=== branch_tag_allocator ===
branch_tag_allocator/port_trees.png
The bar under the picture is 20 µm long.
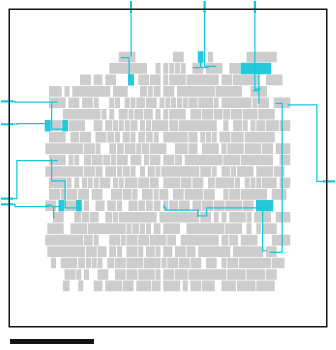

<file path="config.mk">
export PLATFORM = sky130hd
export DESIGN_NAME = branch_tag_allocator
export DESIGN_NICKNAME = d
export VERILOG_FILES = /design/src/rtl/branch_tag_allocator_pkg.sv /design/src/rtl/br_free_picker.sv /design/src/rtl/branch_tag_allocator.sv
export SDC_FILE = /design/constraint.sdc
export NUM_CORES = 1
export LEC_CHECK = 0
export ABC_AREA = 1
export CAP_MARGIN = 30
export CORE_MARGIN = 8
export CORE_UTILIZATION = 49
export CTS_CLUSTER_DIAMETER = 80
export DETAILED_ROUTE_END_ITERATION = 6
export MAX_ROUTING_LAYER = met4
export PLACE_DENSITY = 0.91
export SLEW_MARGIN = 20
export SYNTH_ARGS = -nofsm -noshare
export SYNTH_HDL_FRONTEND = slang
export SYNTH_SLANG_ARGS = --single-unit
</file>
<file path="constraint.sdc">
create_clock -name clock -period 2.99 [get_ports clock]
set_input_delay 0.7475 -clock clock [delete_from_list [all_inputs] [get_ports clock]]
set_output_delay 0.7475 -clock clock [all_outputs]
set_load 0.03 [all_outputs]
</file>
<file path="src/rtl/branch_tag_allocator_pkg.sv">
// Shared branch-mask definitions for the branch tag allocator and its picker.
// The macros are guarded so an including system build can override the width.
`ifndef B_MASK_WIDTH
`define B_MASK_WIDTH 4
`endif
`ifndef NUM_B_MASK_BITS
`define NUM_B_MASK_BITS `B_MASK_WIDTH
`endif

package branch_tag_allocator_pkg;

  localparam int unsigned BMaskWidth = `B_MASK_WIDTH;

  typedef logic [`B_MASK_WIDTH-1:0] B_MASK;

endpackage

</file>
<file path="src/rtl/br_free_picker.sv">
// Combinational in-order picker: hands the lowest free slots to requesting lanes,
// one-hot per lane, stopping at the first lane that cannot be granted.
module br_free_picker #(
  parameter int unsigned NUM_BR = 4,
  parameter int unsigned DISP_W = 2
) (
  input  logic [NUM_BR-1:0]             free_mask,
  input  logic [DISP_W-1:0]             req,
  input  logic                          enable,
  output logic [DISP_W-1:0]             grant,
  output logic [DISP_W-1:0][NUM_BR-1:0] tag
);

  logic [NUM_BR-1:0] avail;
  logic [NUM_BR-1:0] pick;
  logic              chain;

  always_comb begin
    avail = free_mask;
    pick  = '0;
    chain = enable;
    grant = '0;
    tag   = '0;
    for (int j = 0; j < DISP_W; j++) begin
      if (chain && req[j] && (avail != '0)) begin
        // Isolate the lowest set bit of the remaining free slots.
        pick     = avail & (-avail);
        tag[j]   = pick;
        grant[j] = 1'b1;
        avail    = avail & ~pick;
      end else begin
        chain = 1'b0;
      end
    end
  end

endmodule

</file>
<file path="src/rtl/branch_tag_allocator.sv">
// Branch tag allocator: grants one-hot branch tags with dependency masks, frees them
// on correct resolves, and squashes a mispredicted branch together with its dependents.
module branch_tag_allocator
  import branch_tag_allocator_pkg::*;
#(
  parameter int unsigned NUM_BR = BMaskWidth,
  parameter int unsigned DISP_W = 2
) (
  input  logic                            clock,
  input  logic                            reset,
  input  logic [DISP_W-1:0]               alloc_req,
  input  logic                            resolve_valid,
  input  logic [NUM_BR-1:0]               resolve_tag,
  input  logic                            resolve_mispred,
  output logic [DISP_W-1:0]               alloc_grant,
  output logic [DISP_W-1:0][NUM_BR-1:0]   alloc_tag,
  output logic [DISP_W-1:0][NUM_BR-1:0]   alloc_dep_mask,
  output logic [NUM_BR-1:0]               live_mask,
  output logic [$clog2(NUM_BR+1)-1:0]     free_count,
  output logic                            full,
  output logic                            restore_valid,
  output logic [NUM_BR-1:0]               restore_tag,
  output logic [NUM_BR-1:0]               squash_mask,
  output logic                            resolve_err
);

  localparam int unsigned CntW = $clog2(NUM_BR + 1);

  logic [NUM_BR-1:0]             live_q, live_d;
  logic [NUM_BR-1:0][NUM_BR-1:0] dep_q, dep_d;
  logic                          err_q, err_d;

  logic              tag_onehot;
  logic              tag_live;
  logic              res_ok;
  logic              correct_res;
  logic              mispred_res;
  logic              pick_enable;
  logic [NUM_BR-1:0] squash;

  assign tag_onehot  = (resolve_tag != '0) && ((resolve_tag & (-resolve_tag)) == resolve_tag);
  assign tag_live    = |(resolve_tag & live_q);
  assign res_ok      = resolve_valid && tag_onehot && tag_live;
  assign correct_res = res_ok && !resolve_mispred;
  assign mispred_res = res_ok && resolve_mispred;

  // A mispredict blocks every grant that cycle; reset also holds grants low.
  assign pick_enable = reset && !mispred_res;

  br_free_picker #(
    .NUM_BR (NUM_BR),
    .DISP_W (DISP_W)
  ) u_picker (
    .free_mask (~live_q),
    .req       (alloc_req),
    .enable    (pick_enable),
    .grant     (alloc_grant),
    .tag       (alloc_tag)
  );

  always_comb begin
    alloc_dep_mask    = '0;
    alloc_dep_mask[0] = correct_res ? (live_q & ~resolve_tag) : live_q;
    for (int j = 1; j < DISP_W; j++) begin
      alloc_dep_mask[j] = alloc_dep_mask[j-1] | alloc_tag[j-1];
    end
  end

  // Dependents of the mispredicted tag are exactly the live slots carrying its bit.
  always_comb begin
    squash = '0;
    for (int i = 0; i < NUM_BR; i++) begin
      squash[i] = resolve_tag[i] || (live_q[i] && (|(dep_q[i] & resolve_tag)));
    end
    if (!mispred_res) begin
      squash = '0;
    end
  end

  always_comb begin
    live_d = live_q;
    dep_d  = dep_q;
    err_d  = err_q | (resolve_valid && !(tag_onehot && tag_live));
    if (correct_res) begin
      live_d = live_d & ~resolve_tag;
      for (int i = 0; i < NUM_BR; i++) begin
        dep_d[i] = dep_d[i] & ~resolve_tag;
      end
    end
    if (mispred_res) begin
      live_d = live_d & ~squash;
    end
    for (int j = 0; j < DISP_W; j++) begin
      for (int i = 0; i < NUM_BR; i++) begin
        if (alloc_tag[j][i]) begin
          live_d[i] = 1'b1;
          dep_d[i]  = alloc_dep_mask[j];
        end
      end
    end
  end

  always_ff @(posedge clock or negedge reset) begin
    if (!reset) begin
      live_q <= '0;
      dep_q  <= '0;
      err_q  <= 1'b0;
    end else begin
      live_q <= live_d;
      dep_q  <= dep_d;
      err_q  <= err_d;
    end
  end

  always_comb begin
    free_count = '0;
    for (int i = 0; i < NUM_BR; i++) begin
      free_count = free_count + CntW'(!live_q[i]);
    end
  end

  assign live_mask     = live_q;
  assign full          = &live_q;
  assign restore_valid = mispred_res;
  assign restore_tag   = mispred_res ? resolve_tag : '0;
  assign squash_mask   = squash;
  assign resolve_err   = err_q;

endmodule

</file>
=== mux9to1v ===
$ cat src/rtl/mux9to1v_pkg.sv
// Shared constants for the 9-to-1 word multiplexer: highest legal select and
// the fill bit driven on dout for an out-of-range select.
package mux9to1v_pkg;

  localparam logic [3:0] MUX9_SEL_MAX  = 4'd8;
  localparam logic       MUX9_FILL_BIT = 1'b1;

  function automatic logic mux9_sel_is_invalid(input logic [3:0] sel);
    return sel > MUX9_SEL_MAX;
  endfunction

endpackage

$ cat src/rtl/mux9to1v.sv
// 9-to-1 multiplexer of WIDTH-bit words with all-ones fill for illegal selects
// and an optional single output register stage.
module mux9to1v
  import mux9to1v_pkg::*;
#(
  parameter int WIDTH      = 16,
  parameter int REGISTERED = 0
) (
  input  logic             clk,
  input  logic             rst_n,
  input  logic [WIDTH-1:0] a,
  input  logic [WIDTH-1:0] b,
  input  logic [WIDTH-1:0] c,
  input  logic [WIDTH-1:0] d,
  input  logic [WIDTH-1:0] e,
  input  logic [WIDTH-1:0] f,
  input  logic [WIDTH-1:0] g,
  input  logic [WIDTH-1:0] h,
  input  logic [WIDTH-1:0] i,
  input  logic [3:0]       sel,
  output logic [WIDTH-1:0] dout,
  output logic             sel_invalid
);

  logic [WIDTH-1:0] dout_p0;
  logic             sel_invalid_p0;

  // Stage p0: combinational select
  always_comb begin
    dout_p0        = {WIDTH{MUX9_FILL_BIT}};
    sel_invalid_p0 = mux9_sel_is_invalid(sel);
    case (sel)
      4'd0:    dout_p0 = a;
      4'd1:    dout_p0 = b;
      4'd2:    dout_p0 = c;
      4'd3:    dout_p0 = d;
      4'd4:    dout_p0 = e;
      4'd5:    dout_p0 = f;
      4'd6:    dout_p0 = g;
      4'd7:    dout_p0 = h;
      4'd8:    dout_p0 = i;
      default: dout_p0 = {WIDTH{MUX9_FILL_BIT}};
    endcase
  end

  generate
    if (REGISTERED != 0) begin : g_reg
      logic [WIDTH-1:0] dout_p1;
      logic             sel_invalid_p1;

      // Stage p1: output register; reset clears the held word as well
      always_ff @(posedge clk or negedge rst_n) begin
        if (!rst_n) begin
          dout_p1        <= '0;
          sel_invalid_p1 <= 1'b0;
        end else begin
          dout_p1        <= dout_p0;
          sel_invalid_p1 <= sel_invalid_p0;
        end
      end

      assign dout        = dout_p1;
      assign sel_invalid = sel_invalid_p1;
    end else begin : g_comb
      // Clock and reset have no function in the combinational build.
      logic unused_clk_rst;
      assign unused_clk_rst = &{1'b0, clk, rst_n};

      assign dout        = dout_p0;
      assign sel_invalid = sel_invalid_p0;
    end
  endgenerate

endmodule

$ cat config.mk
export PLATFORM = sky130hd
export DESIGN_NAME = mux9to1v
export DESIGN_NICKNAME = d
export VERILOG_FILES = /design/src/rtl/mux9to1v_pkg.sv /design/src/rtl/mux9to1v.sv
export SDC_FILE = /design/constraint.sdc
export NUM_CORES = 1
export LEC_CHECK = 0
export CORE_ASPECT_RATIO = 0.5
export CORE_MARGIN = 2
export CORE_UTILIZATION = 28
export DETAILED_ROUTE_END_ITERATION = 10
export GPL_TIMING_DRIVEN = 0
export PLACE_DENSITY = 0.85
export SKIP_LAST_GASP = 1
export SYNTH_ARGS = -nofsm -noshare
export SYNTH_HDL_FRONTEND = slang
export SYNTH_SLANG_ARGS = --single-unit
$ cat constraint.sdc
create_clock -name vclk -period 1.9
set_input_delay 0.38 -clock vclk [all_inputs]
set_output_delay 0.38 -clock vclk [all_outputs]
set_load 0.01 [all_outputs]

## Gallery

M1 wires.
Supply wires on this layer in gray. Cells faint in the background.
panel A
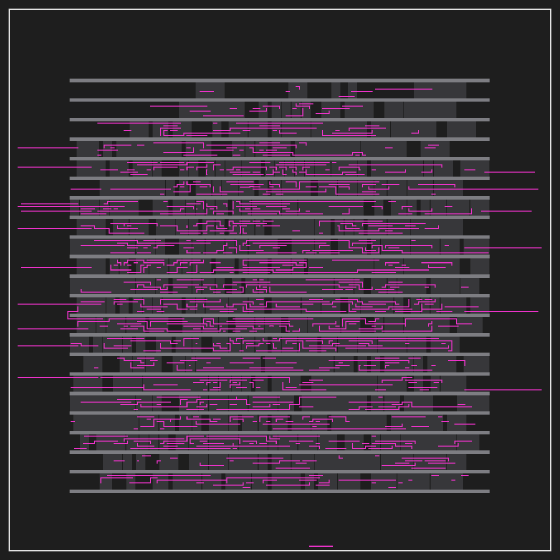
panel B
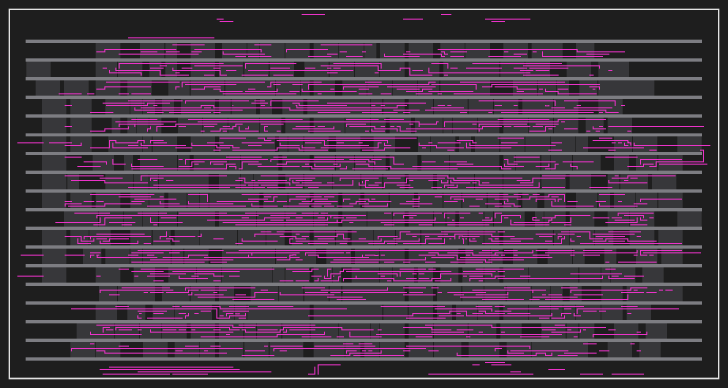
Panel B comes from mux9to1v.
Panel A comes from branch_tag_allocator.

branch_tag_allocator/ff_map.png
Other sequential cells in the stronger gray, the rest of the logic in the fainter gray.
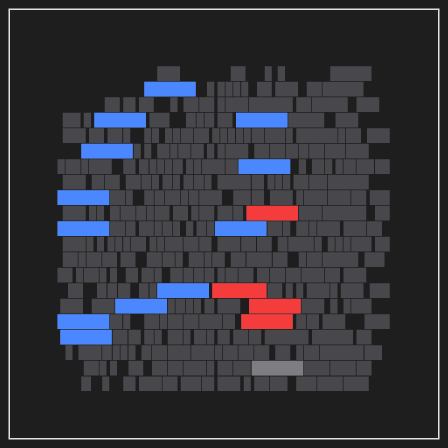
- red: `live_mask` (sequential cells 4)
- blue: `dep_q` (sequential cells 12)
- not colored: 1

Notes on branch_tag_allocator/port_trees.png above:
- cyan: `alloc_tag` (direction output; end cells 8; wire 259 µm)

==> run notes, branch_tag_allocator <==
Implementation results are summarized by area below.

Run status
The flow ran to the end, but the final reports show violations. The checks that failed: setup timing.

Power and ir drop
The share of total power in sequential cells is 0.165.

Final timing
Summed over all failing endpoints, the final setup total negative slack is -0.501 ns. Setup violations remaining at the end of the flow were counted as 11. Clock skew on the completed layout was measured at 0.00205 ns. The critical path in the final layout is reported with a setup slack of -0.0716 ns. The clock period minus final worst setup slack is 3.06 ns.

Finish
The multi-input gate share of total cell area is 0.428. From synthesis to final layout, the design area changed by 60.9%.

Die
The overall die size recorded for this design is 5640 µm². The die outline width is 75.1 µm.

Setup path
The launch point of the worst path is resolve_tag[3]. The launching point of the worst reg2reg path is live_mask[3]$_DFF_PN0_.

Flow run
The number of warnings reported in the stage logs is 28.
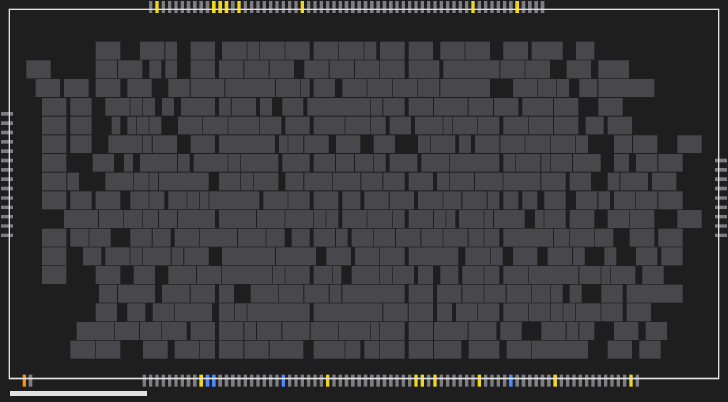
mux9to1v/pinout.png
The bar under the picture is 20 µm long. Pins as bars across the die edge, other pins in gray.
- blue: `sel` (pins 4; direction input; edge bottom)
- yellow: `i` (pins 16; direction input; edge 8 top, 8 bottom)
- orange: `clk` (pins 1; direction input; edge bottom)
- all pins by edge: 81 bottom, 63 top, 14 left, 9 right
vertical die size: 53.5 µm
count of buffers from port buffering: 163
horizontal extent of the die: 103 µm

==> run notes, mux9to1v <==
Implementation results are summarized by area below.

Finish
The count of flip-flops and latches is 0. Compared with the post-synthesis result, the final layout area differs by 166%. The layout buffer count excluding clock buffers is 210. The fraction of final layout cells sized beyond drive strength 1 is 0.309.

Counting the inverters off the clock network in the layout gives 2. The tally of non-filler cells in the final layout is 442. The register area is 0 µm².

The final design was reported to hold multi-input combinational gates totalling 164. The final-stage net count is 528.

Min path
The worst hold path passes through 5 cells. The startpoint of the tightest hold check path is sel[3].

Final timing
The worst hold margin is 1.29 ns. Max-slew check failures listed in the final report amount to 0. Summed over all failing endpoints, the final setup total negative slack is -1.26 ns. Derived from the worst setup path, the maximum achievable clock frequency is 469 MHz. After layout, the worst setup slack is -0.234 ns. The last timing report of the flow puts the setup violation total at 16. The smallest clock period supported by the final layout is computed as 2.13 ns.

Global routing
met3 track demand over resource after global routing is 0.0532. Routing resource usage on met2 recorded by global route was 0.606.

Detailed routing
The routed length per placed instance is 24.8 µm. In this run the remaining antenna-violating nets after routing total 0. After detailed routing, the wire length on met1 is 3960 µm. Once iteration 0 of detailed routing completed, the report listed 309 DRC markers.

Power and ir drop
The share of total power in sequential cells is 0. The power spent charging and discharging nets is 0.359 mW. The internal portion of total power is 0.527 mW. The group with the largest share of power is combinational logic.

The power density of the placed cells is 242 nW/µm². The power share of the clock group is 0.

Die
The area enclosed by the die boundary is 5520 µm². 167 I/O pins were placed.

Logic synthesis
The cell taking the most area after synthesis is sky130_fd_sc_hd__mux2i_1. Sorting the synthesized cells by area gives the leading types as sky130_fd_sc_hd__mux2i_1 (20%), sky130_fd_sc_hd__a22o_1 (9.6%), sky130_fd_sc_hd__buf_6 (6.6%). The mapped netlist covers 1370 µm². According to the Yosys statistics, the synthesized design has a chip area of 1370 µm².

The library cell with the highest instance count after synthesis is sky130_fd_sc_hd__mux2i_1. The synthesis run shows the most used standard cells to be sky130_fd_sc_hd__mux2i_1 (28), sky130_fd_sc_hd__a21oi_1 (16), sky130_fd_sc_hd__a22o_1 (15).

Run status
The run finished, with violations left. The checks that failed: setup timing.

Setup path
Among all stages on the critical path, the largest delay is contributed by sky130_fd_sc_hd__clkdlybuf4s50_1. The highest fanout seen on the critical path is 2.

Placed design
The HPWL after detailed placement is 6670 µm. The post-placement cell area is 3090 µm².

Clock tree
In this run, post-CTS repair resized a total of 161 instances.

Flow run
The run reported a max-capacitance violation count of 0.

=== uart_tx ===
uart_tx/m2.png
Cells faint in the background.
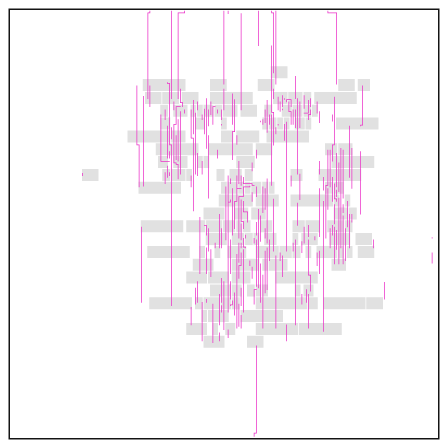

$ cat config.mk
export PLATFORM = sky130hd
export DESIGN_NAME = uart_tx
export DESIGN_NICKNAME = d
export VERILOG_FILES = /design/src/rtl/uart_tx.sv
export SDC_FILE = /design/constraint.sdc
export NUM_CORES = 1
export LEC_CHECK = 0
export CORE_MARGIN = 10
export CORE_UTILIZATION = 25
export CTS_BUF_LIST = sky130_fd_sc_hd__clkbuf_8
export CTS_CLUSTER_DIAMETER = 60
export DETAILED_ROUTE_END_ITERATION = 10
export PLACE_DENSITY = 0.49
export REMOVE_ABC_BUFFERS = 1
export SYNTH_ARGS = -nofsm -noshare
export SYNTH_HDL_FRONTEND = slang
export SYNTH_SLANG_ARGS = --single-unit
$ cat constraint.sdc
create_clock -name clk -period 2.2 [get_ports clk]
set_input_delay 0.22 -clock clk [delete_from_list [all_inputs] [get_ports clk]]
set_output_delay 0.22 -clock clk [all_outputs]
set_load 0.01 [all_outputs]
$ cat src/rtl/uart_tx.sv
// UART transmitter: one start bit, 8 data bits LSB first, STOP_BITS stop bits,
// with bit timing taken from an external oversample tick (tx_enb).
module uart_tx #(
  parameter int unsigned OVERSAMPLE = 16,
  parameter int unsigned STOP_BITS  = 1
) (
  input  logic       clk,
  input  logic       rst,
  input  logic       tx_enb,
  input  logic       tx_start,
  input  logic [7:0] tx_data,
  output logic       tx,
  output logic       tx_busy,
  output logic       tx_done
);

  localparam int unsigned CNT_W = 4;
  localparam int unsigned BIT_W = 3;
  localparam logic [CNT_W-1:0] SAMPLE_LAST = CNT_W'(OVERSAMPLE - 1);
  localparam logic [BIT_W-1:0] DATA_LAST   = BIT_W'(7);
  localparam logic [BIT_W-1:0] STOP_LAST   = BIT_W'(STOP_BITS - 1);

  typedef enum logic [1:0] {
    IDLE  = 2'd0,
    START = 2'd1,
    DATA  = 2'd2,
    STOP  = 2'd3
  } state_t;

  state_t           state_q, state_d;
  logic [CNT_W-1:0] sample_cnt_q, sample_cnt_d;
  logic [BIT_W-1:0] bit_cnt_q, bit_cnt_d;
  logic [7:0]       shift_q, shift_d;
  logic             tx_d, tx_busy_d, tx_done_d;
  logic             bit_end_c;

  // Last oversample tick of the current bit period.
  assign bit_end_c = tx_enb && (sample_cnt_q == SAMPLE_LAST);

  // State and output registers; tx comes straight from a flop.
  always_ff @(posedge clk or negedge rst) begin
    if (!rst) begin
      state_q      <= IDLE;
      sample_cnt_q <= '0;
      bit_cnt_q    <= '0;
      shift_q      <= '0;
      tx           <= 1'b1;
      tx_busy      <= 1'b0;
      tx_done      <= 1'b0;
    end else begin
      state_q      <= state_d;
      sample_cnt_q <= sample_cnt_d;
      bit_cnt_q    <= bit_cnt_d;
      shift_q      <= shift_d;
      tx           <= tx_d;
      tx_busy      <= tx_busy_d;
      tx_done      <= tx_done_d;
    end
  end

  // Next-state and next-output logic.
  always_comb begin
    state_d      = state_q;
    sample_cnt_d = sample_cnt_q;
    bit_cnt_d    = bit_cnt_q;
    shift_d      = shift_q;
    tx_d         = tx;
    tx_busy_d    = tx_busy;
    tx_done_d    = 1'b0;

    if ((state_q != IDLE) && tx_enb) begin
      sample_cnt_d = bit_end_c ? '0 : sample_cnt_q + CNT_W'(1);
    end

    case (state_q)
      IDLE: begin
        tx_d      = 1'b1;
        tx_busy_d = 1'b0;
        if (tx_start) begin
          shift_d      = tx_data;
          sample_cnt_d = '0;
          bit_cnt_d    = '0;
          tx_d         = 1'b0;
          tx_busy_d    = 1'b1;
          state_d      = START;
        end
      end
      START: begin
        if (bit_end_c) begin
          tx_d    = shift_q[0];
          state_d = DATA;
        end
      end
      DATA: begin
        if (bit_end_c) begin
          if (bit_cnt_q != DATA_LAST) begin
            shift_d   = {1'b0, shift_q[7:1]};
            tx_d      = shift_q[1];
            bit_cnt_d = bit_cnt_q + BIT_W'(1);
          end else begin
            tx_d      = 1'b1;
            bit_cnt_d = '0;
            state_d   = STOP;
          end
        end
      end
      STOP: begin
        // bit_cnt is reused to count stop bits.
        if (bit_end_c) begin
          if (bit_cnt_q == STOP_LAST) begin
            bit_cnt_d = '0;
            tx_busy_d = 1'b0;
            tx_done_d = 1'b1;
            state_d   = IDLE;
          end else begin
            bit_cnt_d = bit_cnt_q + BIT_W'(1);
          end
        end
      end
      default: state_d = IDLE;
    endcase
  end

endmodule

=== bit_serializer_flat ===
**config.mk**
```make
export PLATFORM = sky130hd
export DESIGN_NAME = bit_serializer_flat
export DESIGN_NICKNAME = d
export VERILOG_FILES = /design/src/rtl/bit_serializer_pkg.sv /design/src/rtl/bit_serializer_if.sv /design/src/rtl/bit_serializer_fifo.sv /design/src/rtl/bit_serializer.sv /design/src/flat_wrapper.sv
export SDC_FILE = /design/constraint.sdc
export NUM_CORES = 1
export LEC_CHECK = 0
export CORE_MARGIN = 1
export CORE_UTILIZATION = 45
export DETAILED_ROUTE_END_ITERATION = 12
export PLACE_DENSITY = 0.66
export SYNTH_ARGS = -nofsm -noshare
export SYNTH_HDL_FRONTEND = slang
export SYNTH_HIERARCHICAL = 1
export SYNTH_SLANG_ARGS = --single-unit
```
**constraint.sdc**
```tcl
create_clock -name clk -period 3.81 [get_ports clk]
set_input_delay 0.762 -clock clk [delete_from_list [all_inputs] [get_ports clk]]
set_output_delay 0.762 -clock clk [all_outputs]
set_load 0.02 [all_outputs]
```
**src/rtl/bit_serializer_pkg.sv**
```systemverilog
// Shared types and helpers for the bit serializer.
// Imported by the FIFO and the serializer top.
package serializer_pkg;

    typedef enum logic {
        IDLE,
        SHIFT
    } state_t;

    localparam logic IDLE_BIT_DEF = 1'b0;

    function automatic int cnt_w(input int w);
        return (w > 1) ? $clog2(w) : 1;
    endfunction

endpackage

```
**src/rtl/bit_serializer_if.sv**
```systemverilog
// Parallel word handshake into the serializer.
// The producer drives the master side.
interface bit_serializer_if #(
    parameter int WIDTH = 8
) ();

    logic [WIDTH-1:0] din;
    logic             din_valid;
    logic             din_ready;

    modport master (
        output din,
        output din_valid,
        input  din_ready
    );

    modport slave (
        input  din,
        input  din_valid,
        output din_ready
    );

endinterface

```
**src/rtl/bit_serializer_fifo.sv**
```systemverilog
// Small circular-buffer FIFO holding words awaiting serialization.
// Head word is presented combinationally on dout.
module word_fifo
    import serializer_pkg::*;
#(
    parameter int WIDTH = 8,
    parameter int DEPTH = 2
) (
    input  logic                       clk,
    input  logic                       reset,
    input  logic                       push,
    input  logic [WIDTH-1:0]           din,
    input  logic                       pop,
    output logic [WIDTH-1:0]           dout,
    output logic                       full,
    output logic                       empty,
    output logic [$clog2(DEPTH):0]     count
);

    localparam int AW = $clog2(DEPTH);

    logic [WIDTH-1:0] mem [DEPTH];
    logic [AW-1:0]    wptr;
    logic [AW-1:0]    rptr;
    logic [AW:0]      cnt;
    logic             do_push;
    logic             do_pop;

    assign do_push = push && !full;
    assign do_pop  = pop && !empty;

    assign full  = (cnt == (AW+1)'(DEPTH));
    assign empty = (cnt == '0);
    assign count = cnt;
    assign dout  = mem[rptr];

    always_ff @(posedge clk) begin
        if (do_push) begin
            mem[wptr] <= din;
        end
    end

    always_ff @(posedge clk) begin
        if (reset) begin
            wptr <= '0;
            rptr <= '0;
            cnt  <= '0;
        end else begin
            if (do_push) begin
                wptr <= wptr + 1'b1;
            end
            if (do_pop) begin
                rptr <= rptr + 1'b1;
            end
            unique case ({do_push, do_pop})
                2'b10:   cnt <= cnt + 1'b1;
                2'b01:   cnt <= cnt - 1'b1;
                default: cnt <= cnt;
            endcase
        end
    end

endmodule

```
**src/rtl/bit_serializer.sv**
```systemverilog
// Parallel-to-serial front end: FIFO-buffered words shifted out one bit per clock.
// Consecutive words reload on the last-bit edge so the stream has no gaps.
module bit_serializer
    import serializer_pkg::*;
#(
    parameter int   WIDTH     = 8,
    parameter int   DEPTH     = 2,
    parameter bit   MSB_FIRST = 1'b1,
    parameter logic IDLE_BIT  = IDLE_BIT_DEF
) (
    input  logic             clk,
    input  logic             reset,
    bit_serializer_if.slave  in_if,
    output logic             sout,
    output logic             sout_valid,
    output logic             word_done,
    output logic             busy
);

    localparam int CW = cnt_w(WIDTH);

    state_t                 state_q;
    state_t                 state_d;
    logic [WIDTH-1:0]       shreg_q;
    logic [WIDTH-1:0]       shreg_d;
    logic [WIDTH-1:0]       shifted;
    logic [CW-1:0]          bitcnt_q;
    logic [CW-1:0]          bitcnt_d;
    logic                   last;
    logic                   push;
    logic                   pop;
    logic [WIDTH-1:0]       head;
    logic                   full;
    logic                   empty;
    logic [$clog2(DEPTH):0] count;

    assign in_if.din_ready = !full && !reset;
    assign push            = in_if.din_valid && in_if.din_ready;

    word_fifo #(
        .WIDTH (WIDTH),
        .DEPTH (DEPTH)
    ) u_fifo (
        .clk   (clk),
        .reset (reset),
        .push  (push),
        .din   (in_if.din),
        .pop   (pop),
        .dout  (head),
        .full  (full),
        .empty (empty),
        .count (count)
    );

    assign last    = (bitcnt_q == CW'(WIDTH-1));
    assign shifted = MSB_FIRST ? {shreg_q[WIDTH-2:0], 1'b0}
                               : {1'b0, shreg_q[WIDTH-1:1]};

    always_ff @(posedge clk) begin
        if (reset) begin
            state_q  <= IDLE;
            shreg_q  <= '0;
            bitcnt_q <= '0;
        end else begin
            state_q  <= state_d;
            shreg_q  <= shreg_d;
            bitcnt_q <= bitcnt_d;
        end
    end

    always_comb begin
        state_d  = state_q;
        shreg_d  = shreg_q;
        bitcnt_d = bitcnt_q;
        pop      = 1'b0;
        unique case (state_q)
            IDLE: begin
                if (!empty) begin
                    pop      = 1'b1;
                    shreg_d  = head;
                    bitcnt_d = '0;
                    state_d  = SHIFT;
                end
            end
            SHIFT: begin
                if (!last) begin
                    shreg_d  = shifted;
                    bitcnt_d = bitcnt_q + 1'b1;
                end else if (!empty) begin
                    // back-to-back reload keeps sout_valid high
                    pop      = 1'b1;
                    shreg_d  = head;
                    bitcnt_d = '0;
                end else begin
                    shreg_d  = '0;
                    bitcnt_d = '0;
                    state_d  = IDLE;
                end
            end
            default: state_d = IDLE;
        endcase
    end

    assign sout_valid = (state_q == SHIFT);
    assign word_done  = sout_valid && last;
    assign busy       = sout_valid || (count != '0);
    assign sout       = !sout_valid ? IDLE_BIT
                      : (MSB_FIRST ? shreg_q[WIDTH-1] : shreg_q[0]);

endmodule

```
**src/flat_wrapper.sv**
```systemverilog
// flat-port wrapper written by rule: the top's interface ports become plain ports
module bit_serializer_flat import serializer_pkg::*;
#(
    parameter int   WIDTH     = 8,
    parameter int   DEPTH     = 2,
    parameter bit   MSB_FIRST = 1'b1,
    parameter logic IDLE_BIT  = IDLE_BIT_DEF
)
  (clk, reset, sout, sout_valid, word_done, busy, in_if_din, in_if_din_valid, in_if_din_ready);
  bit_serializer_if #(.WIDTH(WIDTH)) in_if_i ();
  input  logic clk;
  input  logic reset;
  output logic sout;
  output logic sout_valid;
  output logic word_done;
  output logic busy;
  input wire logic [$bits(in_if_i.din)-1:0] in_if_din;
  input wire logic [$bits(in_if_i.din_valid)-1:0] in_if_din_valid;
  output wire logic [$bits(in_if_i.din_ready)-1:0] in_if_din_ready;
  assign in_if_i.din = in_if_din;
  assign in_if_i.din_valid = in_if_din_valid;
  assign in_if_din_ready = in_if_i.din_ready;
  bit_serializer #(.WIDTH(WIDTH), .DEPTH(DEPTH), .MSB_FIRST(MSB_FIRST), .IDLE_BIT(IDLE_BIT)) u_core (.clk(clk), .reset(reset), .in_if(in_if_i), .sout(sout), .sout_valid(sout_valid), .word_done(word_done), .busy(busy));
endmodule
```
=== uart_rx_fifo_ctrl ===
===== config.mk =====
export PLATFORM = sky130hd
export DESIGN_NAME = uart_rx_fifo_ctrl
export DESIGN_NICKNAME = d
export VERILOG_FILES = /design/src/rtl/uart_rx_fifo_ctrl.sv
export SDC_FILE = /design/constraint.sdc
export NUM_CORES = 1
export LEC_CHECK = 0
export CORE_UTILIZATION = 40
export CTS_BUF_LIST = sky130_fd_sc_hd__clkbuf_2
export CTS_CLUSTER_DIAMETER = 80
export DETAILED_ROUTE_END_ITERATION = 7
export DONT_BUFFER_PORTS = 1
export GPL_TIMING_DRIVEN = 1
export SKIP_LAST_GASP = 1
export SYNTH_ARGS = -nofsm -noshare
export SYNTH_HDL_FRONTEND = slang
export SYNTH_SLANG_ARGS = --single-unit

===== constraint.sdc =====
create_clock -name clk -period 4.1 [get_ports clk]
set_input_delay 0.82 -clock clk [delete_from_list [all_inputs] [get_ports clk]]
set_output_delay 0.82 -clock clk [all_outputs]
set_load 0.02 [all_outputs]

===== src/rtl/uart_rx_fifo_ctrl.sv =====
// UART receive FIFO controller: 16x11 character/error store, LSR status
// flags, trigger-level and character-timeout interrupt generation.
module uart_rx_fifo_ctrl (
    input  logic       clk,
    input  logic       rst_n,
    input  logic       baud_pulse,
    input  logic       push,
    input  logic [7:0] din,
    input  logic       pe_in,
    input  logic       fe_in,
    input  logic       bi_in,
    input  logic       rd,
    input  logic       lsr_rd,
    input  logic       fifo_en,
    input  logic       rx_fifo_reset,
    input  logic [1:0] trig_lvl,
    input  logic [1:0] wls,
    input  logic       stb,
    input  logic       pen,
    output logic [7:0] dout,
    output logic       dr,
    output logic       oe,
    output logic       pe,
    output logic       fe,
    output logic       bi,
    output logic       rx_fifo_err,
    output logic       rx_data_irq,
    output logic       timeout_irq,
    output logic [4:0] count
);

    logic [10:0] mem_q [16];
    logic [3:0]  wptr_q, wptr_d, rptr_q, rptr_d;
    logic [4:0]  count_q, count_d;
    logic [9:0]  tcnt_q, tcnt_d;
    logic        oe_q, oe_d, pe_q, pe_d, fe_q, fe_d, bi_q, bi_d;
    logic        hl_q, fen_q;

    logic        flush, full, empty, rd_ok, wr, ovw, ovr, head_load;
    logic [4:0]  depth, thr;
    logic [10:0] entry, head;
    logic [3:0]  bits_n;
    logic [9:0]  limit;
    logic        err_any;
    logic [3:0]  off;

    // A change of fifo_en flushes exactly like an FCR[1] strobe
    assign flush = rx_fifo_reset | (fifo_en ^ fen_q);
    assign depth = fifo_en ? 5'd16 : 5'd1;
    assign empty = (count_q == 5'd0);
    assign full  = (count_q == depth);
    assign rd_ok = rd & ~empty & ~flush;
    assign wr    = push & ~flush & (~full | rd_ok);
    assign ovr   = push & ~flush & full & ~rd_ok;
    assign ovw   = ovr & ~fifo_en;
    assign entry = {bi_in, fe_in, pe_in, din};
    assign head  = mem_q[rptr_q];

    // Pop+write on a single entry also replaces the head
    assign head_load = (wr & empty)
                     | (rd_ok & ((count_q > 5'd1) | wr))
                     | ovw;

    assign bits_n = 4'd7 + {2'b00, wls} + {3'b000, pen} + {3'b000, stb};
    assign limit  = {bits_n, 6'b000000};

    always_comb begin
        thr = 5'd1;
        unique case (trig_lvl)
            2'b00: thr = 5'd1;
            2'b01: thr = 5'd4;
            2'b10: thr = 5'd8;
            2'b11: thr = 5'd14;
        endcase
    end

    always_comb begin
        err_any = 1'b0;
        off     = 4'd0;
        for (int i = 0; i < 16; i++) begin
            off = 4'(i) - rptr_q;
            if ({1'b0, off} < count_q)
                err_any = err_any | (|mem_q[i][10:8]);
        end
    end

    always_comb begin
        wptr_d  = wptr_q + {3'b000, wr};
        rptr_d  = rptr_q + {3'b000, rd_ok};
        count_d = count_q;
        if (wr && !rd_ok)
            count_d = count_q + 5'd1;
        else if (rd_ok && !wr)
            count_d = count_q - 5'd1;
        tcnt_d = tcnt_q;
        if (flush || push || rd_ok || empty)
            tcnt_d = 10'd0;
        else if (fifo_en && baud_pulse && tcnt_q < limit)
            tcnt_d = tcnt_q + 10'd1;
        if (flush) begin
            wptr_d  = 4'd0;
            rptr_d  = 4'd0;
            count_d = 5'd0;
        end
        oe_d = ovr | (oe_q & ~lsr_rd);
        pe_d = (hl_q & ~empty & head[8]) | (pe_q & ~lsr_rd);
        fe_d = (hl_q & ~empty & head[9]) | (fe_q & ~lsr_rd);
        bi_d = (hl_q & ~empty & head[10]) | (bi_q & ~lsr_rd);
    end

    always_ff @(posedge clk or negedge rst_n) begin
        if (!rst_n) begin
            for (int i = 0; i < 16; i++)
                mem_q[i] <= '0;
            wptr_q  <= '0;
            rptr_q  <= '0;
            count_q <= '0;
            tcnt_q  <= '0;
            oe_q    <= 1'b0;
            pe_q    <= 1'b0;
            fe_q    <= 1'b0;
            bi_q    <= 1'b0;
            hl_q    <= 1'b0;
            fen_q   <= 1'b0;
        end else begin
            if (wr)
                mem_q[wptr_q] <= entry;
            else if (ovw)
                mem_q[rptr_q] <= entry;
            wptr_q  <= wptr_d;
            rptr_q  <= rptr_d;
            count_q <= count_d;
            tcnt_q  <= tcnt_d;
            oe_q    <= oe_d;
            pe_q    <= pe_d;
            fe_q    <= fe_d;
            bi_q    <= bi_d;
            hl_q    <= head_load;
            fen_q   <= fifo_en;
        end
    end

    assign count       = count_q;
    assign dr          = ~empty;
    assign dout        = empty ? 8'h00 : head[7:0];
    assign oe          = oe_q;
    assign pe          = pe_q;
    assign fe          = fe_q;
    assign bi          = bi_q;
    assign rx_fifo_err = fifo_en & err_any;
    assign rx_data_irq = fifo_en ? (count_q >= thr) : ~empty;
    assign timeout_irq = fifo_en & ~empty & (tcnt_q >= limit);

endmodule


bit_serializer_flat/ff_map.png
Other sequential cells in the stronger gray, the rest of the logic in the fainter gray.
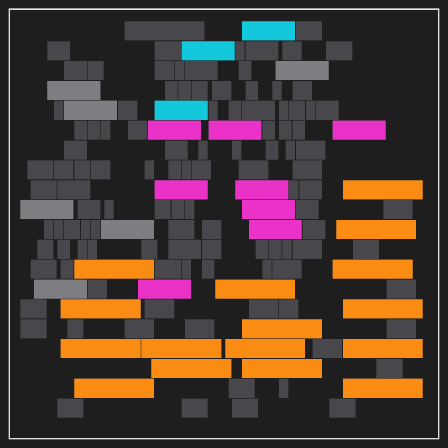
- magenta: `u_core/shreg_q` (sequential cells 8; where middle)
- orange: `u_core/u_fifo/mem` (sequential cells 16)
- cyan: `u_core/bitcnt_q` (sequential cells 3)
- not colored: 6

==> run notes, bit_serializer_flat <==
Implementation results are summarized by area below.

Detailed routing
The wire length recorded after detailed routing is 2450 µm. The routed design shows a wire length per standard cell of 13.0 µm. The detailed router reports a met3 wire length of 115 µm.

Clock tree
TritonCTS built the clock tree. The number of clock sinks is 33.

Run status
The flow ran to the end, and the final reports show no timing, DRC or antenna violations.

Logic synthesis
In the synthesized netlist, the cells that appear most often are sky130_fd_sc_hd__dfxtp_1 (17), sky130_fd_sc_hd__edfxtp_1 (16), sky130_fd_sc_hd__nor2_1 (12). Once synthesis finished, the tally of register bits stood at 33. The area fraction of the largest cell type after synthesis is 0.333. The yosys-reported design area after synthesis is 1440 µm². For reference, the post-synthesis area per instance comes to 11.6 µm². Per the post-synthesis report, the nets total 139.

Per the synthesis report, the XOR/XNOR share of the synthesized area is 0.0182.

Setup path
The report shows a maximum critical-path fanout of 18. The destination of the worst register-to-register timing path is u_core/u_fifo/count[1]$_SDFFE_PP0P_. The worst setup path endpoint is in_if_din_ready. The worst reg-to-reg setup slack is 1.31 ns. The launch point of the worst path is reset.

Finish
The dominant kind of cell by area is flip-flops and latches. After layout, the buffer instance count without clock buffers stands at 17. 0 antenna diodes ended up in the layout.

Power and ir drop
Power attributed to the clock group is 0.253 mW. In this run the VDD rail shows a maximum IR drop of 0.316 mV.

Global routing
The most utilized layer in the global route result is met2. Entering global routing, the biggest net connects 19 pins. The global routing report lists combined usage of all routing layers as 0.165.

Final timing
The max-slew violation count is 0.
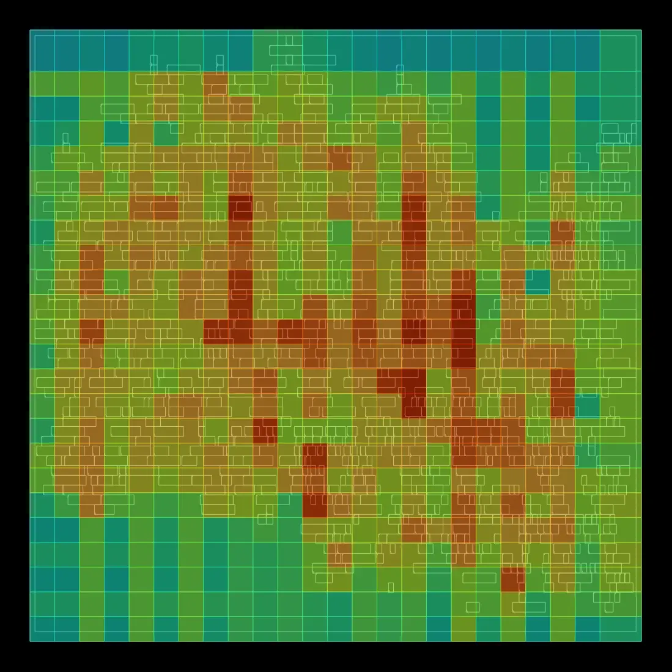
uart_rx_fifo_ctrl/congestion_map.png
gr busiest metal: met2
GRT met3 Usage: 0.0449
met2 track demand over resource in global routing: 0.312
fraction of the core area covered by cells at the end of the flow: 0.450

==> run notes, uart_rx_fifo_ctrl <==
Implementation results are summarized by area below.

Global routing
After global routing the overflow that remains totals 0.

Clock tree
The buffer depth of the longest clock path is 3. The tree is rooted in a sky130_fd_sc_hd__clkbuf_2. TritonCTS built the clock tree.

Logic synthesis
The post-synth design cell area is 11300 µm². Ranked by total cell area, the synthesized netlist is headed by sky130_fd_sc_hd__dfrtp_1 (45%), sky130_fd_sc_hd__mux2_2 (14%), sky130_fd_sc_hd__mux4_2 (11%). The largest combinational cell category by area is multiplexers. The cell taking the most area after synthesis is sky130_fd_sc_hd__dfrtp_1. The proportion of register bits with asynchronous set or reset after synthesis is 1.00.

Detailed routing
The total routed wire length on the met1 layer is 12600 µm. The uppermost signal routing layer after detailed routing is met4. The residual antenna-violating net count after detailed routing is 0.

Final timing
The max-slew violation count is 0. The least setup slack across all paths after layout is -0.151 ns. In the final report, the number of endpoints failing setup comes to 1. The final timing report lists a hold violation count of 205. The most critical hold endpoint after final layout shows a slack of -0.338 ns.

Placed design
The placement stage leaves a total instance area of 11800 µm².

Finish
The number of multi-input combinational cells is 552. Per the run report, area growth between synthesis and finish was 10.5%. The register with the most flip-flops in the layout has 176 of them. After layout, the clock buffer instance count stands at 83.

Flow run
The number of max-cap violations is 0.

Run status
The checks that failed: hold timing, setup timing. The flow ran to the end, but the final reports show violations.

Setup path
The cell sequence reported for the critical path is buf_4 > buf_6 > ha_1 > xor2_2 > inv_1 > ha_1 > nand2_1 > o21ai_2 > a21oi_2 > o32ai_2 > nand4_1 > o41a_1.
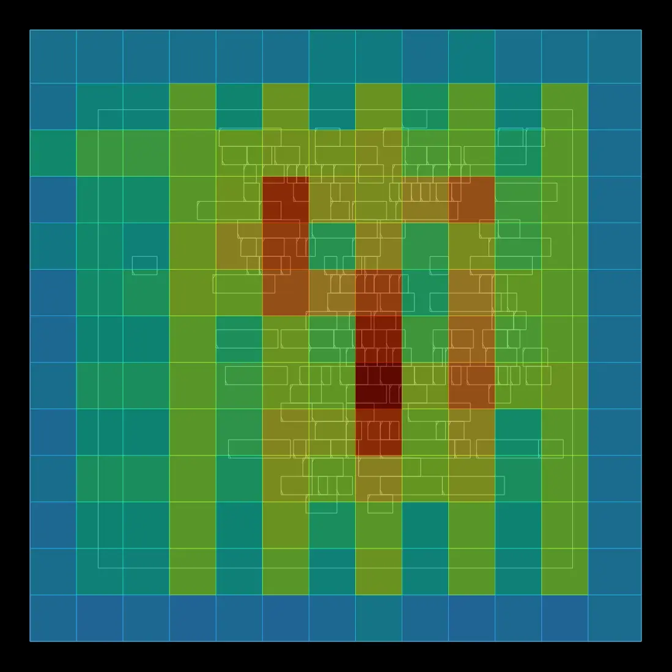
uart_tx/congestion_map.png
fraction of the core area covered by cells at the end of the flow: 0.328
GRT met3 Usage: 0.0249

About uart_tx/m2.png:
- share of all routed wire: 49%
- nets with wire on the layer: 133
- main direction: vertical
total routed wirelength: 2860 µm
met2 track demand over resource in global routing: 0.118
vias after detailed routing: 1000

==> run notes, uart_tx <==
Implementation results are summarized by area below.

Run status
The run finished with clean final reports.

Final timing
From the final report, the count of setup violators was given as 0. Per the final timing report, the hold violations number 0. Setup repair after global routing left no endpoint under its margin.

Clock tree
The number of cells upsized or downsized after cts is 0. The number of hold-repair buffers added at the cts stage is 0. The CTS clock-pin slew for the worst setup and hold paths is 0.08 ns.

Die
The design received a total of 67 well taps at floorplan. The fraction of the core area occupied by cells at floorplan is 0.261. Measured along the y axis, the die boundary spans 90.7 µm.

Detailed routing
The count of routing violations after the opening detailed-route iteration is 93. The count of TritonRoute iterations in the first routing pass is 4. The final routed DRC violation total is 0. The routed length on met3 is 154 µm. The residual antenna-violating net count after detailed routing is 0.

In the final routing, the length of wire on met1 measures 1300 µm.

Logic synthesis
Yosys mapped a number of flops with a built-in enable equal to 0. The main area contributors are sky130_fd_sc_hd__dfrtp_1 (38%), sky130_fd_sc_hd__ha_1 (10%), sky130_fd_sc_hd__nand2_1 (5.7%). The area fraction of the largest cell type after synthesis is 0.380. The proportion of register bits with asynchronous set or reset after synthesis is 1.00. The synthesized netlist handed to floorplanning was reported with a cell count of 129. The post-synthesis register bit count is 20.

Per the synthesis report, the XOR/XNOR share of the synthesized area is 0.0140.

Global routing
The met1 usage is 0.0910. The initial antenna violation count is 0. The first global-routing pass estimated 5110 µm of wire. The largest net degree at the start of global routing is 21. The number of global-route vias before repair is 1051.

The total routing resource utilization after global routing is 0.0747.

Finish
Relative to the synthesized area, the layout overhead comes to 25.4%. The number of antenna diodes in the final layout is 0. Per the layout area report, the sequential fraction of cell area is 0.320.

The total area of multi-input combinational cells is 688 µm². The largest registers in the layout are shift_q (8), sample_cnt_q (4), bit_cnt_q (3). Multi-input logic gates represent a cell area share of 0.439.

Placed design
The count of placed standard cells including taps is 212.

Power and ir drop
Clock network power for this build is 0.367 mW. The static leakage is 0.694 nW. The analysis reports a worst IR drop on VDD of 0.355 mV. The power report lists cell-internal power as 1.27 mW.

The total combinational power is 1.08 mW. Of the total power, registers draw 0.316. The power density of the placed cells is 1350 nW/µm².

Setup path
The data arrival time of the critical path is 1.91 ns. The critical path buffer and inverter count is 2. The data required time of the worst path is 2.34 ns.

Min path
The path category of the worst min-delay check is in -> async.

=== huff_bit_packer ===
huff_bit_packer/ff_map.png
Other sequential cells in the stronger gray, the rest of the logic in the fainter gray.
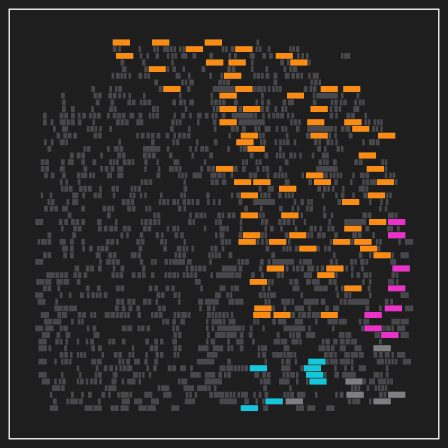

`src/rtl/huff_bit_packer_pkg.sv`:
```
// Shared JPEG entropy-coding constants, FSM state type and helpers for the Huffman bit packer.
package huff_bit_packer_pkg;

  localparam int unsigned HUFF_MAX_CODE_W = 32;
  localparam int unsigned HUFF_ACC_W      = 64;

  localparam logic [7:0] JPEG_STUFF_BYTE    = 8'h00;
  localparam logic [7:0] JPEG_MARKER_PREFIX = 8'hFF;
  localparam logic       JPEG_PAD_BIT       = 1'b1;

  typedef enum logic [1:0] {
    StRun,
    StStuff,
    StFlush,
    StDone
  } huff_state_e;

  function automatic logic [5:0] clamp_len(input logic [5:0] len, input logic [5:0] max_len);
    return (len > max_len) ? max_len : len;
  endfunction

endpackage

```
`src/rtl/huff_bit_acc.sv`:
```
// MSB-first bit accumulator: optional shift-out of the top byte, then append or pad-to-byte.
module huff_bit_acc
  import huff_bit_packer_pkg::*;
#(
  parameter int unsigned MAX_CODE_W = HUFF_MAX_CODE_W,
  parameter int unsigned ACC_W      = HUFF_ACC_W,
  localparam int unsigned FillW     = $clog2(ACC_W + 1)
) (
  input  logic                  clk_i,
  input  logic                  rst_ni,
  input  logic                  clear_i,
  input  logic                  shift_i,
  input  logic                  append_i,
  input  logic [MAX_CODE_W-1:0] code_i,
  input  logic [5:0]            len_i,
  input  logic                  pad_i,
  output logic [7:0]            top_byte_o,
  output logic [FillW-1:0]      fill_o,
  output logic [FillW-1:0]      fill_next_o
);

  logic [ACC_W-1:0]      acc_q, acc_d, acc_s, code_ext, pad_mask;
  logic [FillW-1:0]      fill_q, fill_d, fill_s, fill_up;
  logic [MAX_CODE_W-1:0] code_mask;
  logic [5:0]            len_c;

  always_comb begin
    len_c     = clamp_len(len_i, 6'(MAX_CODE_W));
    code_mask = ~({MAX_CODE_W{1'b1}} << len_c);
    code_ext  = ACC_W'(code_i & code_mask);

    // The outgoing byte leaves first; append and padding act on what remains.
    acc_s  = shift_i ? (acc_q << 8) : acc_q;
    fill_s = shift_i ? (fill_q - FillW'(8)) : fill_q;

    fill_up  = (fill_s + FillW'(7)) & ~FillW'(7);
    pad_mask = ({ACC_W{1'b1}} >> fill_s) & ~({ACC_W{1'b1}} >> fill_up);

    acc_d  = acc_s;
    fill_d = fill_s;
    if (append_i) begin
      acc_d  = acc_s | (code_ext << (FillW'(ACC_W) - fill_s - FillW'(len_c)));
      fill_d = fill_s + FillW'(len_c);
    end else if (pad_i && (|fill_s[2:0])) begin
      acc_d  = (acc_s & ~pad_mask) | ({ACC_W{JPEG_PAD_BIT}} & pad_mask);
      fill_d = fill_up;
    end

    if (clear_i) begin
      acc_d  = '0;
      fill_d = '0;
    end
  end

  always_ff @(posedge clk_i) begin
    if (!rst_ni) begin
      acc_q  <= '0;
      fill_q <= '0;
    end else begin
      acc_q  <= acc_d;
      fill_q <= fill_d;
    end
  end

  assign top_byte_o  = acc_q[ACC_W-1 -: 8];
  assign fill_o      = fill_q;
  assign fill_next_o = fill_d;

endmodule

```
`src/rtl/huff_bit_packer.sv`:
```
// Huffman codeword to JPEG byte-stream packer with 0xFF/0x00 stuffing and 1-padded flush.
// Optional byte counter output enabled by defining HUFF_BYTE_CNT_EN.
module huff_bit_packer
  import huff_bit_packer_pkg::*;
#(
  parameter int unsigned MAX_CODE_W = HUFF_MAX_CODE_W,
  parameter int unsigned ACC_W      = HUFF_ACC_W
) (
  input  logic                  clk_i,
  input  logic                  rst_ni,
  input  logic                  in_valid_i,
  output logic                  in_ready_o,
  input  logic [MAX_CODE_W-1:0] in_code_i,
  input  logic [5:0]            in_len_i,
  input  logic                  in_flush_i,
  output logic                  out_valid_o,
  input  logic                  out_ready_i,
  output logic [7:0]            out_byte_o,
  output logic                  flush_done_o
`ifdef HUFF_BYTE_CNT_EN
  ,
  output logic [31:0]           byte_cnt_o
`endif
);

  localparam int unsigned FillW = $clog2(ACC_W + 1);

  huff_state_e      state_q, state_d;
  logic             in_ready_q, in_ready_d;
  logic             out_valid_q, flush_done_q;
  logic             flush_pend_q, flush_pend_d;
  logic [7:0]       out_byte_q;
  logic [7:0]       top_byte;
  logic [FillW-1:0] fill, fill_next;
  logic             in_fire, out_acc, out_free, stuff_now, load, done_now;

  assign in_fire  = in_valid_i & in_ready_q;
  assign out_acc  = out_valid_q & out_ready_i;
  assign out_free = ~out_valid_q | out_acc;
  // A marker byte leaving the output register forces the stuff byte into the next slot.
  assign stuff_now = out_acc & (state_q != StStuff) & (out_byte_q == JPEG_MARKER_PREFIX);
  assign load      = out_free & ~stuff_now & (fill >= FillW'(8)) &
                     ((state_q == StRun) | (state_q == StFlush));
  assign done_now  = (state_q == StFlush) & (fill == '0) & out_free & ~stuff_now;

  huff_bit_acc #(
    .MAX_CODE_W(MAX_CODE_W),
    .ACC_W     (ACC_W)
  ) u_acc (
    .clk_i      (clk_i),
    .rst_ni     (rst_ni),
    .clear_i    (state_q == StDone),
    .shift_i    (load),
    .append_i   (in_fire),
    .code_i     (in_code_i),
    .len_i      (in_len_i),
    .pad_i      (state_q == StFlush),
    .top_byte_o (top_byte),
    .fill_o     (fill),
    .fill_next_o(fill_next)
  );

  always_comb begin
    state_d = state_q;
    case (state_q)
      StRun: begin
        if (stuff_now) begin
          state_d = StStuff;
        end else if (in_fire & in_flush_i) begin
          state_d = StFlush;
        end
      end
      StStuff: begin
        if (out_acc) begin
          state_d = flush_pend_q ? StFlush : StRun;
        end
      end
      StFlush: begin
        if (stuff_now) begin
          state_d = StStuff;
        end else if (done_now) begin
          state_d = StDone;
        end
      end
      StDone:  state_d = StRun;
      default: state_d = StRun;
    endcase

    flush_pend_d = (flush_pend_q | (in_fire & in_flush_i)) & (state_q != StDone);
    in_ready_d   = (state_d == StRun) & ((32'(fill_next) + MAX_CODE_W) <= ACC_W);
  end

  always_ff @(posedge clk_i) begin
    if (!rst_ni) begin
      state_q      <= StRun;
      in_ready_q   <= 1'b0;
      out_valid_q  <= 1'b0;
      out_byte_q   <= '0;
      flush_done_q <= 1'b0;
      flush_pend_q <= 1'b0;
    end else begin
      state_q      <= state_d;
      in_ready_q   <= in_ready_d;
      flush_done_q <= (state_d == StDone);
      flush_pend_q <= flush_pend_d;
      if (stuff_now) begin
        out_valid_q <= 1'b1;
        out_byte_q  <= JPEG_STUFF_BYTE;
      end else if (load) begin
        out_valid_q <= 1'b1;
        out_byte_q  <= top_byte;
      end else if (out_acc) begin
        out_valid_q <= 1'b0;
      end
    end
  end

  assign in_ready_o   = in_ready_q;
  assign out_valid_o  = out_valid_q;
  assign out_byte_o   = out_byte_q;
  assign flush_done_o = flush_done_q;

`ifdef HUFF_BYTE_CNT_EN
  logic [31:0] byte_cnt_q;

  always_ff @(posedge clk_i) begin
    if (!rst_ni) begin
      byte_cnt_q <= '0;
    end else if (flush_done_q) begin
      byte_cnt_q <= '0;
    end else if (out_acc && (byte_cnt_q != '1)) begin
      byte_cnt_q <= byte_cnt_q + 32'd1;
    end
  end

  assign byte_cnt_o = byte_cnt_q;
`endif

endmodule
```
`config.mk`:
```
export PLATFORM = sky130hd
export DESIGN_NAME = huff_bit_packer
export DESIGN_NICKNAME = d
export VERILOG_FILES = /design/src/rtl/huff_bit_packer_pkg.sv /design/src/rtl/huff_bit_acc.sv /design/src/rtl/huff_bit_packer.sv
export SDC_FILE = /design/constraint.sdc
export NUM_CORES = 1
export LEC_CHECK = 0
export ABC_AREA = 1
export CAP_MARGIN = 20
export CELL_PAD_IN_SITES_DETAIL_PLACEMENT = 0
export CELL_PAD_IN_SITES_GLOBAL_PLACEMENT = 2
export CORE_MARGIN = 10
export CORE_UTILIZATION = 34
export DETAILED_ROUTE_END_ITERATION = 10
export PLACE_DENSITY_LB_ADDON = 0.15
export SETUP_SLACK_MARGIN = 0.2
export SLEW_MARGIN = 20
export SYNTH_ARGS = -nofsm -noshare
export SYNTH_HDL_FRONTEND = slang
export SYNTH_SLANG_ARGS = --single-unit
```
`constraint.sdc`:
```
create_clock -name clk_i -period 7.38 [get_ports clk_i]
set_input_delay 1.845 -clock clk_i [delete_from_list [all_inputs] [get_ports clk_i]]
set_output_delay 1.845 -clock clk_i [all_outputs]
set_load 0.03 [all_outputs]
```
=== pll_scan_engine ===
<file path="config.mk">
export PLATFORM = sky130hd
export DESIGN_NAME = pll_scan_engine
export DESIGN_NICKNAME = d
export VERILOG_FILES = /design/src/rtl/pll_cfg_pkg.sv /design/src/rtl/pll_count_decode.sv /design/src/rtl/pll_scan_engine.sv
export SDC_FILE = /design/constraint.sdc
export NUM_CORES = 1
export LEC_CHECK = 0
export ABC_AREA = 1
export CORE_MARGIN = 2
export CORE_UTILIZATION = 50
export DETAILED_ROUTE_END_ITERATION = 10
export GPL_ROUTABILITY_DRIVEN = 0
export GPL_TIMING_DRIVEN = 0
export PLACE_DENSITY = 0.68
export SLEW_MARGIN = 10
export SYNTH_ARGS = -nofsm -noshare
export SYNTH_HDL_FRONTEND = slang
export SYNTH_SLANG_ARGS = --single-unit
export TNS_END_PERCENT = 50
</file>
<file path="constraint.sdc">
create_clock -name CLK_50 -period 7 [get_ports CLK_50]
set_clock_uncertainty 0.15 [all_clocks]
set_input_delay 0.7 -clock CLK_50 [delete_from_list [all_inputs] [get_ports CLK_50]]
set_output_delay 0.7 -clock CLK_50 [all_outputs]
set_load 0.1 [all_outputs]
</file>
<file path="src/rtl/pll_cfg_pkg.sv">
// Shared definitions for the PLL scan-chain reconfiguration engine:
// counter/parameter codes, shadow field layout and FSM states.
package pll_cfg_pkg;

  localparam logic [3:0] CT_N  = 4'd0;
  localparam logic [3:0] CT_M  = 4'd1;
  localparam logic [3:0] CT_C0 = 4'd4;

  localparam logic [2:0] PARAM_HI  = 3'd0;
  localparam logic [2:0] PARAM_LO  = 3'd1;
  localparam logic [2:0] PARAM_BYP = 3'd4;
  localparam logic [2:0] PARAM_ODD = 3'd5;
  localparam logic [2:0] PARAM_NOM = 3'd7;

  localparam int unsigned SCAN_LEN = 54;

  typedef struct packed {
    logic [7:0] hi;
    logic [7:0] lo;
    logic       byp;
    logic       odd;
  } cnt_t;

  typedef enum logic [2:0] {
    S_IDLE,
    S_WR,
    S_WR2,
    S_RD,
    S_RD2,
    S_SHIFT,
    S_UPDATE,
    S_WAIT_DONE
  } state_t;

  // Shadow slot in image order {N, M, C0}; 3 marks an unsupported counter.
  function automatic logic [1:0] ctr_slot(input logic [3:0] ct);
    case (ct)
      CT_N:    return 2'd2;
      CT_M:    return 2'd1;
      CT_C0:   return 2'd0;
      default: return 2'd3;
    endcase
  endfunction

endpackage

</file>
<file path="src/rtl/pll_count_decode.sv">
// Nominal division count -> {hi, lo, byp, odd} decoder for one PLL counter.
module pll_count_decode
  import pll_cfg_pkg::*;
(
  input  logic [8:0] count_i,
  output cnt_t       fields_o
);

  logic [8:0] v;

  always_comb begin
    fields_o = '0;
    v        = (count_i > 9'd510) ? 9'd510 : count_i;
    if (count_i <= 9'd1) begin
      fields_o.byp = 1'b1;
      fields_o.hi  = 8'd1;
      fields_o.lo  = 8'd1;
    end else begin
      fields_o.hi  = 8'((v + 9'd1) >> 1);
      fields_o.lo  = v[8:1];
      fields_o.odd = v[0];
    end
  end

endmodule

</file>
<file path="src/rtl/pll_scan_engine.sv">
// Responder for counter write/read/reconfig requests; keeps the N/M/C0 shadow
// image and shifts it MSB-first into the PLL scan chain.
module pll_scan_engine #(
  parameter int unsigned N_INIT   = 25,
  parameter int unsigned M_INIT   = 100,
  parameter int unsigned C0_INIT  = 2,
  parameter int unsigned DONE_TMO = 1023
) (
  input  logic       CLK_50,
  input  logic       reset,
  input  logic [3:0] counter_type,
  input  logic [2:0] counter_param,
  input  logic [8:0] data_in,
  input  logic       write_param,
  input  logic       read_param,
  input  logic       reconfig,
  input  logic       pll_areset_in,
  input  logic       pll_scandataout,
  input  logic       pll_scandone,
  output logic       busy,
  output logic [8:0] data_out,
  output logic       pll_scanclk,
  output logic       pll_scanclkena,
  output logic       pll_scandata,
  output logic       pll_configupdate,
  output logic       pll_areset
);
  import pll_cfg_pkg::*;

  localparam int unsigned TMO_W = $clog2(DONE_TMO + 1);

  state_t              state_q, state_d;
  cnt_t   [2:0]        shadow_q, shadow_d;
  logic [SCAN_LEN-1:0] sr_q, sr_d;
  logic [5:0]          bit_cnt_q, bit_cnt_d;
  logic                phase_q, phase_d;
  logic [TMO_W-1:0]    tmo_q, tmo_d;
  logic [3:0]          req_type_q, req_type_d;
  logic [2:0]          req_param_q, req_param_d;
  logic [8:0]          req_data_q, req_data_d;
  logic [8:0]          data_out_q, data_out_d;
  logic                areset_q;
  logic                unused_scandataout;

  cnt_t       init_n, init_m, init_c0, wr_nom, cur, upd;
  logic [1:0] slot;
  logic [8:0] rd_val;

  assign unused_scandataout = pll_scandataout;

  pll_count_decode u_dec_n  (.count_i(9'(N_INIT)),  .fields_o(init_n));
  pll_count_decode u_dec_m  (.count_i(9'(M_INIT)),  .fields_o(init_m));
  pll_count_decode u_dec_c0 (.count_i(9'(C0_INIT)), .fields_o(init_c0));
  pll_count_decode u_dec_wr (.count_i(req_data_q),  .fields_o(wr_nom));

  always_ff @(posedge CLK_50) begin
    if (reset) state_q <= S_IDLE;
    else       state_q <= state_d;
  end

  always_comb begin
    state_d = state_q;
    case (state_q)
      S_IDLE: begin
        if (reconfig)         state_d = S_SHIFT;
        else if (write_param) state_d = S_WR;
        else if (read_param)  state_d = S_RD;
      end
      S_WR:  state_d = S_WR2;
      S_WR2: state_d = S_IDLE;
      S_RD:  state_d = S_RD2;
      S_RD2: state_d = S_IDLE;
      S_SHIFT:
        if (phase_q && bit_cnt_q == 6'(SCAN_LEN - 1)) state_d = S_UPDATE;
      S_UPDATE:
        if (phase_q) state_d = S_WAIT_DONE;
      S_WAIT_DONE:
        if (pll_scandone || tmo_q == TMO_W'(DONE_TMO - 1)) state_d = S_IDLE;
      default: state_d = S_IDLE;
    endcase
  end

  always_comb begin
    busy             = (state_q != S_IDLE);
    pll_scanclkena   = (state_q == S_SHIFT);
    pll_scanclk      = (state_q == S_SHIFT) && phase_q;
    pll_scandata     = (state_q == S_SHIFT) && sr_q[SCAN_LEN-1];
    pll_configupdate = (state_q == S_UPDATE);
    data_out         = data_out_q;
    pll_areset       = areset_q;
  end

  // Field access for the latched request; unsupported counters read as zero.
  always_comb begin
    slot = ctr_slot(req_type_q);
    cur  = '0;
    case (slot)
      2'd0:    cur = shadow_q[0];
      2'd1:    cur = shadow_q[1];
      2'd2:    cur = shadow_q[2];
      default: cur = '0;
    endcase
    upd    = cur;
    rd_val = '0;
    case (req_param_q)
      PARAM_HI:  begin upd.hi  = req_data_q[7:0]; rd_val = {1'b0, cur.hi};  end
      PARAM_LO:  begin upd.lo  = req_data_q[7:0]; rd_val = {1'b0, cur.lo};  end
      PARAM_BYP: begin upd.byp = req_data_q[0];   rd_val = {8'b0, cur.byp}; end
      PARAM_ODD: begin upd.odd = req_data_q[0];   rd_val = {8'b0, cur.odd}; end
      PARAM_NOM: begin
        upd    = wr_nom;
        rd_val = cur.byp ? 9'd1 : ({1'b0, cur.hi} + {1'b0, cur.lo});
      end
      default: ;
    endcase
    if (slot == 2'd3) rd_val = '0;
  end

  always_comb begin
    shadow_d    = shadow_q;
    sr_d        = sr_q;
    bit_cnt_d   = bit_cnt_q;
    phase_d     = phase_q;
    tmo_d       = tmo_q;
    req_type_d  = req_type_q;
    req_param_d = req_param_q;
    req_data_d  = req_data_q;
    data_out_d  = data_out_q;
    case (state_q)
      S_IDLE: begin
        phase_d   = 1'b0;
        bit_cnt_d = '0;
        tmo_d     = '0;
        if (reconfig) begin
          sr_d = shadow_q;
        end else if (write_param || read_param) begin
          req_type_d  = counter_type;
          req_param_d = counter_param;
          req_data_d  = data_in;
        end
      end
      S_WR: begin
        for (int unsigned i = 0; i < 3; i++)
          if (slot == 2'(i)) shadow_d[i] = upd;
      end
      S_RD: data_out_d = rd_val;
      // Data advances on the scanclk falling edge so it is stable at the rising edge.
      S_SHIFT: begin
        phase_d = ~phase_q;
        if (phase_q) begin
          sr_d      = {sr_q[SCAN_LEN-2:0], 1'b0};
          bit_cnt_d = bit_cnt_q + 6'd1;
        end
      end
      S_UPDATE: begin
        phase_d = ~phase_q;
        tmo_d   = '0;
      end
      S_WAIT_DONE: tmo_d = tmo_q + TMO_W'(1);
      default: ;
    endcase
  end

  always_ff @(posedge CLK_50) begin
    if (reset) begin
      shadow_q    <= {init_n, init_m, init_c0};
      sr_q        <= '0;
      bit_cnt_q   <= '0;
      phase_q     <= 1'b0;
      tmo_q       <= '0;
      req_type_q  <= '0;
      req_param_q <= '0;
      req_data_q  <= '0;
      data_out_q  <= '0;
      areset_q    <= 1'b0;
    end else begin
      shadow_q    <= shadow_d;
      sr_q        <= sr_d;
      bit_cnt_q   <= bit_cnt_d;
      phase_q     <= phase_d;
      tmo_q       <= tmo_d;
      req_type_q  <= req_type_d;
      req_param_q <= req_param_d;
      req_data_q  <= req_data_d;
      data_out_q  <= data_out_d;
      areset_q    <= pll_areset_in;
    end
  end

endmodule

</file>
=== result_writeback ===
[config.mk]
export PLATFORM = sky130hd
export DESIGN_NAME = result_writeback
export DESIGN_NICKNAME = d
export VERILOG_FILES = /design/src/rtl/cnn_pkg.sv /design/src/rtl/wb_block_buffer.sv /design/src/rtl/result_writeback.sv
export SDC_FILE = /design/constraint.sdc
export NUM_CORES = 2
export LEC_CHECK = 0
export CAP_MARGIN = 20
export CORE_MARGIN = 3
export CORE_UTILIZATION = 45
export CTS_BUF_LIST = sky130_fd_sc_hd__clkbuf_16
export DETAILED_ROUTE_END_ITERATION = 6
export GPL_TIMING_DRIVEN = 0
export PLACE_DENSITY = 0.62
export SKIP_CTS_REPAIR_TIMING = 1
export SYNTH_ARGS = -nofsm -noshare
export SYNTH_HDL_FRONTEND = slang
export SYNTH_SLANG_ARGS = --single-unit
[constraint.sdc]
create_clock -name clk -period 9 [get_ports clk]
set_input_delay 1.8 -clock clk [delete_from_list [all_inputs] [get_ports clk]]
set_output_delay 1.8 -clock clk [all_outputs]
set_load 0.005 [all_outputs]
[src/rtl/cnn_pkg.sv]
// Shared CNN datapath defaults (also used by the DMA and filter buffer) and the writeback state encoding.
package cnn_pkg;

   localparam int DATA_WIDTH = 16;
   localparam int ADDR_WIDTH = 20;
   localparam int BLOCK_SIZE = 150;

   typedef enum logic [1:0] {
      IDLE,
      FILL,
      DRAIN,
      DONE
   } wb_state_t;

endpackage

[src/rtl/wb_block_buffer.sv]
// Block staging buffer: one synchronous write port, one asynchronous read port, contents never reset.
module wb_block_buffer #(
   parameter int DATA_WIDTH = 16,
   parameter int DEPTH      = 150,
   parameter int IDX_WIDTH  = $clog2(DEPTH + 1)
) (
   input  logic                  clk,
   input  logic                  we,
   input  logic [IDX_WIDTH-1:0]  waddr,
   input  logic [DATA_WIDTH-1:0] wdata,
   input  logic [IDX_WIDTH-1:0]  raddr,
   output logic [DATA_WIDTH-1:0] rdata
);

   logic [DATA_WIDTH-1:0] mem [DEPTH];

   always_ff @(posedge clk) begin
      if (we) mem[waddr] <= wdata;
   end

   assign rdata = mem[raddr];

endmodule

[src/rtl/result_writeback.sv]
// Fills a BLOCK_SIZE buffer from the result stream, then writes it to memory at ascending addresses, one word per cycle each way.
// in_ready stays low for the whole drain; writes hold while mem_ready is low. Define WB_RELU_EN to store negative words as zero.
module result_writeback #(
   parameter int DATA_WIDTH = cnn_pkg::DATA_WIDTH,
   parameter int ADDR_WIDTH = cnn_pkg::ADDR_WIDTH,
   parameter int BLOCK_SIZE = cnn_pkg::BLOCK_SIZE
) (
   input  logic                  clk,
   input  logic                  reset,
   input  logic                  start,
   input  logic [ADDR_WIDTH-1:0] base_addr,
   input  logic [ADDR_WIDTH-1:0] total_words,
   input  logic                  in_valid,
   input  logic [DATA_WIDTH-1:0] in_data,
   output logic                  in_ready,
   input  logic                  mem_ready,
   output logic                  mem_enable,
   output logic                  mem_rw,
   output logic [ADDR_WIDTH-1:0] mem_address,
   output logic [DATA_WIDTH-1:0] mem_data,
   output logic                  busy,
   output logic                  done
);

   import cnn_pkg::*;

   localparam int IW = $clog2(BLOCK_SIZE + 1);

   wb_state_t             state, stateNext;
   logic [ADDR_WIDTH-1:0] blkAddr, remaining, remainingNext;
   logic [IW-1:0]         target, wrIdx, rdIdx;
   logic                  fillXfer, fillLast, drainCommit, drainLast;
   logic [DATA_WIDTH-1:0] storeData, bufData;

   function automatic logic [IW-1:0] blockTarget(input logic [ADDR_WIDTH-1:0] words);
      if (words > ADDR_WIDTH'(BLOCK_SIZE)) return IW'(BLOCK_SIZE);
      return IW'(words);
   endfunction

   assign fillXfer      = (state == FILL) && in_valid;
   assign fillLast      = fillXfer && ((wrIdx + IW'(1)) == target);
   assign drainCommit   = (state == DRAIN) && mem_ready;
   assign drainLast     = drainCommit && ((rdIdx + IW'(1)) == target);
   assign remainingNext = remaining - ADDR_WIDTH'(target);

`ifdef WB_RELU_EN
   assign storeData = in_data[DATA_WIDTH-1] ? '0 : in_data;
`else
   assign storeData = in_data;
`endif

   wb_block_buffer #(
      .DATA_WIDTH(DATA_WIDTH),
      .DEPTH     (BLOCK_SIZE),
      .IDX_WIDTH (IW)
   ) blockBuf (
      .clk  (clk),
      .we   (fillXfer),
      .waddr(wrIdx),
      .wdata(storeData),
      .raddr(rdIdx),
      .rdata(bufData)
   );

   always_ff @(posedge clk) begin
      if (reset) state <= IDLE;
      else       state <= stateNext;
   end

   always_comb begin
      stateNext   = state;
      in_ready    = 1'b0;
      mem_enable  = 1'b0;
      mem_address = '0;
      mem_data    = '0;
      done        = 1'b0;
      busy        = (state != IDLE);
      case (state)
         IDLE: begin
            if (start) stateNext = (total_words == '0) ? DONE : FILL;
         end
         FILL: begin
            in_ready = 1'b1;
            if (fillLast) stateNext = DRAIN;
         end
         DRAIN: begin
            mem_enable  = 1'b1;
            mem_address = blkAddr + ADDR_WIDTH'(rdIdx);
            mem_data    = bufData;
            if (drainLast) stateNext = (remainingNext == '0) ? DONE : FILL;
         end
         DONE: begin
            done      = 1'b1;
            stateNext = IDLE;
         end
         default: stateNext = IDLE;
      endcase
   end

   assign mem_rw = mem_enable;

   // rdIdx returns to 0 on the last commit so the read index never points past the buffer.
   always_ff @(posedge clk) begin
      if (reset) begin
         blkAddr   <= '0;
         remaining <= '0;
         target    <= '0;
         wrIdx     <= '0;
         rdIdx     <= '0;
      end else begin
         if (state == IDLE && start) begin
            blkAddr   <= base_addr;
            remaining <= total_words;
            target    <= blockTarget(total_words);
            wrIdx     <= '0;
         end
         if (fillXfer) wrIdx <= wrIdx + IW'(1);
         if (drainCommit) rdIdx <= drainLast ? '0 : rdIdx + IW'(1);
         if (drainLast) begin
            blkAddr   <= blkAddr + ADDR_WIDTH'(target);
            remaining <= remainingNext;
            target    <= blockTarget(remainingNext);
            wrIdx     <= '0;
         end
      end
   end

endmodule
huff_bit_packer/m1.png
Supply wires on this layer in gray. Cells faint in the background.
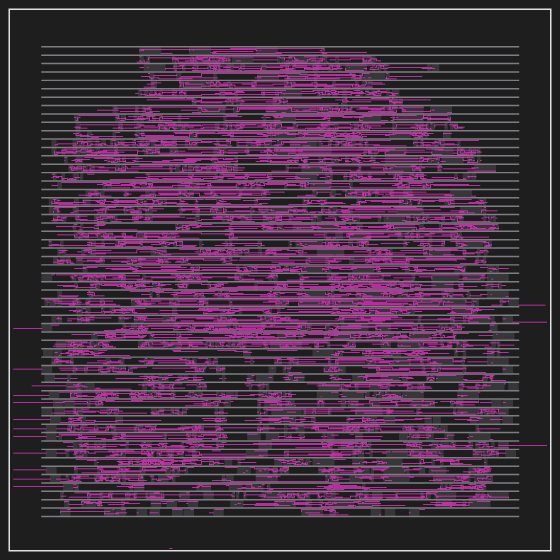
- nets with wire on the layer: 1397
- share of all routed wire: 48%
- longest straight run: 55.2 µm

## Picture notes: huff_bit_packer/ff_map.png
- cyan: `u_acc.fill_o` (sequential cells 7)
- magenta: `out_byte_o` (sequential cells 8)
- orange: `u_acc.acc_q` (sequential cells 64)
- not colored: 6
fraction of the core area covered by cells at the end of the flow: 0.389
fraction of area in registers: 0.185
Reg area: 1700 µm²

==> run notes, huff_bit_packer <==
Implementation results are summarized by area below.

Run status
The run finished with clean final reports.

Logic synthesis
Counting every instance in the synthesized netlist gives 1420. Grouping non-sequential cells by family puts the most area in simple AND/OR/NAND/NOR gates. The yosys-reported design area after synthesis is 8180 µm². The netlist uses 55 different library cells. Of the total synthesized cell area, the portion taken by full adders, half adders and majority gates is 0.0318.

The total of warnings raised by yosys is 0. The share of the Yosys chip area taken by registers is 0.208.

Setup path
The data required time of the worst path is 7.65 ns. The data arrival time of the critical path is 6.25 ns.

Global routing
met3 track demand over resource after global routing is 0.0218. Entering global routing, the biggest net connects 65 pins. The first-pass GRT wire length is 54000 µm.

Die
According to the floorplan report, the placeable core area is 23600 µm². The die covers 30700 µm².

Final timing
The highest attainable clock frequency is 167 MHz. Counting pins that exceed their max-slew limit in the final report gives 0. The worst max-slew margin expressed relative to the limit is 0.404.

The part of the cycle the worst path needs is 0.810.

Clock tree
The TritonCTS clock tree is done. Clock tree synthesis selected as its root buffer the cell sky130_fd_sc_hd__clkbuf_16.

Placed design
The count of placed standard cells including taps is 1723.

Detailed routing
The residual antenna-violating net count after detailed routing is 0.

Finish
Excluding fillers, the count of instances in the completed layout stands at 1739. The final layout contains a sequential cell count of 85.
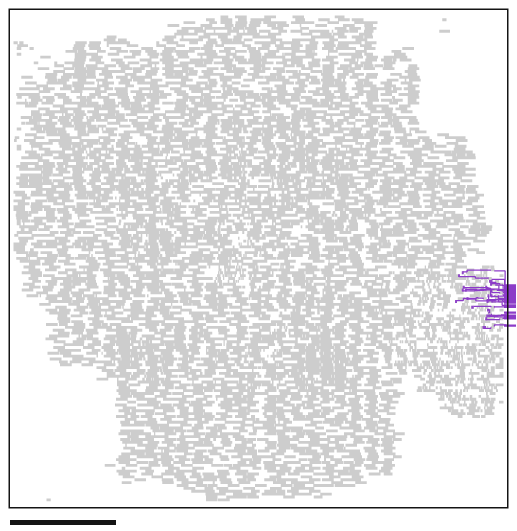
result_writeback/port_trees.png
The bar under the picture is 100 µm long.
- purple: `mem_address` (direction output; end cells 20; wire 569 µm)
count of buffers from port buffering: 100
number of top-level pins: 102

==> run notes, result_writeback <==
Implementation results are summarized by area below.

Run status
The run finished with clean final reports.

Finish
The layout report lists the non-clock buffer share of cell area as 0.0493. The layout summary lists the proportion of cells stronger than drive strength 1 as 0.286. The register with the most flip-flops in the layout has 2400 of them.

The area fraction of clock buffers and clock inverters is 0.0678.

Placed design
The HPWL after detailed placement is 172000 µm.

Setup path
Among all stages on the critical path, the largest delay is contributed by sky130_fd_sc_hd__nor4_2. For flop-to-flop paths, the worst setup slack is 3.97 ns. In this run the critical path is formed by clkbuf_1 > clkbuf_1 > buf_1 > clkbuf_1 > mux4_2 > mux4_2 > o22ai_1 > nor4_2 > clkdlybuf4s50_1. The highest fanout seen on the critical path is 10.

Final timing
The worst hold margin is 0.484 ns. At the pin with the least slew margin, the transition time is 1.23 ns.

Detailed routing
The residual antenna-violating net count after detailed routing is 0. The count of TritonRoute iterations in the first routing pass is 6.

Clock tree
Clock-pin slew was measured on the worst setup and hold paths at 0.06 ns.

Flow run
The report counts max-capacitance violations totalling 0.

Global routing
The number of global-route vias before repair is 48300.
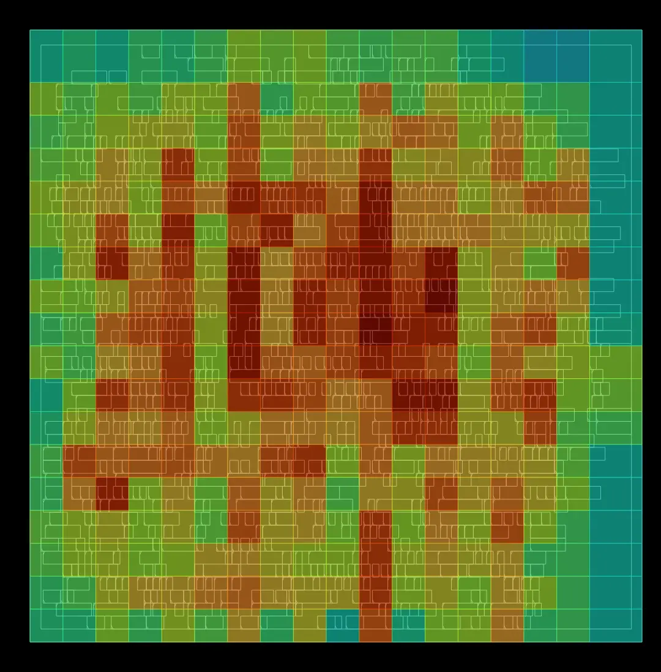
pll_scan_engine/congestion_map.png
met2 track demand over resource in global routing: 0.459
global routing met1 resource utilization: 0.417
gr busiest metal: met2
drt wl/cell: 17.1 µm
fraction of the core area covered by cells at the end of the flow: 0.586

==> run notes, pll_scan_engine <==
Implementation results are summarized by area below.

Min path
For hold timing, the worst endpoint is data_out[5]$_SDFFE_PP0N_. The launch point of the worst min-delay path is recorded as data_out[5]$_SDFFE_PP0N_.

Logic synthesis
Per the synthesis report, the simple-gate share of the synthesized area is 0.296. The proportion of register bits with asynchronous set or reset after synthesis is 0. Of the total synthesized cell area, the portion taken by XOR and XNOR cells is 0.00454.

The cell count after synthesis is 1144.

Finish
With fillers left out, the area of the finished cells amounts to 8870 µm². Multi-input combinational cells in the finished layout were counted as 818. Per the final report, the share of cell area in clock cells is 0.0624.

Clock tree
In this run the clock root is driven by a sky130_fd_sc_hd__clkbuf_16. After clock tree synthesis, the repair step resized 0 gates. The clock latency at the later pin of the worst-skew pair is 0.43 ns.

Detailed routing
The count of routing violations after the opening detailed-route iteration is 824. The wire length on met2 is 10500 µm. The routed wirelength on the met1 layer is recorded as 10700 µm.

Final timing
The total count of hold-check failures in the final report is 0.

Setup path
The data required time of the worst path is 6.15 ns.

Run status
The run finished with clean final reports.

Global routing
Overall routing resource usage recorded by global route was 0.301.

==> notes/layouts.md <==
Pictures saved along the way, in no particular order.

Signal wires on met2.
Cells faint in the background.
Plate I
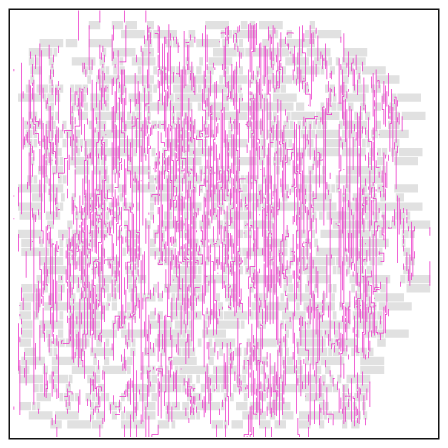
Plate II
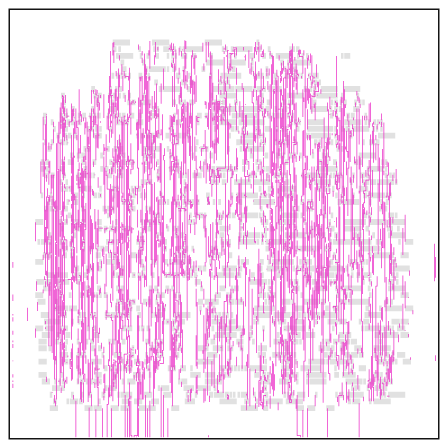
Plate III
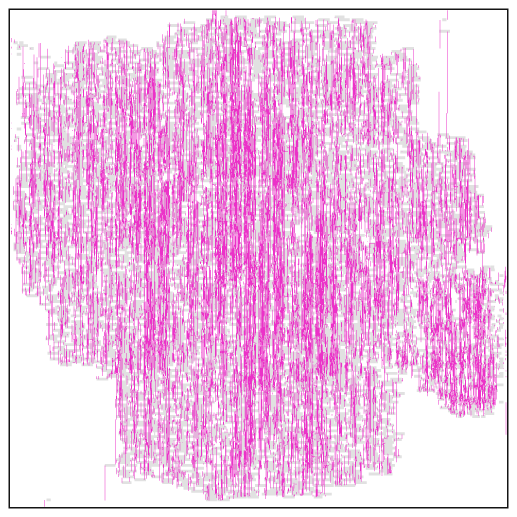
huff_bit_packer -> Plate II
result_writeback -> Plate III
pll_scan_engine -> Plate I

Key to Plate I:
- wire length on this layer: 10500 µm
- longest straight run: 57.6 µm
- main direction: vertical
- share of all routed wire: 44%
- nets with wire on the layer: 941


=== traffic_phase_arbiter ===
traffic_phase_arbiter/ff_map.png
Other sequential cells in the stronger gray, the rest of the logic in the fainter gray.
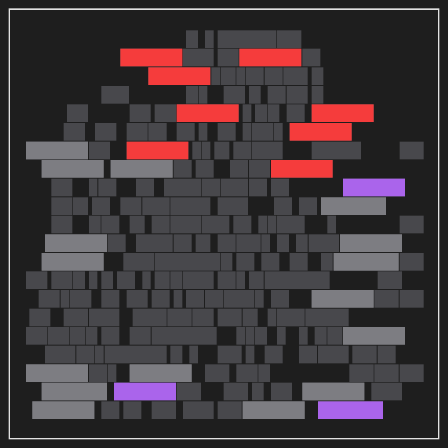

### src/rtl/traffic_phase_arbiter.sv
// traffic_phase_arbiter: demand-actuated NS/EW phase scheduler.
// Detector requests are latched as pending demand. A green phase gives way to
// pending opposing demand once it has run its minimum length and its own
// traffic has stopped extending it, or unconditionally at maximum green. Every
// green phase is followed by a fixed yellow and a fixed all-red clearance.
// Optional feature macro: EMERGENCY_PREEMPT_EN adds emg_req/emg_dir, which cut
// the opposing green short and then hold the requested green.
module traffic_phase_arbiter #(
  parameter int T_MIN_GREEN = 10,
  parameter int T_MAX_GREEN = 50,
  parameter int T_EXT       = 5,
  parameter int T_YELLOW    = 10,
  parameter int T_RED       = 5,
  parameter int CNT_W       = 8
) (
  input  logic       clk,
  input  logic       rst_n,
  input  logic       req_ns,
  input  logic       req_ew,
  output logic [2:0] north,
  output logic [2:0] south,
  output logic [2:0] east,
  output logic [2:0] west,
  output logic [2:0] phase,
  output logic       pend_ns,
  output logic       pend_ew
`ifdef EMERGENCY_PREEMPT_EN
  ,
  input  logic       emg_req,
  input  logic       emg_dir
`endif
);

  typedef enum logic [2:0] {
    NS_GREEN  = 3'd0,
    NS_YELLOW = 3'd1,
    ALL_RED_1 = 3'd2,
    EW_GREEN  = 3'd3,
    EW_YELLOW = 3'd4,
    ALL_RED_2 = 3'd5
  } state_e;

  localparam logic [2:0] LampRed    = 3'b001;
  localparam logic [2:0] LampYellow = 3'b010;
  localparam logic [2:0] LampGreen  = 3'b100;

  localparam logic [CNT_W-1:0] MinGreenLast = CNT_W'(T_MIN_GREEN - 1);
  localparam logic [CNT_W-1:0] MaxGreenLast = CNT_W'(T_MAX_GREEN - 1);
  localparam logic [CNT_W-1:0] YellowLast   = CNT_W'(T_YELLOW - 1);
  localparam logic [CNT_W-1:0] RedLast      = CNT_W'(T_RED - 1);
  localparam logic [CNT_W-1:0] ExtReload    = CNT_W'(T_EXT);

  state_e           state_q, state_d;
  logic [CNT_W-1:0] count_q, count_d;
  logic [CNT_W-1:0] gap_q, gap_d;
  logic             pendNs_q, pendNs_d;
  logic             pendEw_q, pendEw_d;
  logic [2:0]       nsLamp_q, ewLamp_q;
  logic             emgNs, emgEw;
  logic             nsMayEnd, ewMayEnd;
  logic             stateChange;

`ifdef EMERGENCY_PREEMPT_EN
  assign emgNs = emg_req && !emg_dir;
  assign emgEw = emg_req &&  emg_dir;
`else
  assign emgNs = 1'b0;
  assign emgEw = 1'b0;
`endif

  // Lamp colour seen by the NS pair for a given state; anything else is red.
  function automatic logic [2:0] nsLampOf(input state_e s);
    case (s)
      NS_GREEN:  nsLampOf = LampGreen;
      NS_YELLOW: nsLampOf = LampYellow;
      default:   nsLampOf = LampRed;
    endcase
  endfunction

  // Lamp colour seen by the EW pair for a given state; anything else is red.
  function automatic logic [2:0] ewLampOf(input state_e s);
    case (s)
      EW_GREEN:  ewLampOf = LampGreen;
      EW_YELLOW: ewLampOf = LampYellow;
      default:   ewLampOf = LampRed;
    endcase
  endfunction

  // A green may yield once min green has elapsed and either the gap has run
  // out or max green is reached; only meaningful with opposing demand pending.
  always_comb begin
    nsMayEnd = pendEw_q && (count_q >= MinGreenLast) &&
               ((gap_q == '0) || (count_q >= MaxGreenLast));
    ewMayEnd = pendNs_q && (count_q >= MinGreenLast) &&
               ((gap_q == '0) || (count_q >= MaxGreenLast));
  end

  // Next-state decision from registered state; preemption overrides the
  // normal green-ending rules in both directions.
  always_comb begin
    state_d = state_q;
    case (state_q)
      NS_GREEN:  if (emgEw || (!emgNs && nsMayEnd)) state_d = NS_YELLOW;
      NS_YELLOW: if (count_q == YellowLast)         state_d = ALL_RED_1;
      ALL_RED_1: if (count_q == RedLast)            state_d = EW_GREEN;
      EW_GREEN:  if (emgNs || (!emgEw && ewMayEnd)) state_d = EW_YELLOW;
      EW_YELLOW: if (count_q == YellowLast)         state_d = ALL_RED_2;
      ALL_RED_2: if (count_q == RedLast)            state_d = NS_GREEN;
      default:                                      state_d = NS_GREEN;
    endcase
  end

  // Phase counter, gap timer and demand latches for the coming cycle.
  always_comb begin
    stateChange = (state_d != state_q);

    count_d = count_q;
    if (stateChange)                 count_d = '0;
    else if (count_q != MaxGreenLast) count_d = count_q + 1'b1;

    gap_d = '0;
    if (!stateChange) begin
      if ((state_q == NS_GREEN && req_ns) || (state_q == EW_GREEN && req_ew))
        gap_d = ExtReload;
      else if (gap_q != '0)
        gap_d = gap_q - 1'b1;
    end

    pendNs_d = pendNs_q;
    if (req_ns && state_q != NS_GREEN)                 pendNs_d = 1'b1;
    else if (state_d == NS_GREEN && state_q != NS_GREEN) pendNs_d = 1'b0;

    pendEw_d = pendEw_q;
    if (req_ew && state_q != EW_GREEN)                 pendEw_d = 1'b1;
    else if (state_d == EW_GREEN && state_q != EW_GREEN) pendEw_d = 1'b0;
  end

  // State register with lamps registered from the next state so they always
  // match the current state and come out of reset showing NS green.
  always_ff @(posedge clk or negedge rst_n) begin
    if (!rst_n) begin
      state_q  <= NS_GREEN;
      count_q  <= '0;
      gap_q    <= '0;
      pendNs_q <= 1'b0;
      pendEw_q <= 1'b0;
      nsLamp_q <= LampGreen;
      ewLamp_q <= LampRed;
    end else begin
      state_q  <= state_d;
      count_q  <= count_d;
      gap_q    <= gap_d;
      pendNs_q <= pendNs_d;
      pendEw_q <= pendEw_d;
      nsLamp_q <= nsLampOf(state_d);
      ewLamp_q <= ewLampOf(state_d);
    end
  end

  assign north   = nsLamp_q;
  assign south   = nsLamp_q;
  assign east    = ewLamp_q;
  assign west    = ewLamp_q;
  assign phase   = state_q;
  assign pend_ns = pendNs_q;
  assign pend_ew = pendEw_q;

endmodule
### config.mk
export PLATFORM = sky130hd
export DESIGN_NAME = traffic_phase_arbiter
export DESIGN_NICKNAME = d
export VERILOG_FILES = /design/src/rtl/traffic_phase_arbiter.sv
export SDC_FILE = /design/constraint.sdc
export NUM_CORES = 1
export LEC_CHECK = 0
export CORE_MARGIN = 2
export CORE_UTILIZATION = 45
export DETAILED_ROUTE_END_ITERATION = 8
export GPL_ROUTABILITY_DRIVEN = 0
export PLACE_DENSITY = 0.7
export SETUP_SLACK_MARGIN = 0.5
export SLEW_MARGIN = 20
export SYNTH_ARGS = -nofsm -noshare
export SYNTH_HDL_FRONTEND = slang
export SYNTH_SLANG_ARGS = --single-unit
### constraint.sdc
create_clock -name clk -period 2.3 [get_ports clk]
set_input_delay 0.345 -clock clk [delete_from_list [all_inputs] [get_ports clk]]
set_output_delay 0.345 -clock clk [all_outputs]
set_load 0.01 [all_outputs]
=== sync_down_counter_flat ===
==> src/rtl/sync_down_counter_if.sv <==
// sync_down_counter_if: control and status bundle of the down counter/timer
interface sync_down_counter_if #(parameter int WIDTH = 4);
  logic             en;
  logic             load;
  logic [WIDTH-1:0] load_val;
  logic [WIDTH-1:0] count;
  logic             zero;
  logic             tc;
  logic             busy;
  modport master (output en, load, load_val, input count, zero, tc, busy);
  modport slave  (input en, load, load_val, output count, zero, tc, busy);
endinterface

==> src/rtl/sync_down_counter.sv <==
// sync_down_counter: wrap-down free run, loadable one-shot or auto-reload countdown with registered tc
module sync_down_counter #(
  parameter int WIDTH       = 4,
  parameter bit AUTO_RELOAD = 1'b0
) (
  input logic                clk,
  input logic                rst,
  sync_down_counter_if.slave bus
);
  typedef enum logic [1:0] {FREE, RUN, DONE} state_t;
  state_t           state_q, state_d;
  logic [WIDTH-1:0] count_q, count_d, rel_q, rel_d;
  logic             tc_q, tc_d;
  always_comb begin
    state_d = state_q;
    count_d = count_q;
    rel_d   = rel_q;
    tc_d    = 1'b0;
    if (bus.load) begin
      count_d = bus.load_val;
      rel_d   = bus.load_val;
      state_d = (bus.load_val != '0) ? RUN : DONE;
    end else if (bus.en && state_q == FREE) begin
      count_d = count_q - 1'b1;
    end else if (bus.en && state_q == RUN) begin
      // count 0 in RUN only happens with auto-reload, one cycle after tc
      count_d = (count_q == '0) ? rel_q : count_q - 1'b1;
      tc_d    = (count_q == WIDTH'(1));
      state_d = (count_q == WIDTH'(1) && !AUTO_RELOAD) ? DONE : RUN;
    end
  end
  always_ff @(posedge clk) begin
    if (rst) begin
      state_q <= FREE;
      count_q <= '1;
      rel_q   <= '1;
      tc_q    <= 1'b0;
    end else begin
      state_q <= state_d;
      count_q <= count_d;
      rel_q   <= rel_d;
      tc_q    <= tc_d;
    end
  end
  assign bus.count = count_q;
  assign bus.zero  = (count_q == '0);
  assign bus.tc    = tc_q;
  assign bus.busy  = (state_q == RUN);
endmodule

==> src/flat_wrapper.sv <==
// flat-port wrapper written by rule: the top's interface ports become plain ports
module sync_down_counter_flat 
#(
  parameter int WIDTH       = 4,
  parameter bit AUTO_RELOAD = 1'b0
)
  (clk, rst, bus_en, bus_load, bus_load_val, bus_count, bus_zero, bus_tc, bus_busy);
  sync_down_counter_if #(.WIDTH(WIDTH)) bus_i ();
  input logic clk;
  input logic rst;
  input wire logic [$bits(bus_i.en)-1:0] bus_en;
  input wire logic [$bits(bus_i.load)-1:0] bus_load;
  input wire logic [$bits(bus_i.load_val)-1:0] bus_load_val;
  output wire logic [$bits(bus_i.count)-1:0] bus_count;
  output wire logic [$bits(bus_i.zero)-1:0] bus_zero;
  output wire logic [$bits(bus_i.tc)-1:0] bus_tc;
  output wire logic [$bits(bus_i.busy)-1:0] bus_busy;
  assign bus_i.en = bus_en;
  assign bus_i.load = bus_load;
  assign bus_i.load_val = bus_load_val;
  assign bus_count = bus_i.count;
  assign bus_zero = bus_i.zero;
  assign bus_tc = bus_i.tc;
  assign bus_busy = bus_i.busy;
  sync_down_counter #(.WIDTH(WIDTH), .AUTO_RELOAD(AUTO_RELOAD)) u_core (.clk(clk), .rst(rst), .bus(bus_i));
endmodule
==> config.mk <==
export PLATFORM = sky130hd
export DESIGN_NAME = sync_down_counter_flat
export DESIGN_NICKNAME = d
export VERILOG_FILES = /design/src/rtl/sync_down_counter_if.sv /design/src/rtl/sync_down_counter.sv /design/src/flat_wrapper.sv
export SDC_FILE = /design/constraint.sdc
export NUM_CORES = 1
export LEC_CHECK = 0
export CAP_MARGIN = 25
export CORE_MARGIN = 5
export CORE_UTILIZATION = 46
export DETAILED_ROUTE_END_ITERATION = 10
export PLACE_DENSITY = 0.86
export SKIP_CTS_REPAIR_TIMING = 1
export SLEW_MARGIN = 30
export SYNTH_ARGS = -nofsm -noshare
export SYNTH_HDL_FRONTEND = slang
export SYNTH_SLANG_ARGS = --single-unit
==> constraint.sdc <==
create_clock -name clk -period 1.9 [get_ports clk]
set_input_delay 0.38 -clock clk [delete_from_list [all_inputs] [get_ports clk]]
set_output_delay 0.38 -clock clk [all_outputs]
set_load 0.005 [all_outputs]
=== music_track_player ===
`src/rtl/music_track_player.sv`:
```
// music_track_player: plays a selected track from a fixed melody table as timed notes, each followed by a rest; define TRACK_LOOP_EN to repeat the track continuously
module music_track_player #(
  parameter int CLKS_PER_BEAT   = 10,
  parameter int GAP_CLKS        = 2,
  parameter int NOTES_PER_TRACK = 8
) (
  input  logic       clk,
  input  logic       reset,
  input  logic [1:0] select,
  input  logic       start,
  input  logic       stop,
  output logic [3:0] pitch,
  output logic       playing,
  output logic [1:0] track,
  output logic [2:0] note_idx,
  output logic       done
);
  localparam int CW = $clog2(3 * CLKS_PER_BEAT + GAP_CLKS + 1);
  localparam logic [2:0] LAST = 3'(NOTES_PER_TRACK - 1);
  localparam logic [CW-1:0] GAP_LAST = CW'(GAP_CLKS - 1);
  typedef enum logic [1:0] {IDLE, PLAY, GAP} state_t;
  state_t state;
  logic [CW-1:0] cnt;
  function automatic logic [3:0] tone(input logic [1:0] t, input logic [2:0] i);
    logic [4:0] s;
    s = {3'b000, t} * 5'd3 + {2'b00, i};
    return 4'(s >= 5'd15 ? s - 5'd15 : s) + 4'd1;
  endfunction
  function automatic logic [CW-1:0] note_last(input logic [2:0] i);
    return CW'((int'(i) % 3 + 1) * CLKS_PER_BEAT - 1);
  endfunction
  // sequencer: stop beats start, start restarts from note 0, otherwise step through notes and rests
  always_ff @(posedge clk or negedge reset) begin
    if (!reset) begin
      state    <= IDLE;
      cnt      <= '0;
      pitch    <= '0;
      playing  <= 1'b0;
      track    <= '0;
      note_idx <= '0;
      done     <= 1'b0;
    end else begin
      done <= 1'b0;
      if (stop) begin
        state    <= IDLE;
        cnt      <= '0;
        pitch    <= '0;
        playing  <= 1'b0;
        note_idx <= '0;
      end else if (start) begin
        state    <= PLAY;
        cnt      <= '0;
        pitch    <= tone(select, 3'd0);
        playing  <= 1'b1;
        track    <= select;
        note_idx <= '0;
      end else begin
        case (state)
          PLAY: begin
            if (cnt == note_last(note_idx)) begin
              state <= GAP;
              cnt   <= '0;
              pitch <= '0;
            end else cnt <= cnt + 1'b1;
          end
          GAP: begin
            if (cnt != GAP_LAST) cnt <= cnt + 1'b1;
            else begin
              cnt <= '0;
              if (note_idx != LAST) begin
                state    <= PLAY;
                note_idx <= note_idx + 3'd1;
                pitch    <= tone(track, note_idx + 3'd1);
              end else begin
                done     <= 1'b1;
                note_idx <= '0;
`ifdef TRACK_LOOP_EN
                state    <= PLAY;
                pitch    <= tone(track, 3'd0);
`else
                state    <= IDLE;
                playing  <= 1'b0;
`endif
              end
            end
          end
          default: ;
        endcase
      end
    end
  end
endmodule

```
`config.mk`:
```
export PLATFORM = sky130hd
export DESIGN_NAME = music_track_player
export DESIGN_NICKNAME = d
export VERILOG_FILES = /design/src/rtl/music_track_player.sv
export SDC_FILE = /design/constraint.sdc
export NUM_CORES = 1
export LEC_CHECK = 0
export ABC_AREA = 1
export CORE_ASPECT_RATIO = 2
export CORE_MARGIN = 3
export CORE_UTILIZATION = 60
export DETAILED_ROUTE_END_ITERATION = 10
export PLACE_DENSITY = 0.85
export SLEW_MARGIN = 10
export SYNTH_ARGS = -nofsm -noshare
export SYNTH_HDL_FRONTEND = slang
export SYNTH_SLANG_ARGS = --single-unit
```
`constraint.sdc`:
```
create_clock -name clk -period 5.75 [get_ports clk]
set_input_delay 1.15 -clock clk [delete_from_list [all_inputs] [get_ports clk]]
set_output_delay 1.15 -clock clk [all_outputs]
set_load 0.01 [all_outputs]
```
traffic_phase_arbiter/port_trees.png
The bar under the picture is 20 µm long.
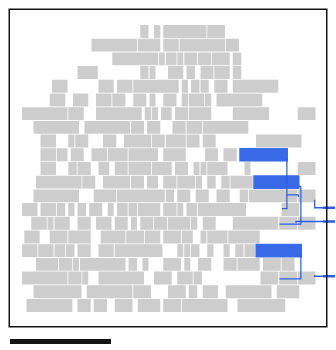
- blue: `west` (direction output; end cells 3; wire 45.2 µm)
number of top-level pins: 21
count of buffers from port buffering: 20

## Picture notes: traffic_phase_arbiter/ff_map.png
- red: `gap_q` (sequential cells 8; where top middle)
- purple: `north` (sequential cells 3)
- not colored: 16

==> run notes, traffic_phase_arbiter <==
Implementation results are summarized by area below.

Global routing
The number of global-route vias before repair is 1405. Routing resource usage on met1 recorded by global route was 0.249.

Placed design
The HPWL after detailed placement is 2670 µm. The post-placement cell area is 2010 µm².

Power and ir drop
The share of total power dissipated in combinational logic is 0.643.

Setup path
Looking at the reg2reg group, the worst path starts from count_q[0]$_DFFE_PN0P_. The data arrival time of the critical path is 2.71 ns. The worst setup path endpoint is gap_q[1]$_DFF_PN0_. The critical path startpoint category is a register.

The worst setup path is captured at a register. Per the post-run analysis, buffers plus inverters along the critical path come to 1. The destination of the worst register-to-register timing path is gap_q[1]$_DFF_PN0_.

Finish
The final-stage net count is 222. The multi-input gate share of total cell area is 0.426. The top cell type in the final layout, fill and taps aside, is sky130_fd_sc_hd__buf_4.

Logic synthesis
In this run, the synthesized area fraction spent on AND-OR/OR-AND gates is recorded as 0.195. The cell taking the most area after synthesis is sky130_fd_sc_hd__dfrtp_1. By area the synthesized netlist is led by sky130_fd_sc_hd__dfrtp_1 (40%), sky130_fd_sc_hd__a21oi_1 (7.1%), sky130_fd_sc_hd__xor2_1 (4.5%). The average instance in the mapped netlist occupies 9.58 µm². The fraction of the mapped netlist area in adder cells is 0.0403.

Min path
According to the hold report, the worst path is of the in -> async type.

Detailed routing
The routed length per placed instance is 14.8 µm.

Final timing
Per the final timing report, the hold violations number 0. In the final report, the number of endpoints failing setup comes to 16. The least setup slack across all paths after layout is -0.172 ns. Of the available clock period, the critical path in the final layout requires 1.07. On the final layout, the worst clock skew is 0.00295 ns. Adding up every negative setup slack in the final design gives -2.32 ns. The clock period minus final worst setup slack is 2.47 ns. Looking at the max-slew report, the worst-margin pin has a slew of 0.471 ns.

Run status
The final reports fail on setup timing. The run finished, with violations left.

Clock tree
The number of clock sinks is 27. Per the skew report, the later register of the worst-skew pair sees a clock latency of 0.33 ns. The number of hold buffers added after CTS was 0.

Die
The fraction of the core area occupied by cells at floorplan is 0.465.
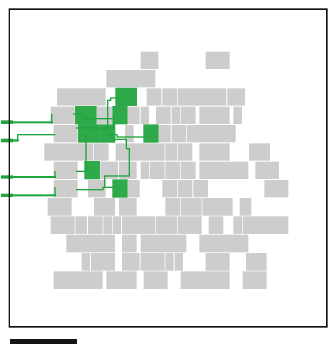
sync_down_counter_flat/port_trees.png
The bar under the picture is 10 µm long.
- green: `bus_load_val` (direction input; end cells 8; wire 81.6 µm)

==> run notes, sync_down_counter_flat <==
Implementation results are summarized by area below.

Run status
The flow ran to the end, and the final reports show no timing, DRC or antenna violations.

Power and ir drop
Per the summary, power density relative to cell area is 621 nW/µm².

Setup path
The worst setup path is of the reg -> out kind. The cell type group with the largest total delay on the critical path is buffers and inverters. The slowest stage of the critical path is the sky130_fd_sc_hd__clkdlybuf4s50_1 cell. The critical path contains buffers and inverters numbering 2 combined. The worst setup path endpoint is bus_busy.

Finish
The area fraction of clock buffers and clock inverters is 0.0317. The total area of multi-input combinational cells is 387 µm². The finished cells cover 828 µm². Per the final layout report, the fraction of cells sized above drive strength 1 comes to 0.114. By area, combinational gates come first.

Global routing
The total routing resource utilization after global routing is 0.139.

Detailed routing
Signal routing reaches up to met4. The routed length per placed instance is 12.4 µm. TritonRoute reported its final design rule violation total as 0.

Min path
The cell count of the worst hold path is 2.

Final timing
In this run the tightest slew margin relative to its limit is 0.695.

Placed design
The HPWL after detailed placement is 993 µm. Port buffering added 14 buffers.

Logic synthesis
The library cell with the highest instance count after synthesis is sky130_fd_sc_hd__dfxtp_1. The synthesized-area fraction occupied by xor and xnor cells is 0.0279. The number of nets at floorplan is 81. The largest total area in the synthesized netlist belongs to sky130_fd_sc_hd__dfxtp_1.

Clock tree
Per the TritonCTS log, the buffer count is 3.
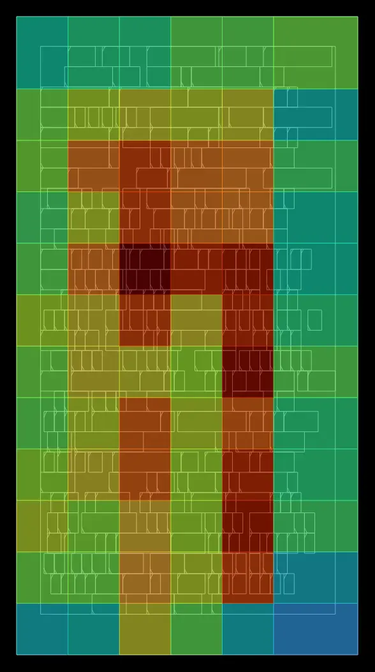
music_track_player/congestion_map.png
fraction of the core area covered by cells at the end of the flow: 0.710
met2 track demand over resource in global routing: 0.474
global routing met1 resource utilization: 0.250
GRT met3 Usage: 0.0210

==> run notes, music_track_player <==
Implementation results are summarized by area below.

Run status
The flow ran to the end, and the final reports show no timing, DRC or antenna violations.

Placed design
The post-placement cell area is 2090 µm².

Setup path
The destination of the worst register-to-register timing path is state[1]$_DFFE_PN0P_. The worst setup path is captured at a register. The timing report lists the critical path depth as 26 cells.

Detailed routing
The count of TritonRoute iterations in the first routing pass is 4.

Power and ir drop
In this run, power in combinational logic comes to 0.148 mW. The fraction of power consumed by combinational cells is 0.373.

Finish
The number of flip-flops under the largest register name is 6. The largest registers in the layout are cnt (6), pitch (4), note_idx (3).

Logic synthesis
The synthesized netlist was found by Yosys to have 277 cells. The synthesis run shows the most used standard cells to be sky130_fd_sc_hd__nand2_1 (88), sky130_fd_sc_hd__inv_1 (48), sky130_fd_sc_hd__nand3_1 (25). The post-synthesis simple-gate area fraction is 0.361.

Final timing
Setup repair after global routing left no endpoint under its margin. Looking at the max-slew report, the worst-margin pin has a slew of 0.859 ns.

Global routing
The first-pass GRT wire length is 7350 µm.

Die
In the floorplan report the effective utilization is 0.631.

Clock tree
For this design, the sink count on the clock tree is 19.

==> gallery <==
M1 wires.
Supply wires on this layer in gray. Cells faint in the background.
image #1
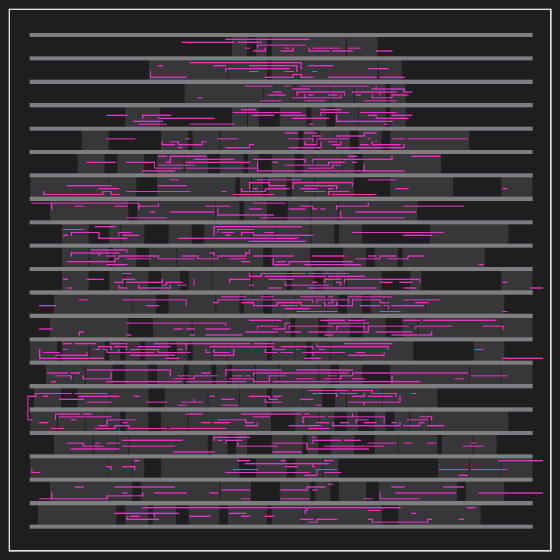
image #2
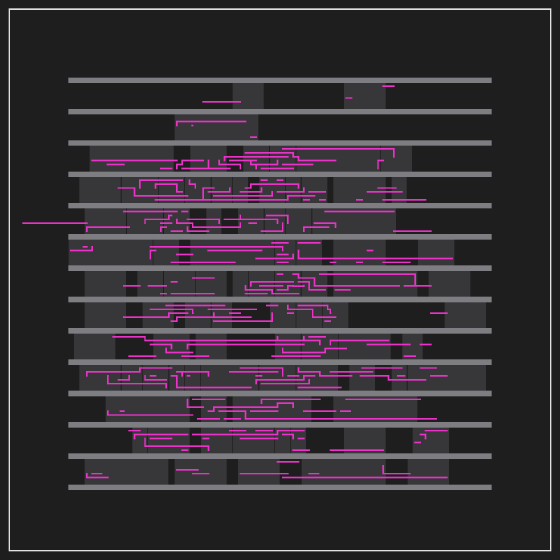
image #3
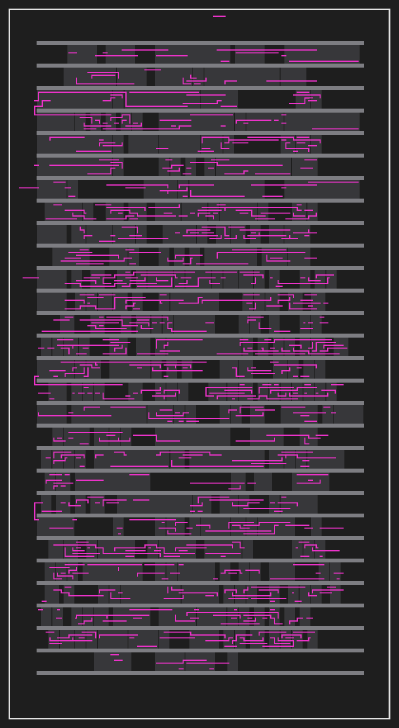
music_track_player -> image #3
sync_down_counter_flat -> image #2
traffic_phase_arbiter -> image #1

Key to image #1:
- share of all routed wire: 42%
- wire length on this layer: 1620 µm


=== ring_delay_ctrl ===
### src/rtl/ring_delay_ctrl.sv
// ring_delay_ctrl: splits a ring-oscillator period into per-stage delays.
// Define RING_DELAY_ROTATE_EN to rotate the long-delay stages around the ring.
module ring_delay_ctrl #(
  parameter int N_STAGES = 16,
  parameter int PERIOD_W = 32,
  parameter int DELAY_W  = 32
) (
  input  logic                        clk,
  input  logic                        rst,
  input  logic                        en,
  input  logic [PERIOD_W-1:0]         period_fs,
  input  logic                        period_valid,
  output logic                        period_ready,
  output logic [N_STAGES*DELAY_W-1:0] inv_delay_fs,
  output logic                        delay_valid
);

  localparam int D  = 2 * N_STAGES;
  localparam int RW = $clog2(D) + 1;
  localparam int CW = $clog2(PERIOD_W) + 1;
  localparam int SW = (N_STAGES > 1) ? $clog2(N_STAGES) : 1;
  localparam int XW = (PERIOD_W + 1 > DELAY_W) ? PERIOD_W + 1 : DELAY_W;
  localparam logic [RW-1:0] D_W  = RW'(D);
  localparam logic [CW-1:0] LAST = CW'(PERIOD_W - 1);

  typedef enum logic [1:0] {
    IDLE,
    DIV,
    DIST
  } state_t;

  state_t state, state_next;

  logic [PERIOD_W-1:0] dvd;
  logic [PERIOD_W-1:0] quo;
  logic [RW-1:0]       rem;
  logic [CW-1:0]       cnt;
  logic                res;
  logic [SW-1:0]       start;
  logic                accept;

  logic [RW-1:0] trial;
  logic [RW-1:0] step_rem;
  logic          step_bit;

  logic [RW-1:0] s;
  int            nl;
  logic [XW-1:0] q_ext;
  logic [XW-1:0] q1_ext;
  logic [XW-1:0] dmax;
  logic [DELAY_W-1:0] short_d;
  logic [DELAY_W-1:0] long_d;
  logic [N_STAGES*DELAY_W-1:0] dist_delays;
  logic [SW-1:0] start_next;

  assign period_ready = (state == IDLE) & en & ~rst;
  assign accept       = period_valid & period_ready;

  always_ff @(posedge clk) begin
    if (rst) state <= IDLE;
    else     state <= state_next;
  end

  always_comb begin
    state_next = state;
    case (state)
      IDLE:    if (accept) state_next = DIV;
      DIV:     if (cnt == LAST) state_next = DIST;
      DIST:    state_next = IDLE;
      default: state_next = IDLE;
    endcase
  end

  // Restoring division by D, one quotient bit per cycle, MSB first.
  always_comb begin
    trial    = {rem[RW-2:0], dvd[PERIOD_W-1]};
    step_bit = (trial >= D_W);
    step_rem = step_bit ? (trial - D_W) : trial;
  end

  always_comb begin
    s      = rem + RW'(res);
    nl     = int'(s >> 1);
    q_ext  = '0;
    q_ext[PERIOD_W-1:0] = quo;
    q1_ext = q_ext + XW'(1);
    dmax   = '0;
    dmax[DELAY_W-1:0] = '1;
    short_d = (q_ext > dmax) ? dmax[DELAY_W-1:0] : q_ext[DELAY_W-1:0];
    long_d  = (q1_ext > dmax) ? dmax[DELAY_W-1:0] : q1_ext[DELAY_W-1:0];
    dist_delays = '0;
    for (int j = 0; j < N_STAGES; j++) begin
      dist_delays[j*DELAY_W +: DELAY_W] =
        (((j + N_STAGES - int'(start)) % N_STAGES) < nl) ? long_d : short_d;
    end
  end

`ifdef RING_DELAY_ROTATE_EN
  always_comb begin
    start_next = SW'((int'(start) + nl) % N_STAGES);
  end
`else
  assign start_next = '0;
`endif

  always_ff @(posedge clk) begin
    if (rst) begin
      dvd          <= '0;
      quo          <= '0;
      rem          <= '0;
      cnt          <= '0;
      res          <= 1'b0;
      start        <= '0;
      inv_delay_fs <= '0;
      delay_valid  <= 1'b0;
    end else begin
      delay_valid <= 1'b0;
      case (state)
        IDLE: begin
          if (accept) begin
            dvd <= period_fs;
            quo <= '0;
            rem <= '0;
            cnt <= '0;
          end
        end
        DIV: begin
          dvd <= dvd << 1;
          rem <= step_rem;
          quo <= {quo[PERIOD_W-2:0], step_bit};
          cnt <= cnt + CW'(1);
        end
        DIST: begin
          inv_delay_fs <= dist_delays;
          res          <= s[0];
          start        <= start_next;
          delay_valid  <= 1'b1;
        end
        default: ;
      endcase
    end
  end

endmodule

### config.mk
export PLATFORM = sky130hd
export DESIGN_NAME = ring_delay_ctrl
export DESIGN_NICKNAME = d
export VERILOG_FILES = /design/src/rtl/ring_delay_ctrl.sv
export SDC_FILE = /design/constraint.sdc
export NUM_CORES = 1
export LEC_CHECK = 0
export ABC_AREA = 0
export CELL_PAD_IN_SITES_DETAIL_PLACEMENT = 1
export CELL_PAD_IN_SITES_GLOBAL_PLACEMENT = 2
export CORE_MARGIN = 4
export CORE_UTILIZATION = 29
export DETAILED_ROUTE_END_ITERATION = 12
export MAX_ROUTING_LAYER = met4
export PLACE_DENSITY_LB_ADDON = 0.1
export SETUP_SLACK_MARGIN = 0.02
export SLEW_MARGIN = 20
export SYNTH_ARGS = -nofsm -noshare
export SYNTH_HDL_FRONTEND = slang
export SYNTH_SLANG_ARGS = --single-unit
### constraint.sdc
create_clock -name clk -period 3.8 [get_ports clk]
set_input_delay 0.76 -clock clk [delete_from_list [all_inputs] [get_ports clk]]
set_output_delay 0.76 -clock clk [all_outputs]
set_load 0.1 [all_outputs]
=== calc_result_display_flat ===
File: src/rtl/calc_pkg.sv
// calc_pkg: shared glyph codes, FSM states and seven-segment table for the calculator display
package calc_pkg;
  typedef enum logic [3:0] {D0, D1, D2, D3, D4, D5, D6, D7, D8, D9, MINUS, O, F, BLANK} glyph_t;
  typedef enum logic [1:0] {IDLE, CONV, SHOW} state_t;
  localparam logic [6:0] SEG7 [16] = '{
    7'b1000000, 7'b1111001, 7'b0100100, 7'b0110000, 7'b0011001, 7'b0010010, 7'b0000010, 7'b1111000,
    7'b0000000, 7'b0010000, 7'b0111111, 7'b1000000, 7'b0001110, 7'b1111111, 7'b1111111, 7'b1111111
  };
  function automatic logic [3:0] dd_fix(input logic [3:0] n);
    return n >= 4'd5 ? n + 4'd3 : n;
  endfunction
endpackage

File: src/rtl/calc_result_display_if.sv
// calc_result_display_if: result capture and display pin bundle
interface calc_result_display_if #(parameter int WIDTH = 4);
  logic ld;
  logic [WIDTH-1:0] r;
  logic ovf;
  logic busy;
  logic [3:0] an;
  logic [6:0] seg;
  modport master (output ld, r, ovf, input busy, an, seg);
  modport slave (input ld, r, ovf, output busy, an, seg);
endinterface

File: src/rtl/calc_seg7_glyph.sv
// calc_seg7_glyph: glyph code to active-low segment pattern
module calc_seg7_glyph
  import calc_pkg::*;
(
  input glyph_t g,
  output logic [6:0] seg
);
  assign seg = SEG7[g];
endmodule

File: src/rtl/calc_result_display.sv
// calc_result_display: captures a signed result, converts it to sign plus BCD, scans a 4-digit display
module calc_result_display
  import calc_pkg::*;
#(
  parameter int WIDTH = 4,
  parameter int REFRESH_DIV = 100000
) (
  input logic clk,
  input logic rst,
  calc_result_display_if.slave bus
);
  localparam int CW = $clog2(REFRESH_DIV);
  localparam int NW = $clog2(WIDTH + 1);
  state_t state, state_n;
  logic [NW-1:0] cnt;
  logic [WIDTH-1:0] sh, mag;
  logic [11:0] bcd, adj;
  logic neg, ovf_l, done, show_h, show_t, wrap;
  glyph_t dig [4];
  glyph_t nd [4];
  logic [CW-1:0] scnt;
  logic [1:0] idx;
  logic [6:0] gseg;
  // modulo-2^WIDTH negation yields the correct unsigned magnitude even for -2^(WIDTH-1)
  assign mag = bus.r[WIDTH-1] ? -bus.r : bus.r;
  assign done = state == CONV && cnt == NW'(WIDTH);
  assign adj = {dd_fix(bcd[11:8]), dd_fix(bcd[7:4]), dd_fix(bcd[3:0])};
  assign bus.busy = state == CONV && cnt != '0;
  assign show_h = bcd[11:8] != 4'd0;
  assign show_t = show_h || bcd[7:4] != 4'd0;
  assign wrap = scnt == CW'(REFRESH_DIV - 1);
  always_ff @(posedge clk) begin
    if (rst) state <= IDLE;
    else state <= state_n;
  end
  always_comb begin
    state_n = state;
    if (bus.ld) state_n = CONV;
    else if (done) state_n = SHOW;
  end
  always_comb begin
    nd[0] = ovf_l ? F : glyph_t'(bcd[3:0]);
    nd[1] = ovf_l ? O : show_t ? glyph_t'(bcd[7:4]) : neg ? MINUS : BLANK;
    nd[2] = ovf_l ? BLANK : show_h ? glyph_t'(bcd[11:8]) : neg && show_t ? MINUS : BLANK;
    nd[3] = !ovf_l && neg && show_h ? MINUS : BLANK;
  end
  always_ff @(posedge clk) begin
    if (rst) begin
      cnt <= '0;
      sh <= '0;
      bcd <= '0;
      neg <= 1'b0;
      ovf_l <= 1'b0;
      dig <= '{default: BLANK};
    end else if (bus.ld) begin
      cnt <= '0;
      sh <= mag;
      bcd <= '0;
      neg <= bus.r[WIDTH-1] && !bus.ovf;
      ovf_l <= bus.ovf;
    end else if (state == CONV) begin
      if (done) dig <= nd;
      else begin
        {bcd, sh} <= {adj, sh} << 1;
        cnt <= cnt + NW'(1);
      end
    end
  end
  calc_seg7_glyph u_glyph (.g(dig[idx]), .seg(gseg));
  always_ff @(posedge clk) begin
    if (rst) begin
      scnt <= '0;
      idx <= 2'd0;
      bus.an <= 4'hf;
      bus.seg <= 7'h7f;
    end else begin
      scnt <= wrap ? '0 : scnt + CW'(1);
      if (wrap) idx <= idx + 2'd1;
      bus.an <= state == IDLE ? 4'hf : ~(4'b0001 << idx);
      bus.seg <= state == IDLE ? 7'h7f : gseg;
    end
  end
endmodule
File: src/flat_wrapper.sv
// flat-port wrapper written by rule: the top's interface ports become plain ports
module calc_result_display_flat import calc_pkg::*;
#(
  parameter int WIDTH = 4,
  parameter int REFRESH_DIV = 100000
)
  (clk, rst, bus_ld, bus_r, bus_ovf, bus_busy, bus_an, bus_seg);
  calc_result_display_if #(.WIDTH(WIDTH)) bus_i ();
  input logic clk;
  input logic rst;
  input wire logic [$bits(bus_i.ld)-1:0] bus_ld;
  input wire logic [$bits(bus_i.r)-1:0] bus_r;
  input wire logic [$bits(bus_i.ovf)-1:0] bus_ovf;
  output wire logic [$bits(bus_i.busy)-1:0] bus_busy;
  output wire logic [$bits(bus_i.an)-1:0] bus_an;
  output wire logic [$bits(bus_i.seg)-1:0] bus_seg;
  assign bus_i.ld = bus_ld;
  assign bus_i.r = bus_r;
  assign bus_i.ovf = bus_ovf;
  assign bus_busy = bus_i.busy;
  assign bus_an = bus_i.an;
  assign bus_seg = bus_i.seg;
  calc_result_display #(.WIDTH(WIDTH), .REFRESH_DIV(REFRESH_DIV)) u_core (.clk(clk), .rst(rst), .bus(bus_i));
endmodule
File: config.mk
export PLATFORM = sky130hd
export DESIGN_NAME = calc_result_display_flat
export DESIGN_NICKNAME = d
export VERILOG_FILES = /design/src/rtl/calc_pkg.sv /design/src/rtl/calc_result_display_if.sv /design/src/rtl/calc_seg7_glyph.sv /design/src/rtl/calc_result_display.sv /design/src/flat_wrapper.sv
export SDC_FILE = /design/constraint.sdc
export NUM_CORES = 1
export LEC_CHECK = 0
export CAP_MARGIN = 10
export CORE_ASPECT_RATIO = 1.5
export CORE_UTILIZATION = 31
export DETAILED_ROUTE_END_ITERATION = 10
export SLEW_MARGIN = 20
export SYNTH_ARGS = -nofsm -noshare
export SYNTH_HDL_FRONTEND = slang
export SYNTH_HIERARCHICAL = 1
export SYNTH_SLANG_ARGS = --single-unit
File: constraint.sdc
create_clock -name clk -period 3.9 [get_ports clk]
set_input_delay 0.975 -clock clk [delete_from_list [all_inputs] [get_ports clk]]
set_output_delay 0.975 -clock clk [all_outputs]
set_load 0.01 [all_outputs]

==> screenshots <==
Congestion heat map.
picture 1
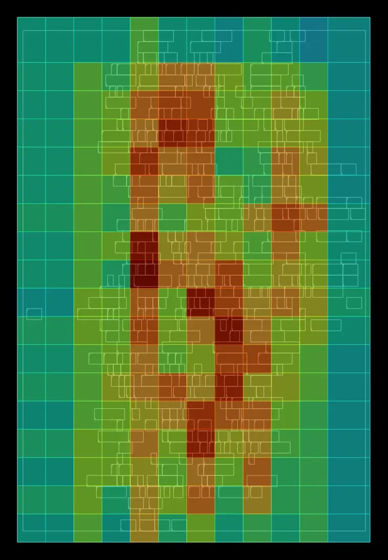
picture 2
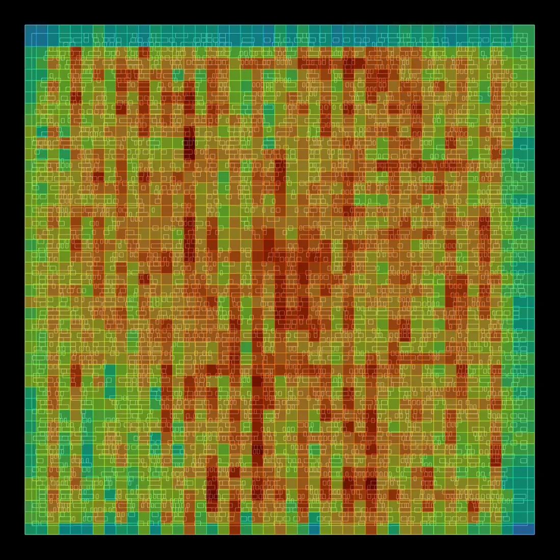
- calc_result_display_flat = picture 1
- ring_delay_ctrl = picture 2
Of these, highest track usage: picture 2
Of these, most wire per cell: picture 2

calc_result_display_flat/port_trees.png
The bar under the picture is 20 µm long.
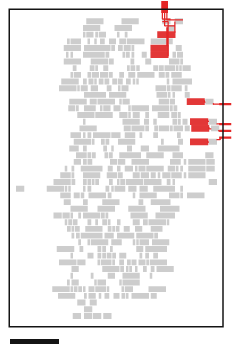
- red: `bus_seg` (direction output; end cells 7; wire 71.0 µm)
number of top-level pins: 20
count of buffers from port buffering: 19

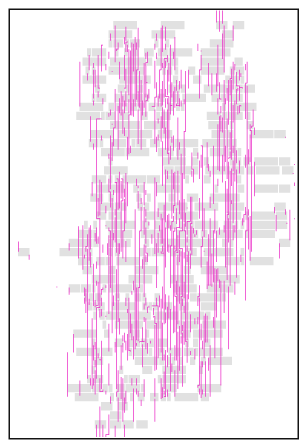
calc_result_display_flat/m2.png
Cells faint in the background.
- main direction: vertical
- nets with wire on the layer: 328
- longest straight run: 43.5 µm
- wire length on this layer: 3790 µm
- share of all routed wire: 54%
met2 track demand over resource in global routing: 0.259
vias after detailed routing: 2555
total routed wirelength: 6960 µm

==> run notes, calc_result_display_flat <==
Implementation results are summarized by area below.

Final timing
For reference, the final report shows the hold violation count at 0. Per the timing report, the achievable frequency comes out to 356 MHz.

Logic synthesis
The number of nets at floorplan is 400.

Detailed routing
The count of routing violations after the opening detailed-route iteration is 140.

Clock tree
The tree is rooted in a sky130_fd_sc_hd__clkbuf_16. Buffers inserted to repair hold after CTS numbered 0. The CTS clock-pin slew for the worst setup and hold paths is 0.05 ns.

Global routing
Per the GRT congestion report, total overflow comes to 0.

Finish
Of the total standard cell area in the layout, the multi-input combinational portion is 0.455. The largest registers in the layout are u_core/scnt (17), u_core/dig (14), u_core/bcd (12). Once layout is complete, the utilization of the core stands at 0.381.

Non-clock inverters in the final layout number 25. The number of clock-tree buffers in the layout is 12. The register with the most flip-flops in the layout has 17 of them.

Setup path
The capture point of the critical path was reported as u_core/dig[4]$_SDFFE_PP1P_. The worst reg-to-reg setup slack is 1.26 ns. The report lists the cells along the critical path as clkdlybuf4s50_1 > or2_1 > or4_1 > or2_4 > o32a_1.

Power and ir drop
The worst-case vdd ir drop is 0.204 mV.

Run status
The run finished with clean final reports.

Min path
Checking hold timing, the worst path is listed with class reg -> reg.
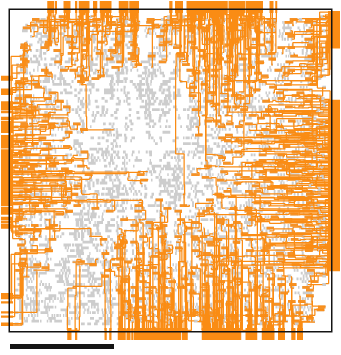
ring_delay_ctrl/port_trees.png
The bar under the picture is 100 µm long.
- orange: `inv_delay_fs` (direction output; end cells 512; wire 34.4 mm)

==> run notes, ring_delay_ctrl <==
Implementation results are summarized by area below.

Logic synthesis
By count the netlist is led by sky130_fd_sc_hd__o21ai_0 (597), sky130_fd_sc_hd__dfxtp_1 (592), sky130_fd_sc_hd__nand2_1 (474). For this run, the register share of the synthesized area comes to 0.449. The post-synthesis register bit count is 592.

Per the post-synthesis report, the nets total 3477. After synthesis the cells add up to 26400 µm².

Finish
The register area is 11900 µm². After layout, the inverter instance count without clock inverters stands at 10. The area added between synthesis and finish is 38.2%. There are 592 flip-flops and latches. The proportion of cell area occupied by registers is 0.325. The fraction of final layout cells sized beyond drive strength 1 is 0.152.

The layout buffer count excluding clock buffers is 784. Leaving out fill and tap cells, the most frequent cell in the layout is sky130_fd_sc_hd__o21ai_0.

Die
The fraction of the core area occupied by cells at floorplan is 0.293. From left edge to right edge, the die measures 310 µm. The core region is 90100 µm². The number of well taps is 1176. The standard-cell row count is 110.

Final timing
The clock period minus final worst setup slack is 3.57 ns. Setup repair after global routing could not meet its margin everywhere. The total count of hold-check failures in the final report is 0.

Clock tree
On the worst setup and hold paths after CTS, the clock-pin slew comes to 0.06 ns. TritonCTS built the clock tree.

Setup path
The script reports the combined buffer and inverter count of the critical path as 4. Per STA, the startpoint of the critical path is quo[0]$_SDFFE_PP0P_. The worst register-to-register path has a setup slack of 0.23 ns.

Min path
Per the hold report, the tightest min-delay path originates at inv_delay_fs[238]$_SDFFE_PP0P_.

Run status
The flow ran to the end, and the final reports show no timing, DRC or antenna violations.

Power and ir drop
The power density of the placed cells is 381 nW/µm². The total chip power is 13.9 mW.

Global routing
The met1 usage is 0.422.

Detailed routing
The mean number of vias per cell is 5.69. The wire length on met2 is 73800 µm. The script parses the final routing iteration and logs DRC violations as 0.

Flow run
The number of max-cap violations is 0.


==> gallery <==
M1 wires.
Supply wires on this layer in gray. Cells faint in the background.
shot_01.png
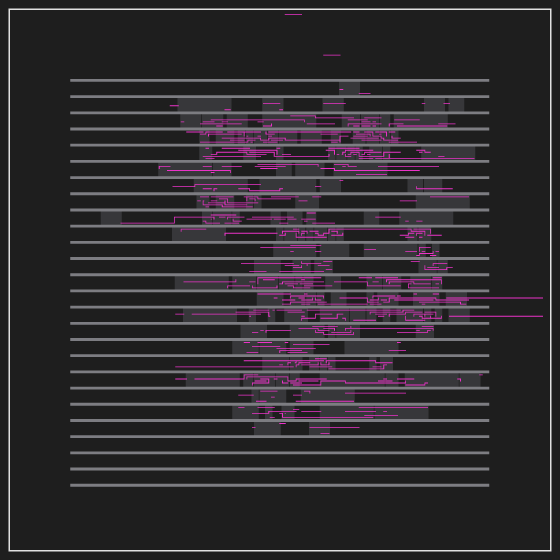
shot_02.png
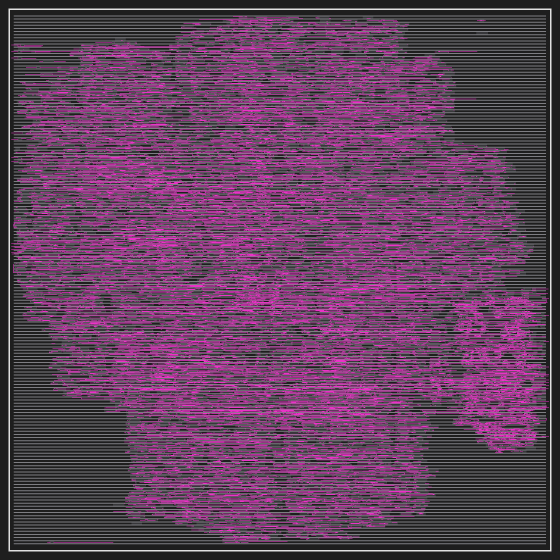
shot_03.png
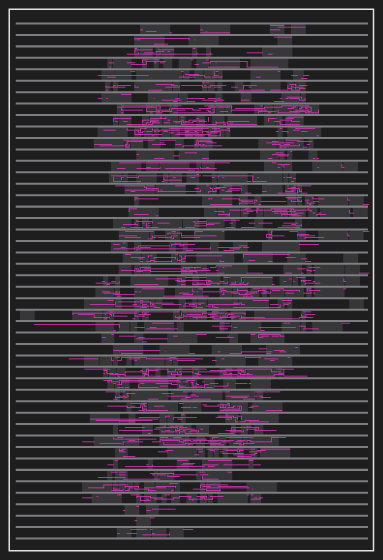
shot_04.png
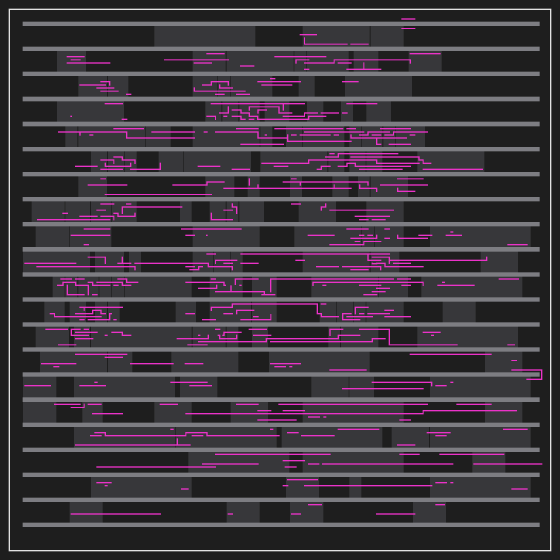
shot_05.png
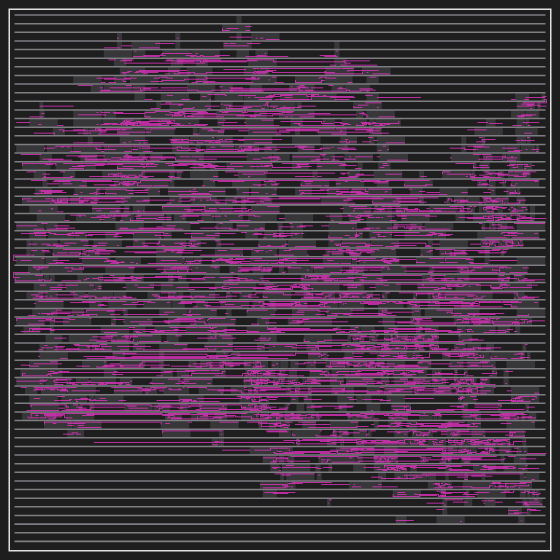
shot_06.png
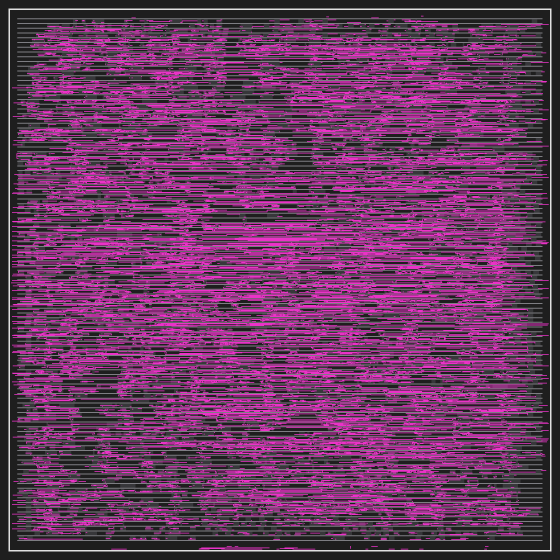
bit_serializer_flat: shot_04.png
ring_delay_ctrl: shot_06.png
uart_tx: shot_01.png
uart_rx_fifo_ctrl: shot_05.png
result_writeback: shot_02.png
calc_result_display_flat: shot_03.png

Key to shot_05.png:
- main direction: horizontal
- wire length on this layer: 12600 µm
- share of all routed wire: 46%
- nets with wire on the layer: 940
- longest straight run: 63.5 µm


==> screenshots <==
Nets reached from selected ports.
(a)
The bar under the picture is 20 µm long.
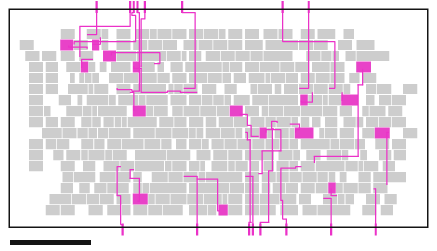
(b)
The bar under the picture is 20 µm long.
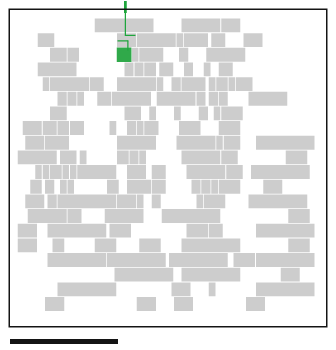
(c)
The bar under the picture is 50 µm long.
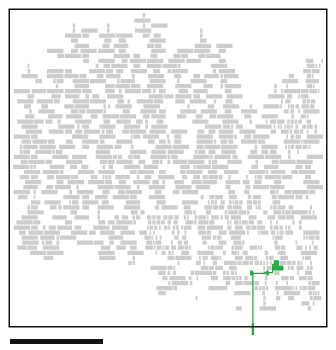
(d)
The bar under the picture is 50 µm long.
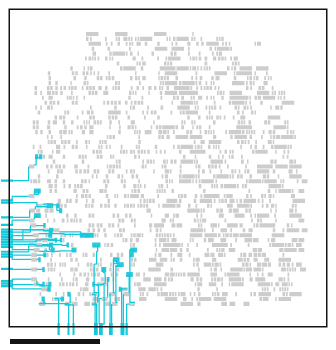
(e)
The bar under the picture is 10 µm long.
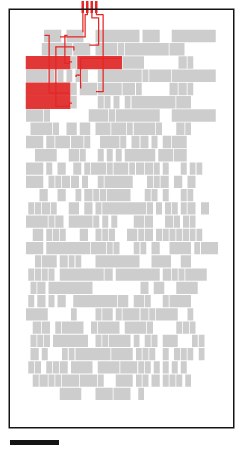
(f)
The bar under the picture is 50 µm long.
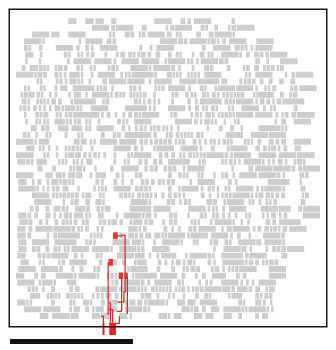
- (c) = uart_rx_fifo_ctrl
- (e) = music_track_player
- (d) = huff_bit_packer
- (f) = pll_scan_engine
- (b) = bit_serializer_flat
- (a) = mux9to1v
Of these, fewest cells: (b)

No activity file was given, so power comes from the tool's default toggle rates.
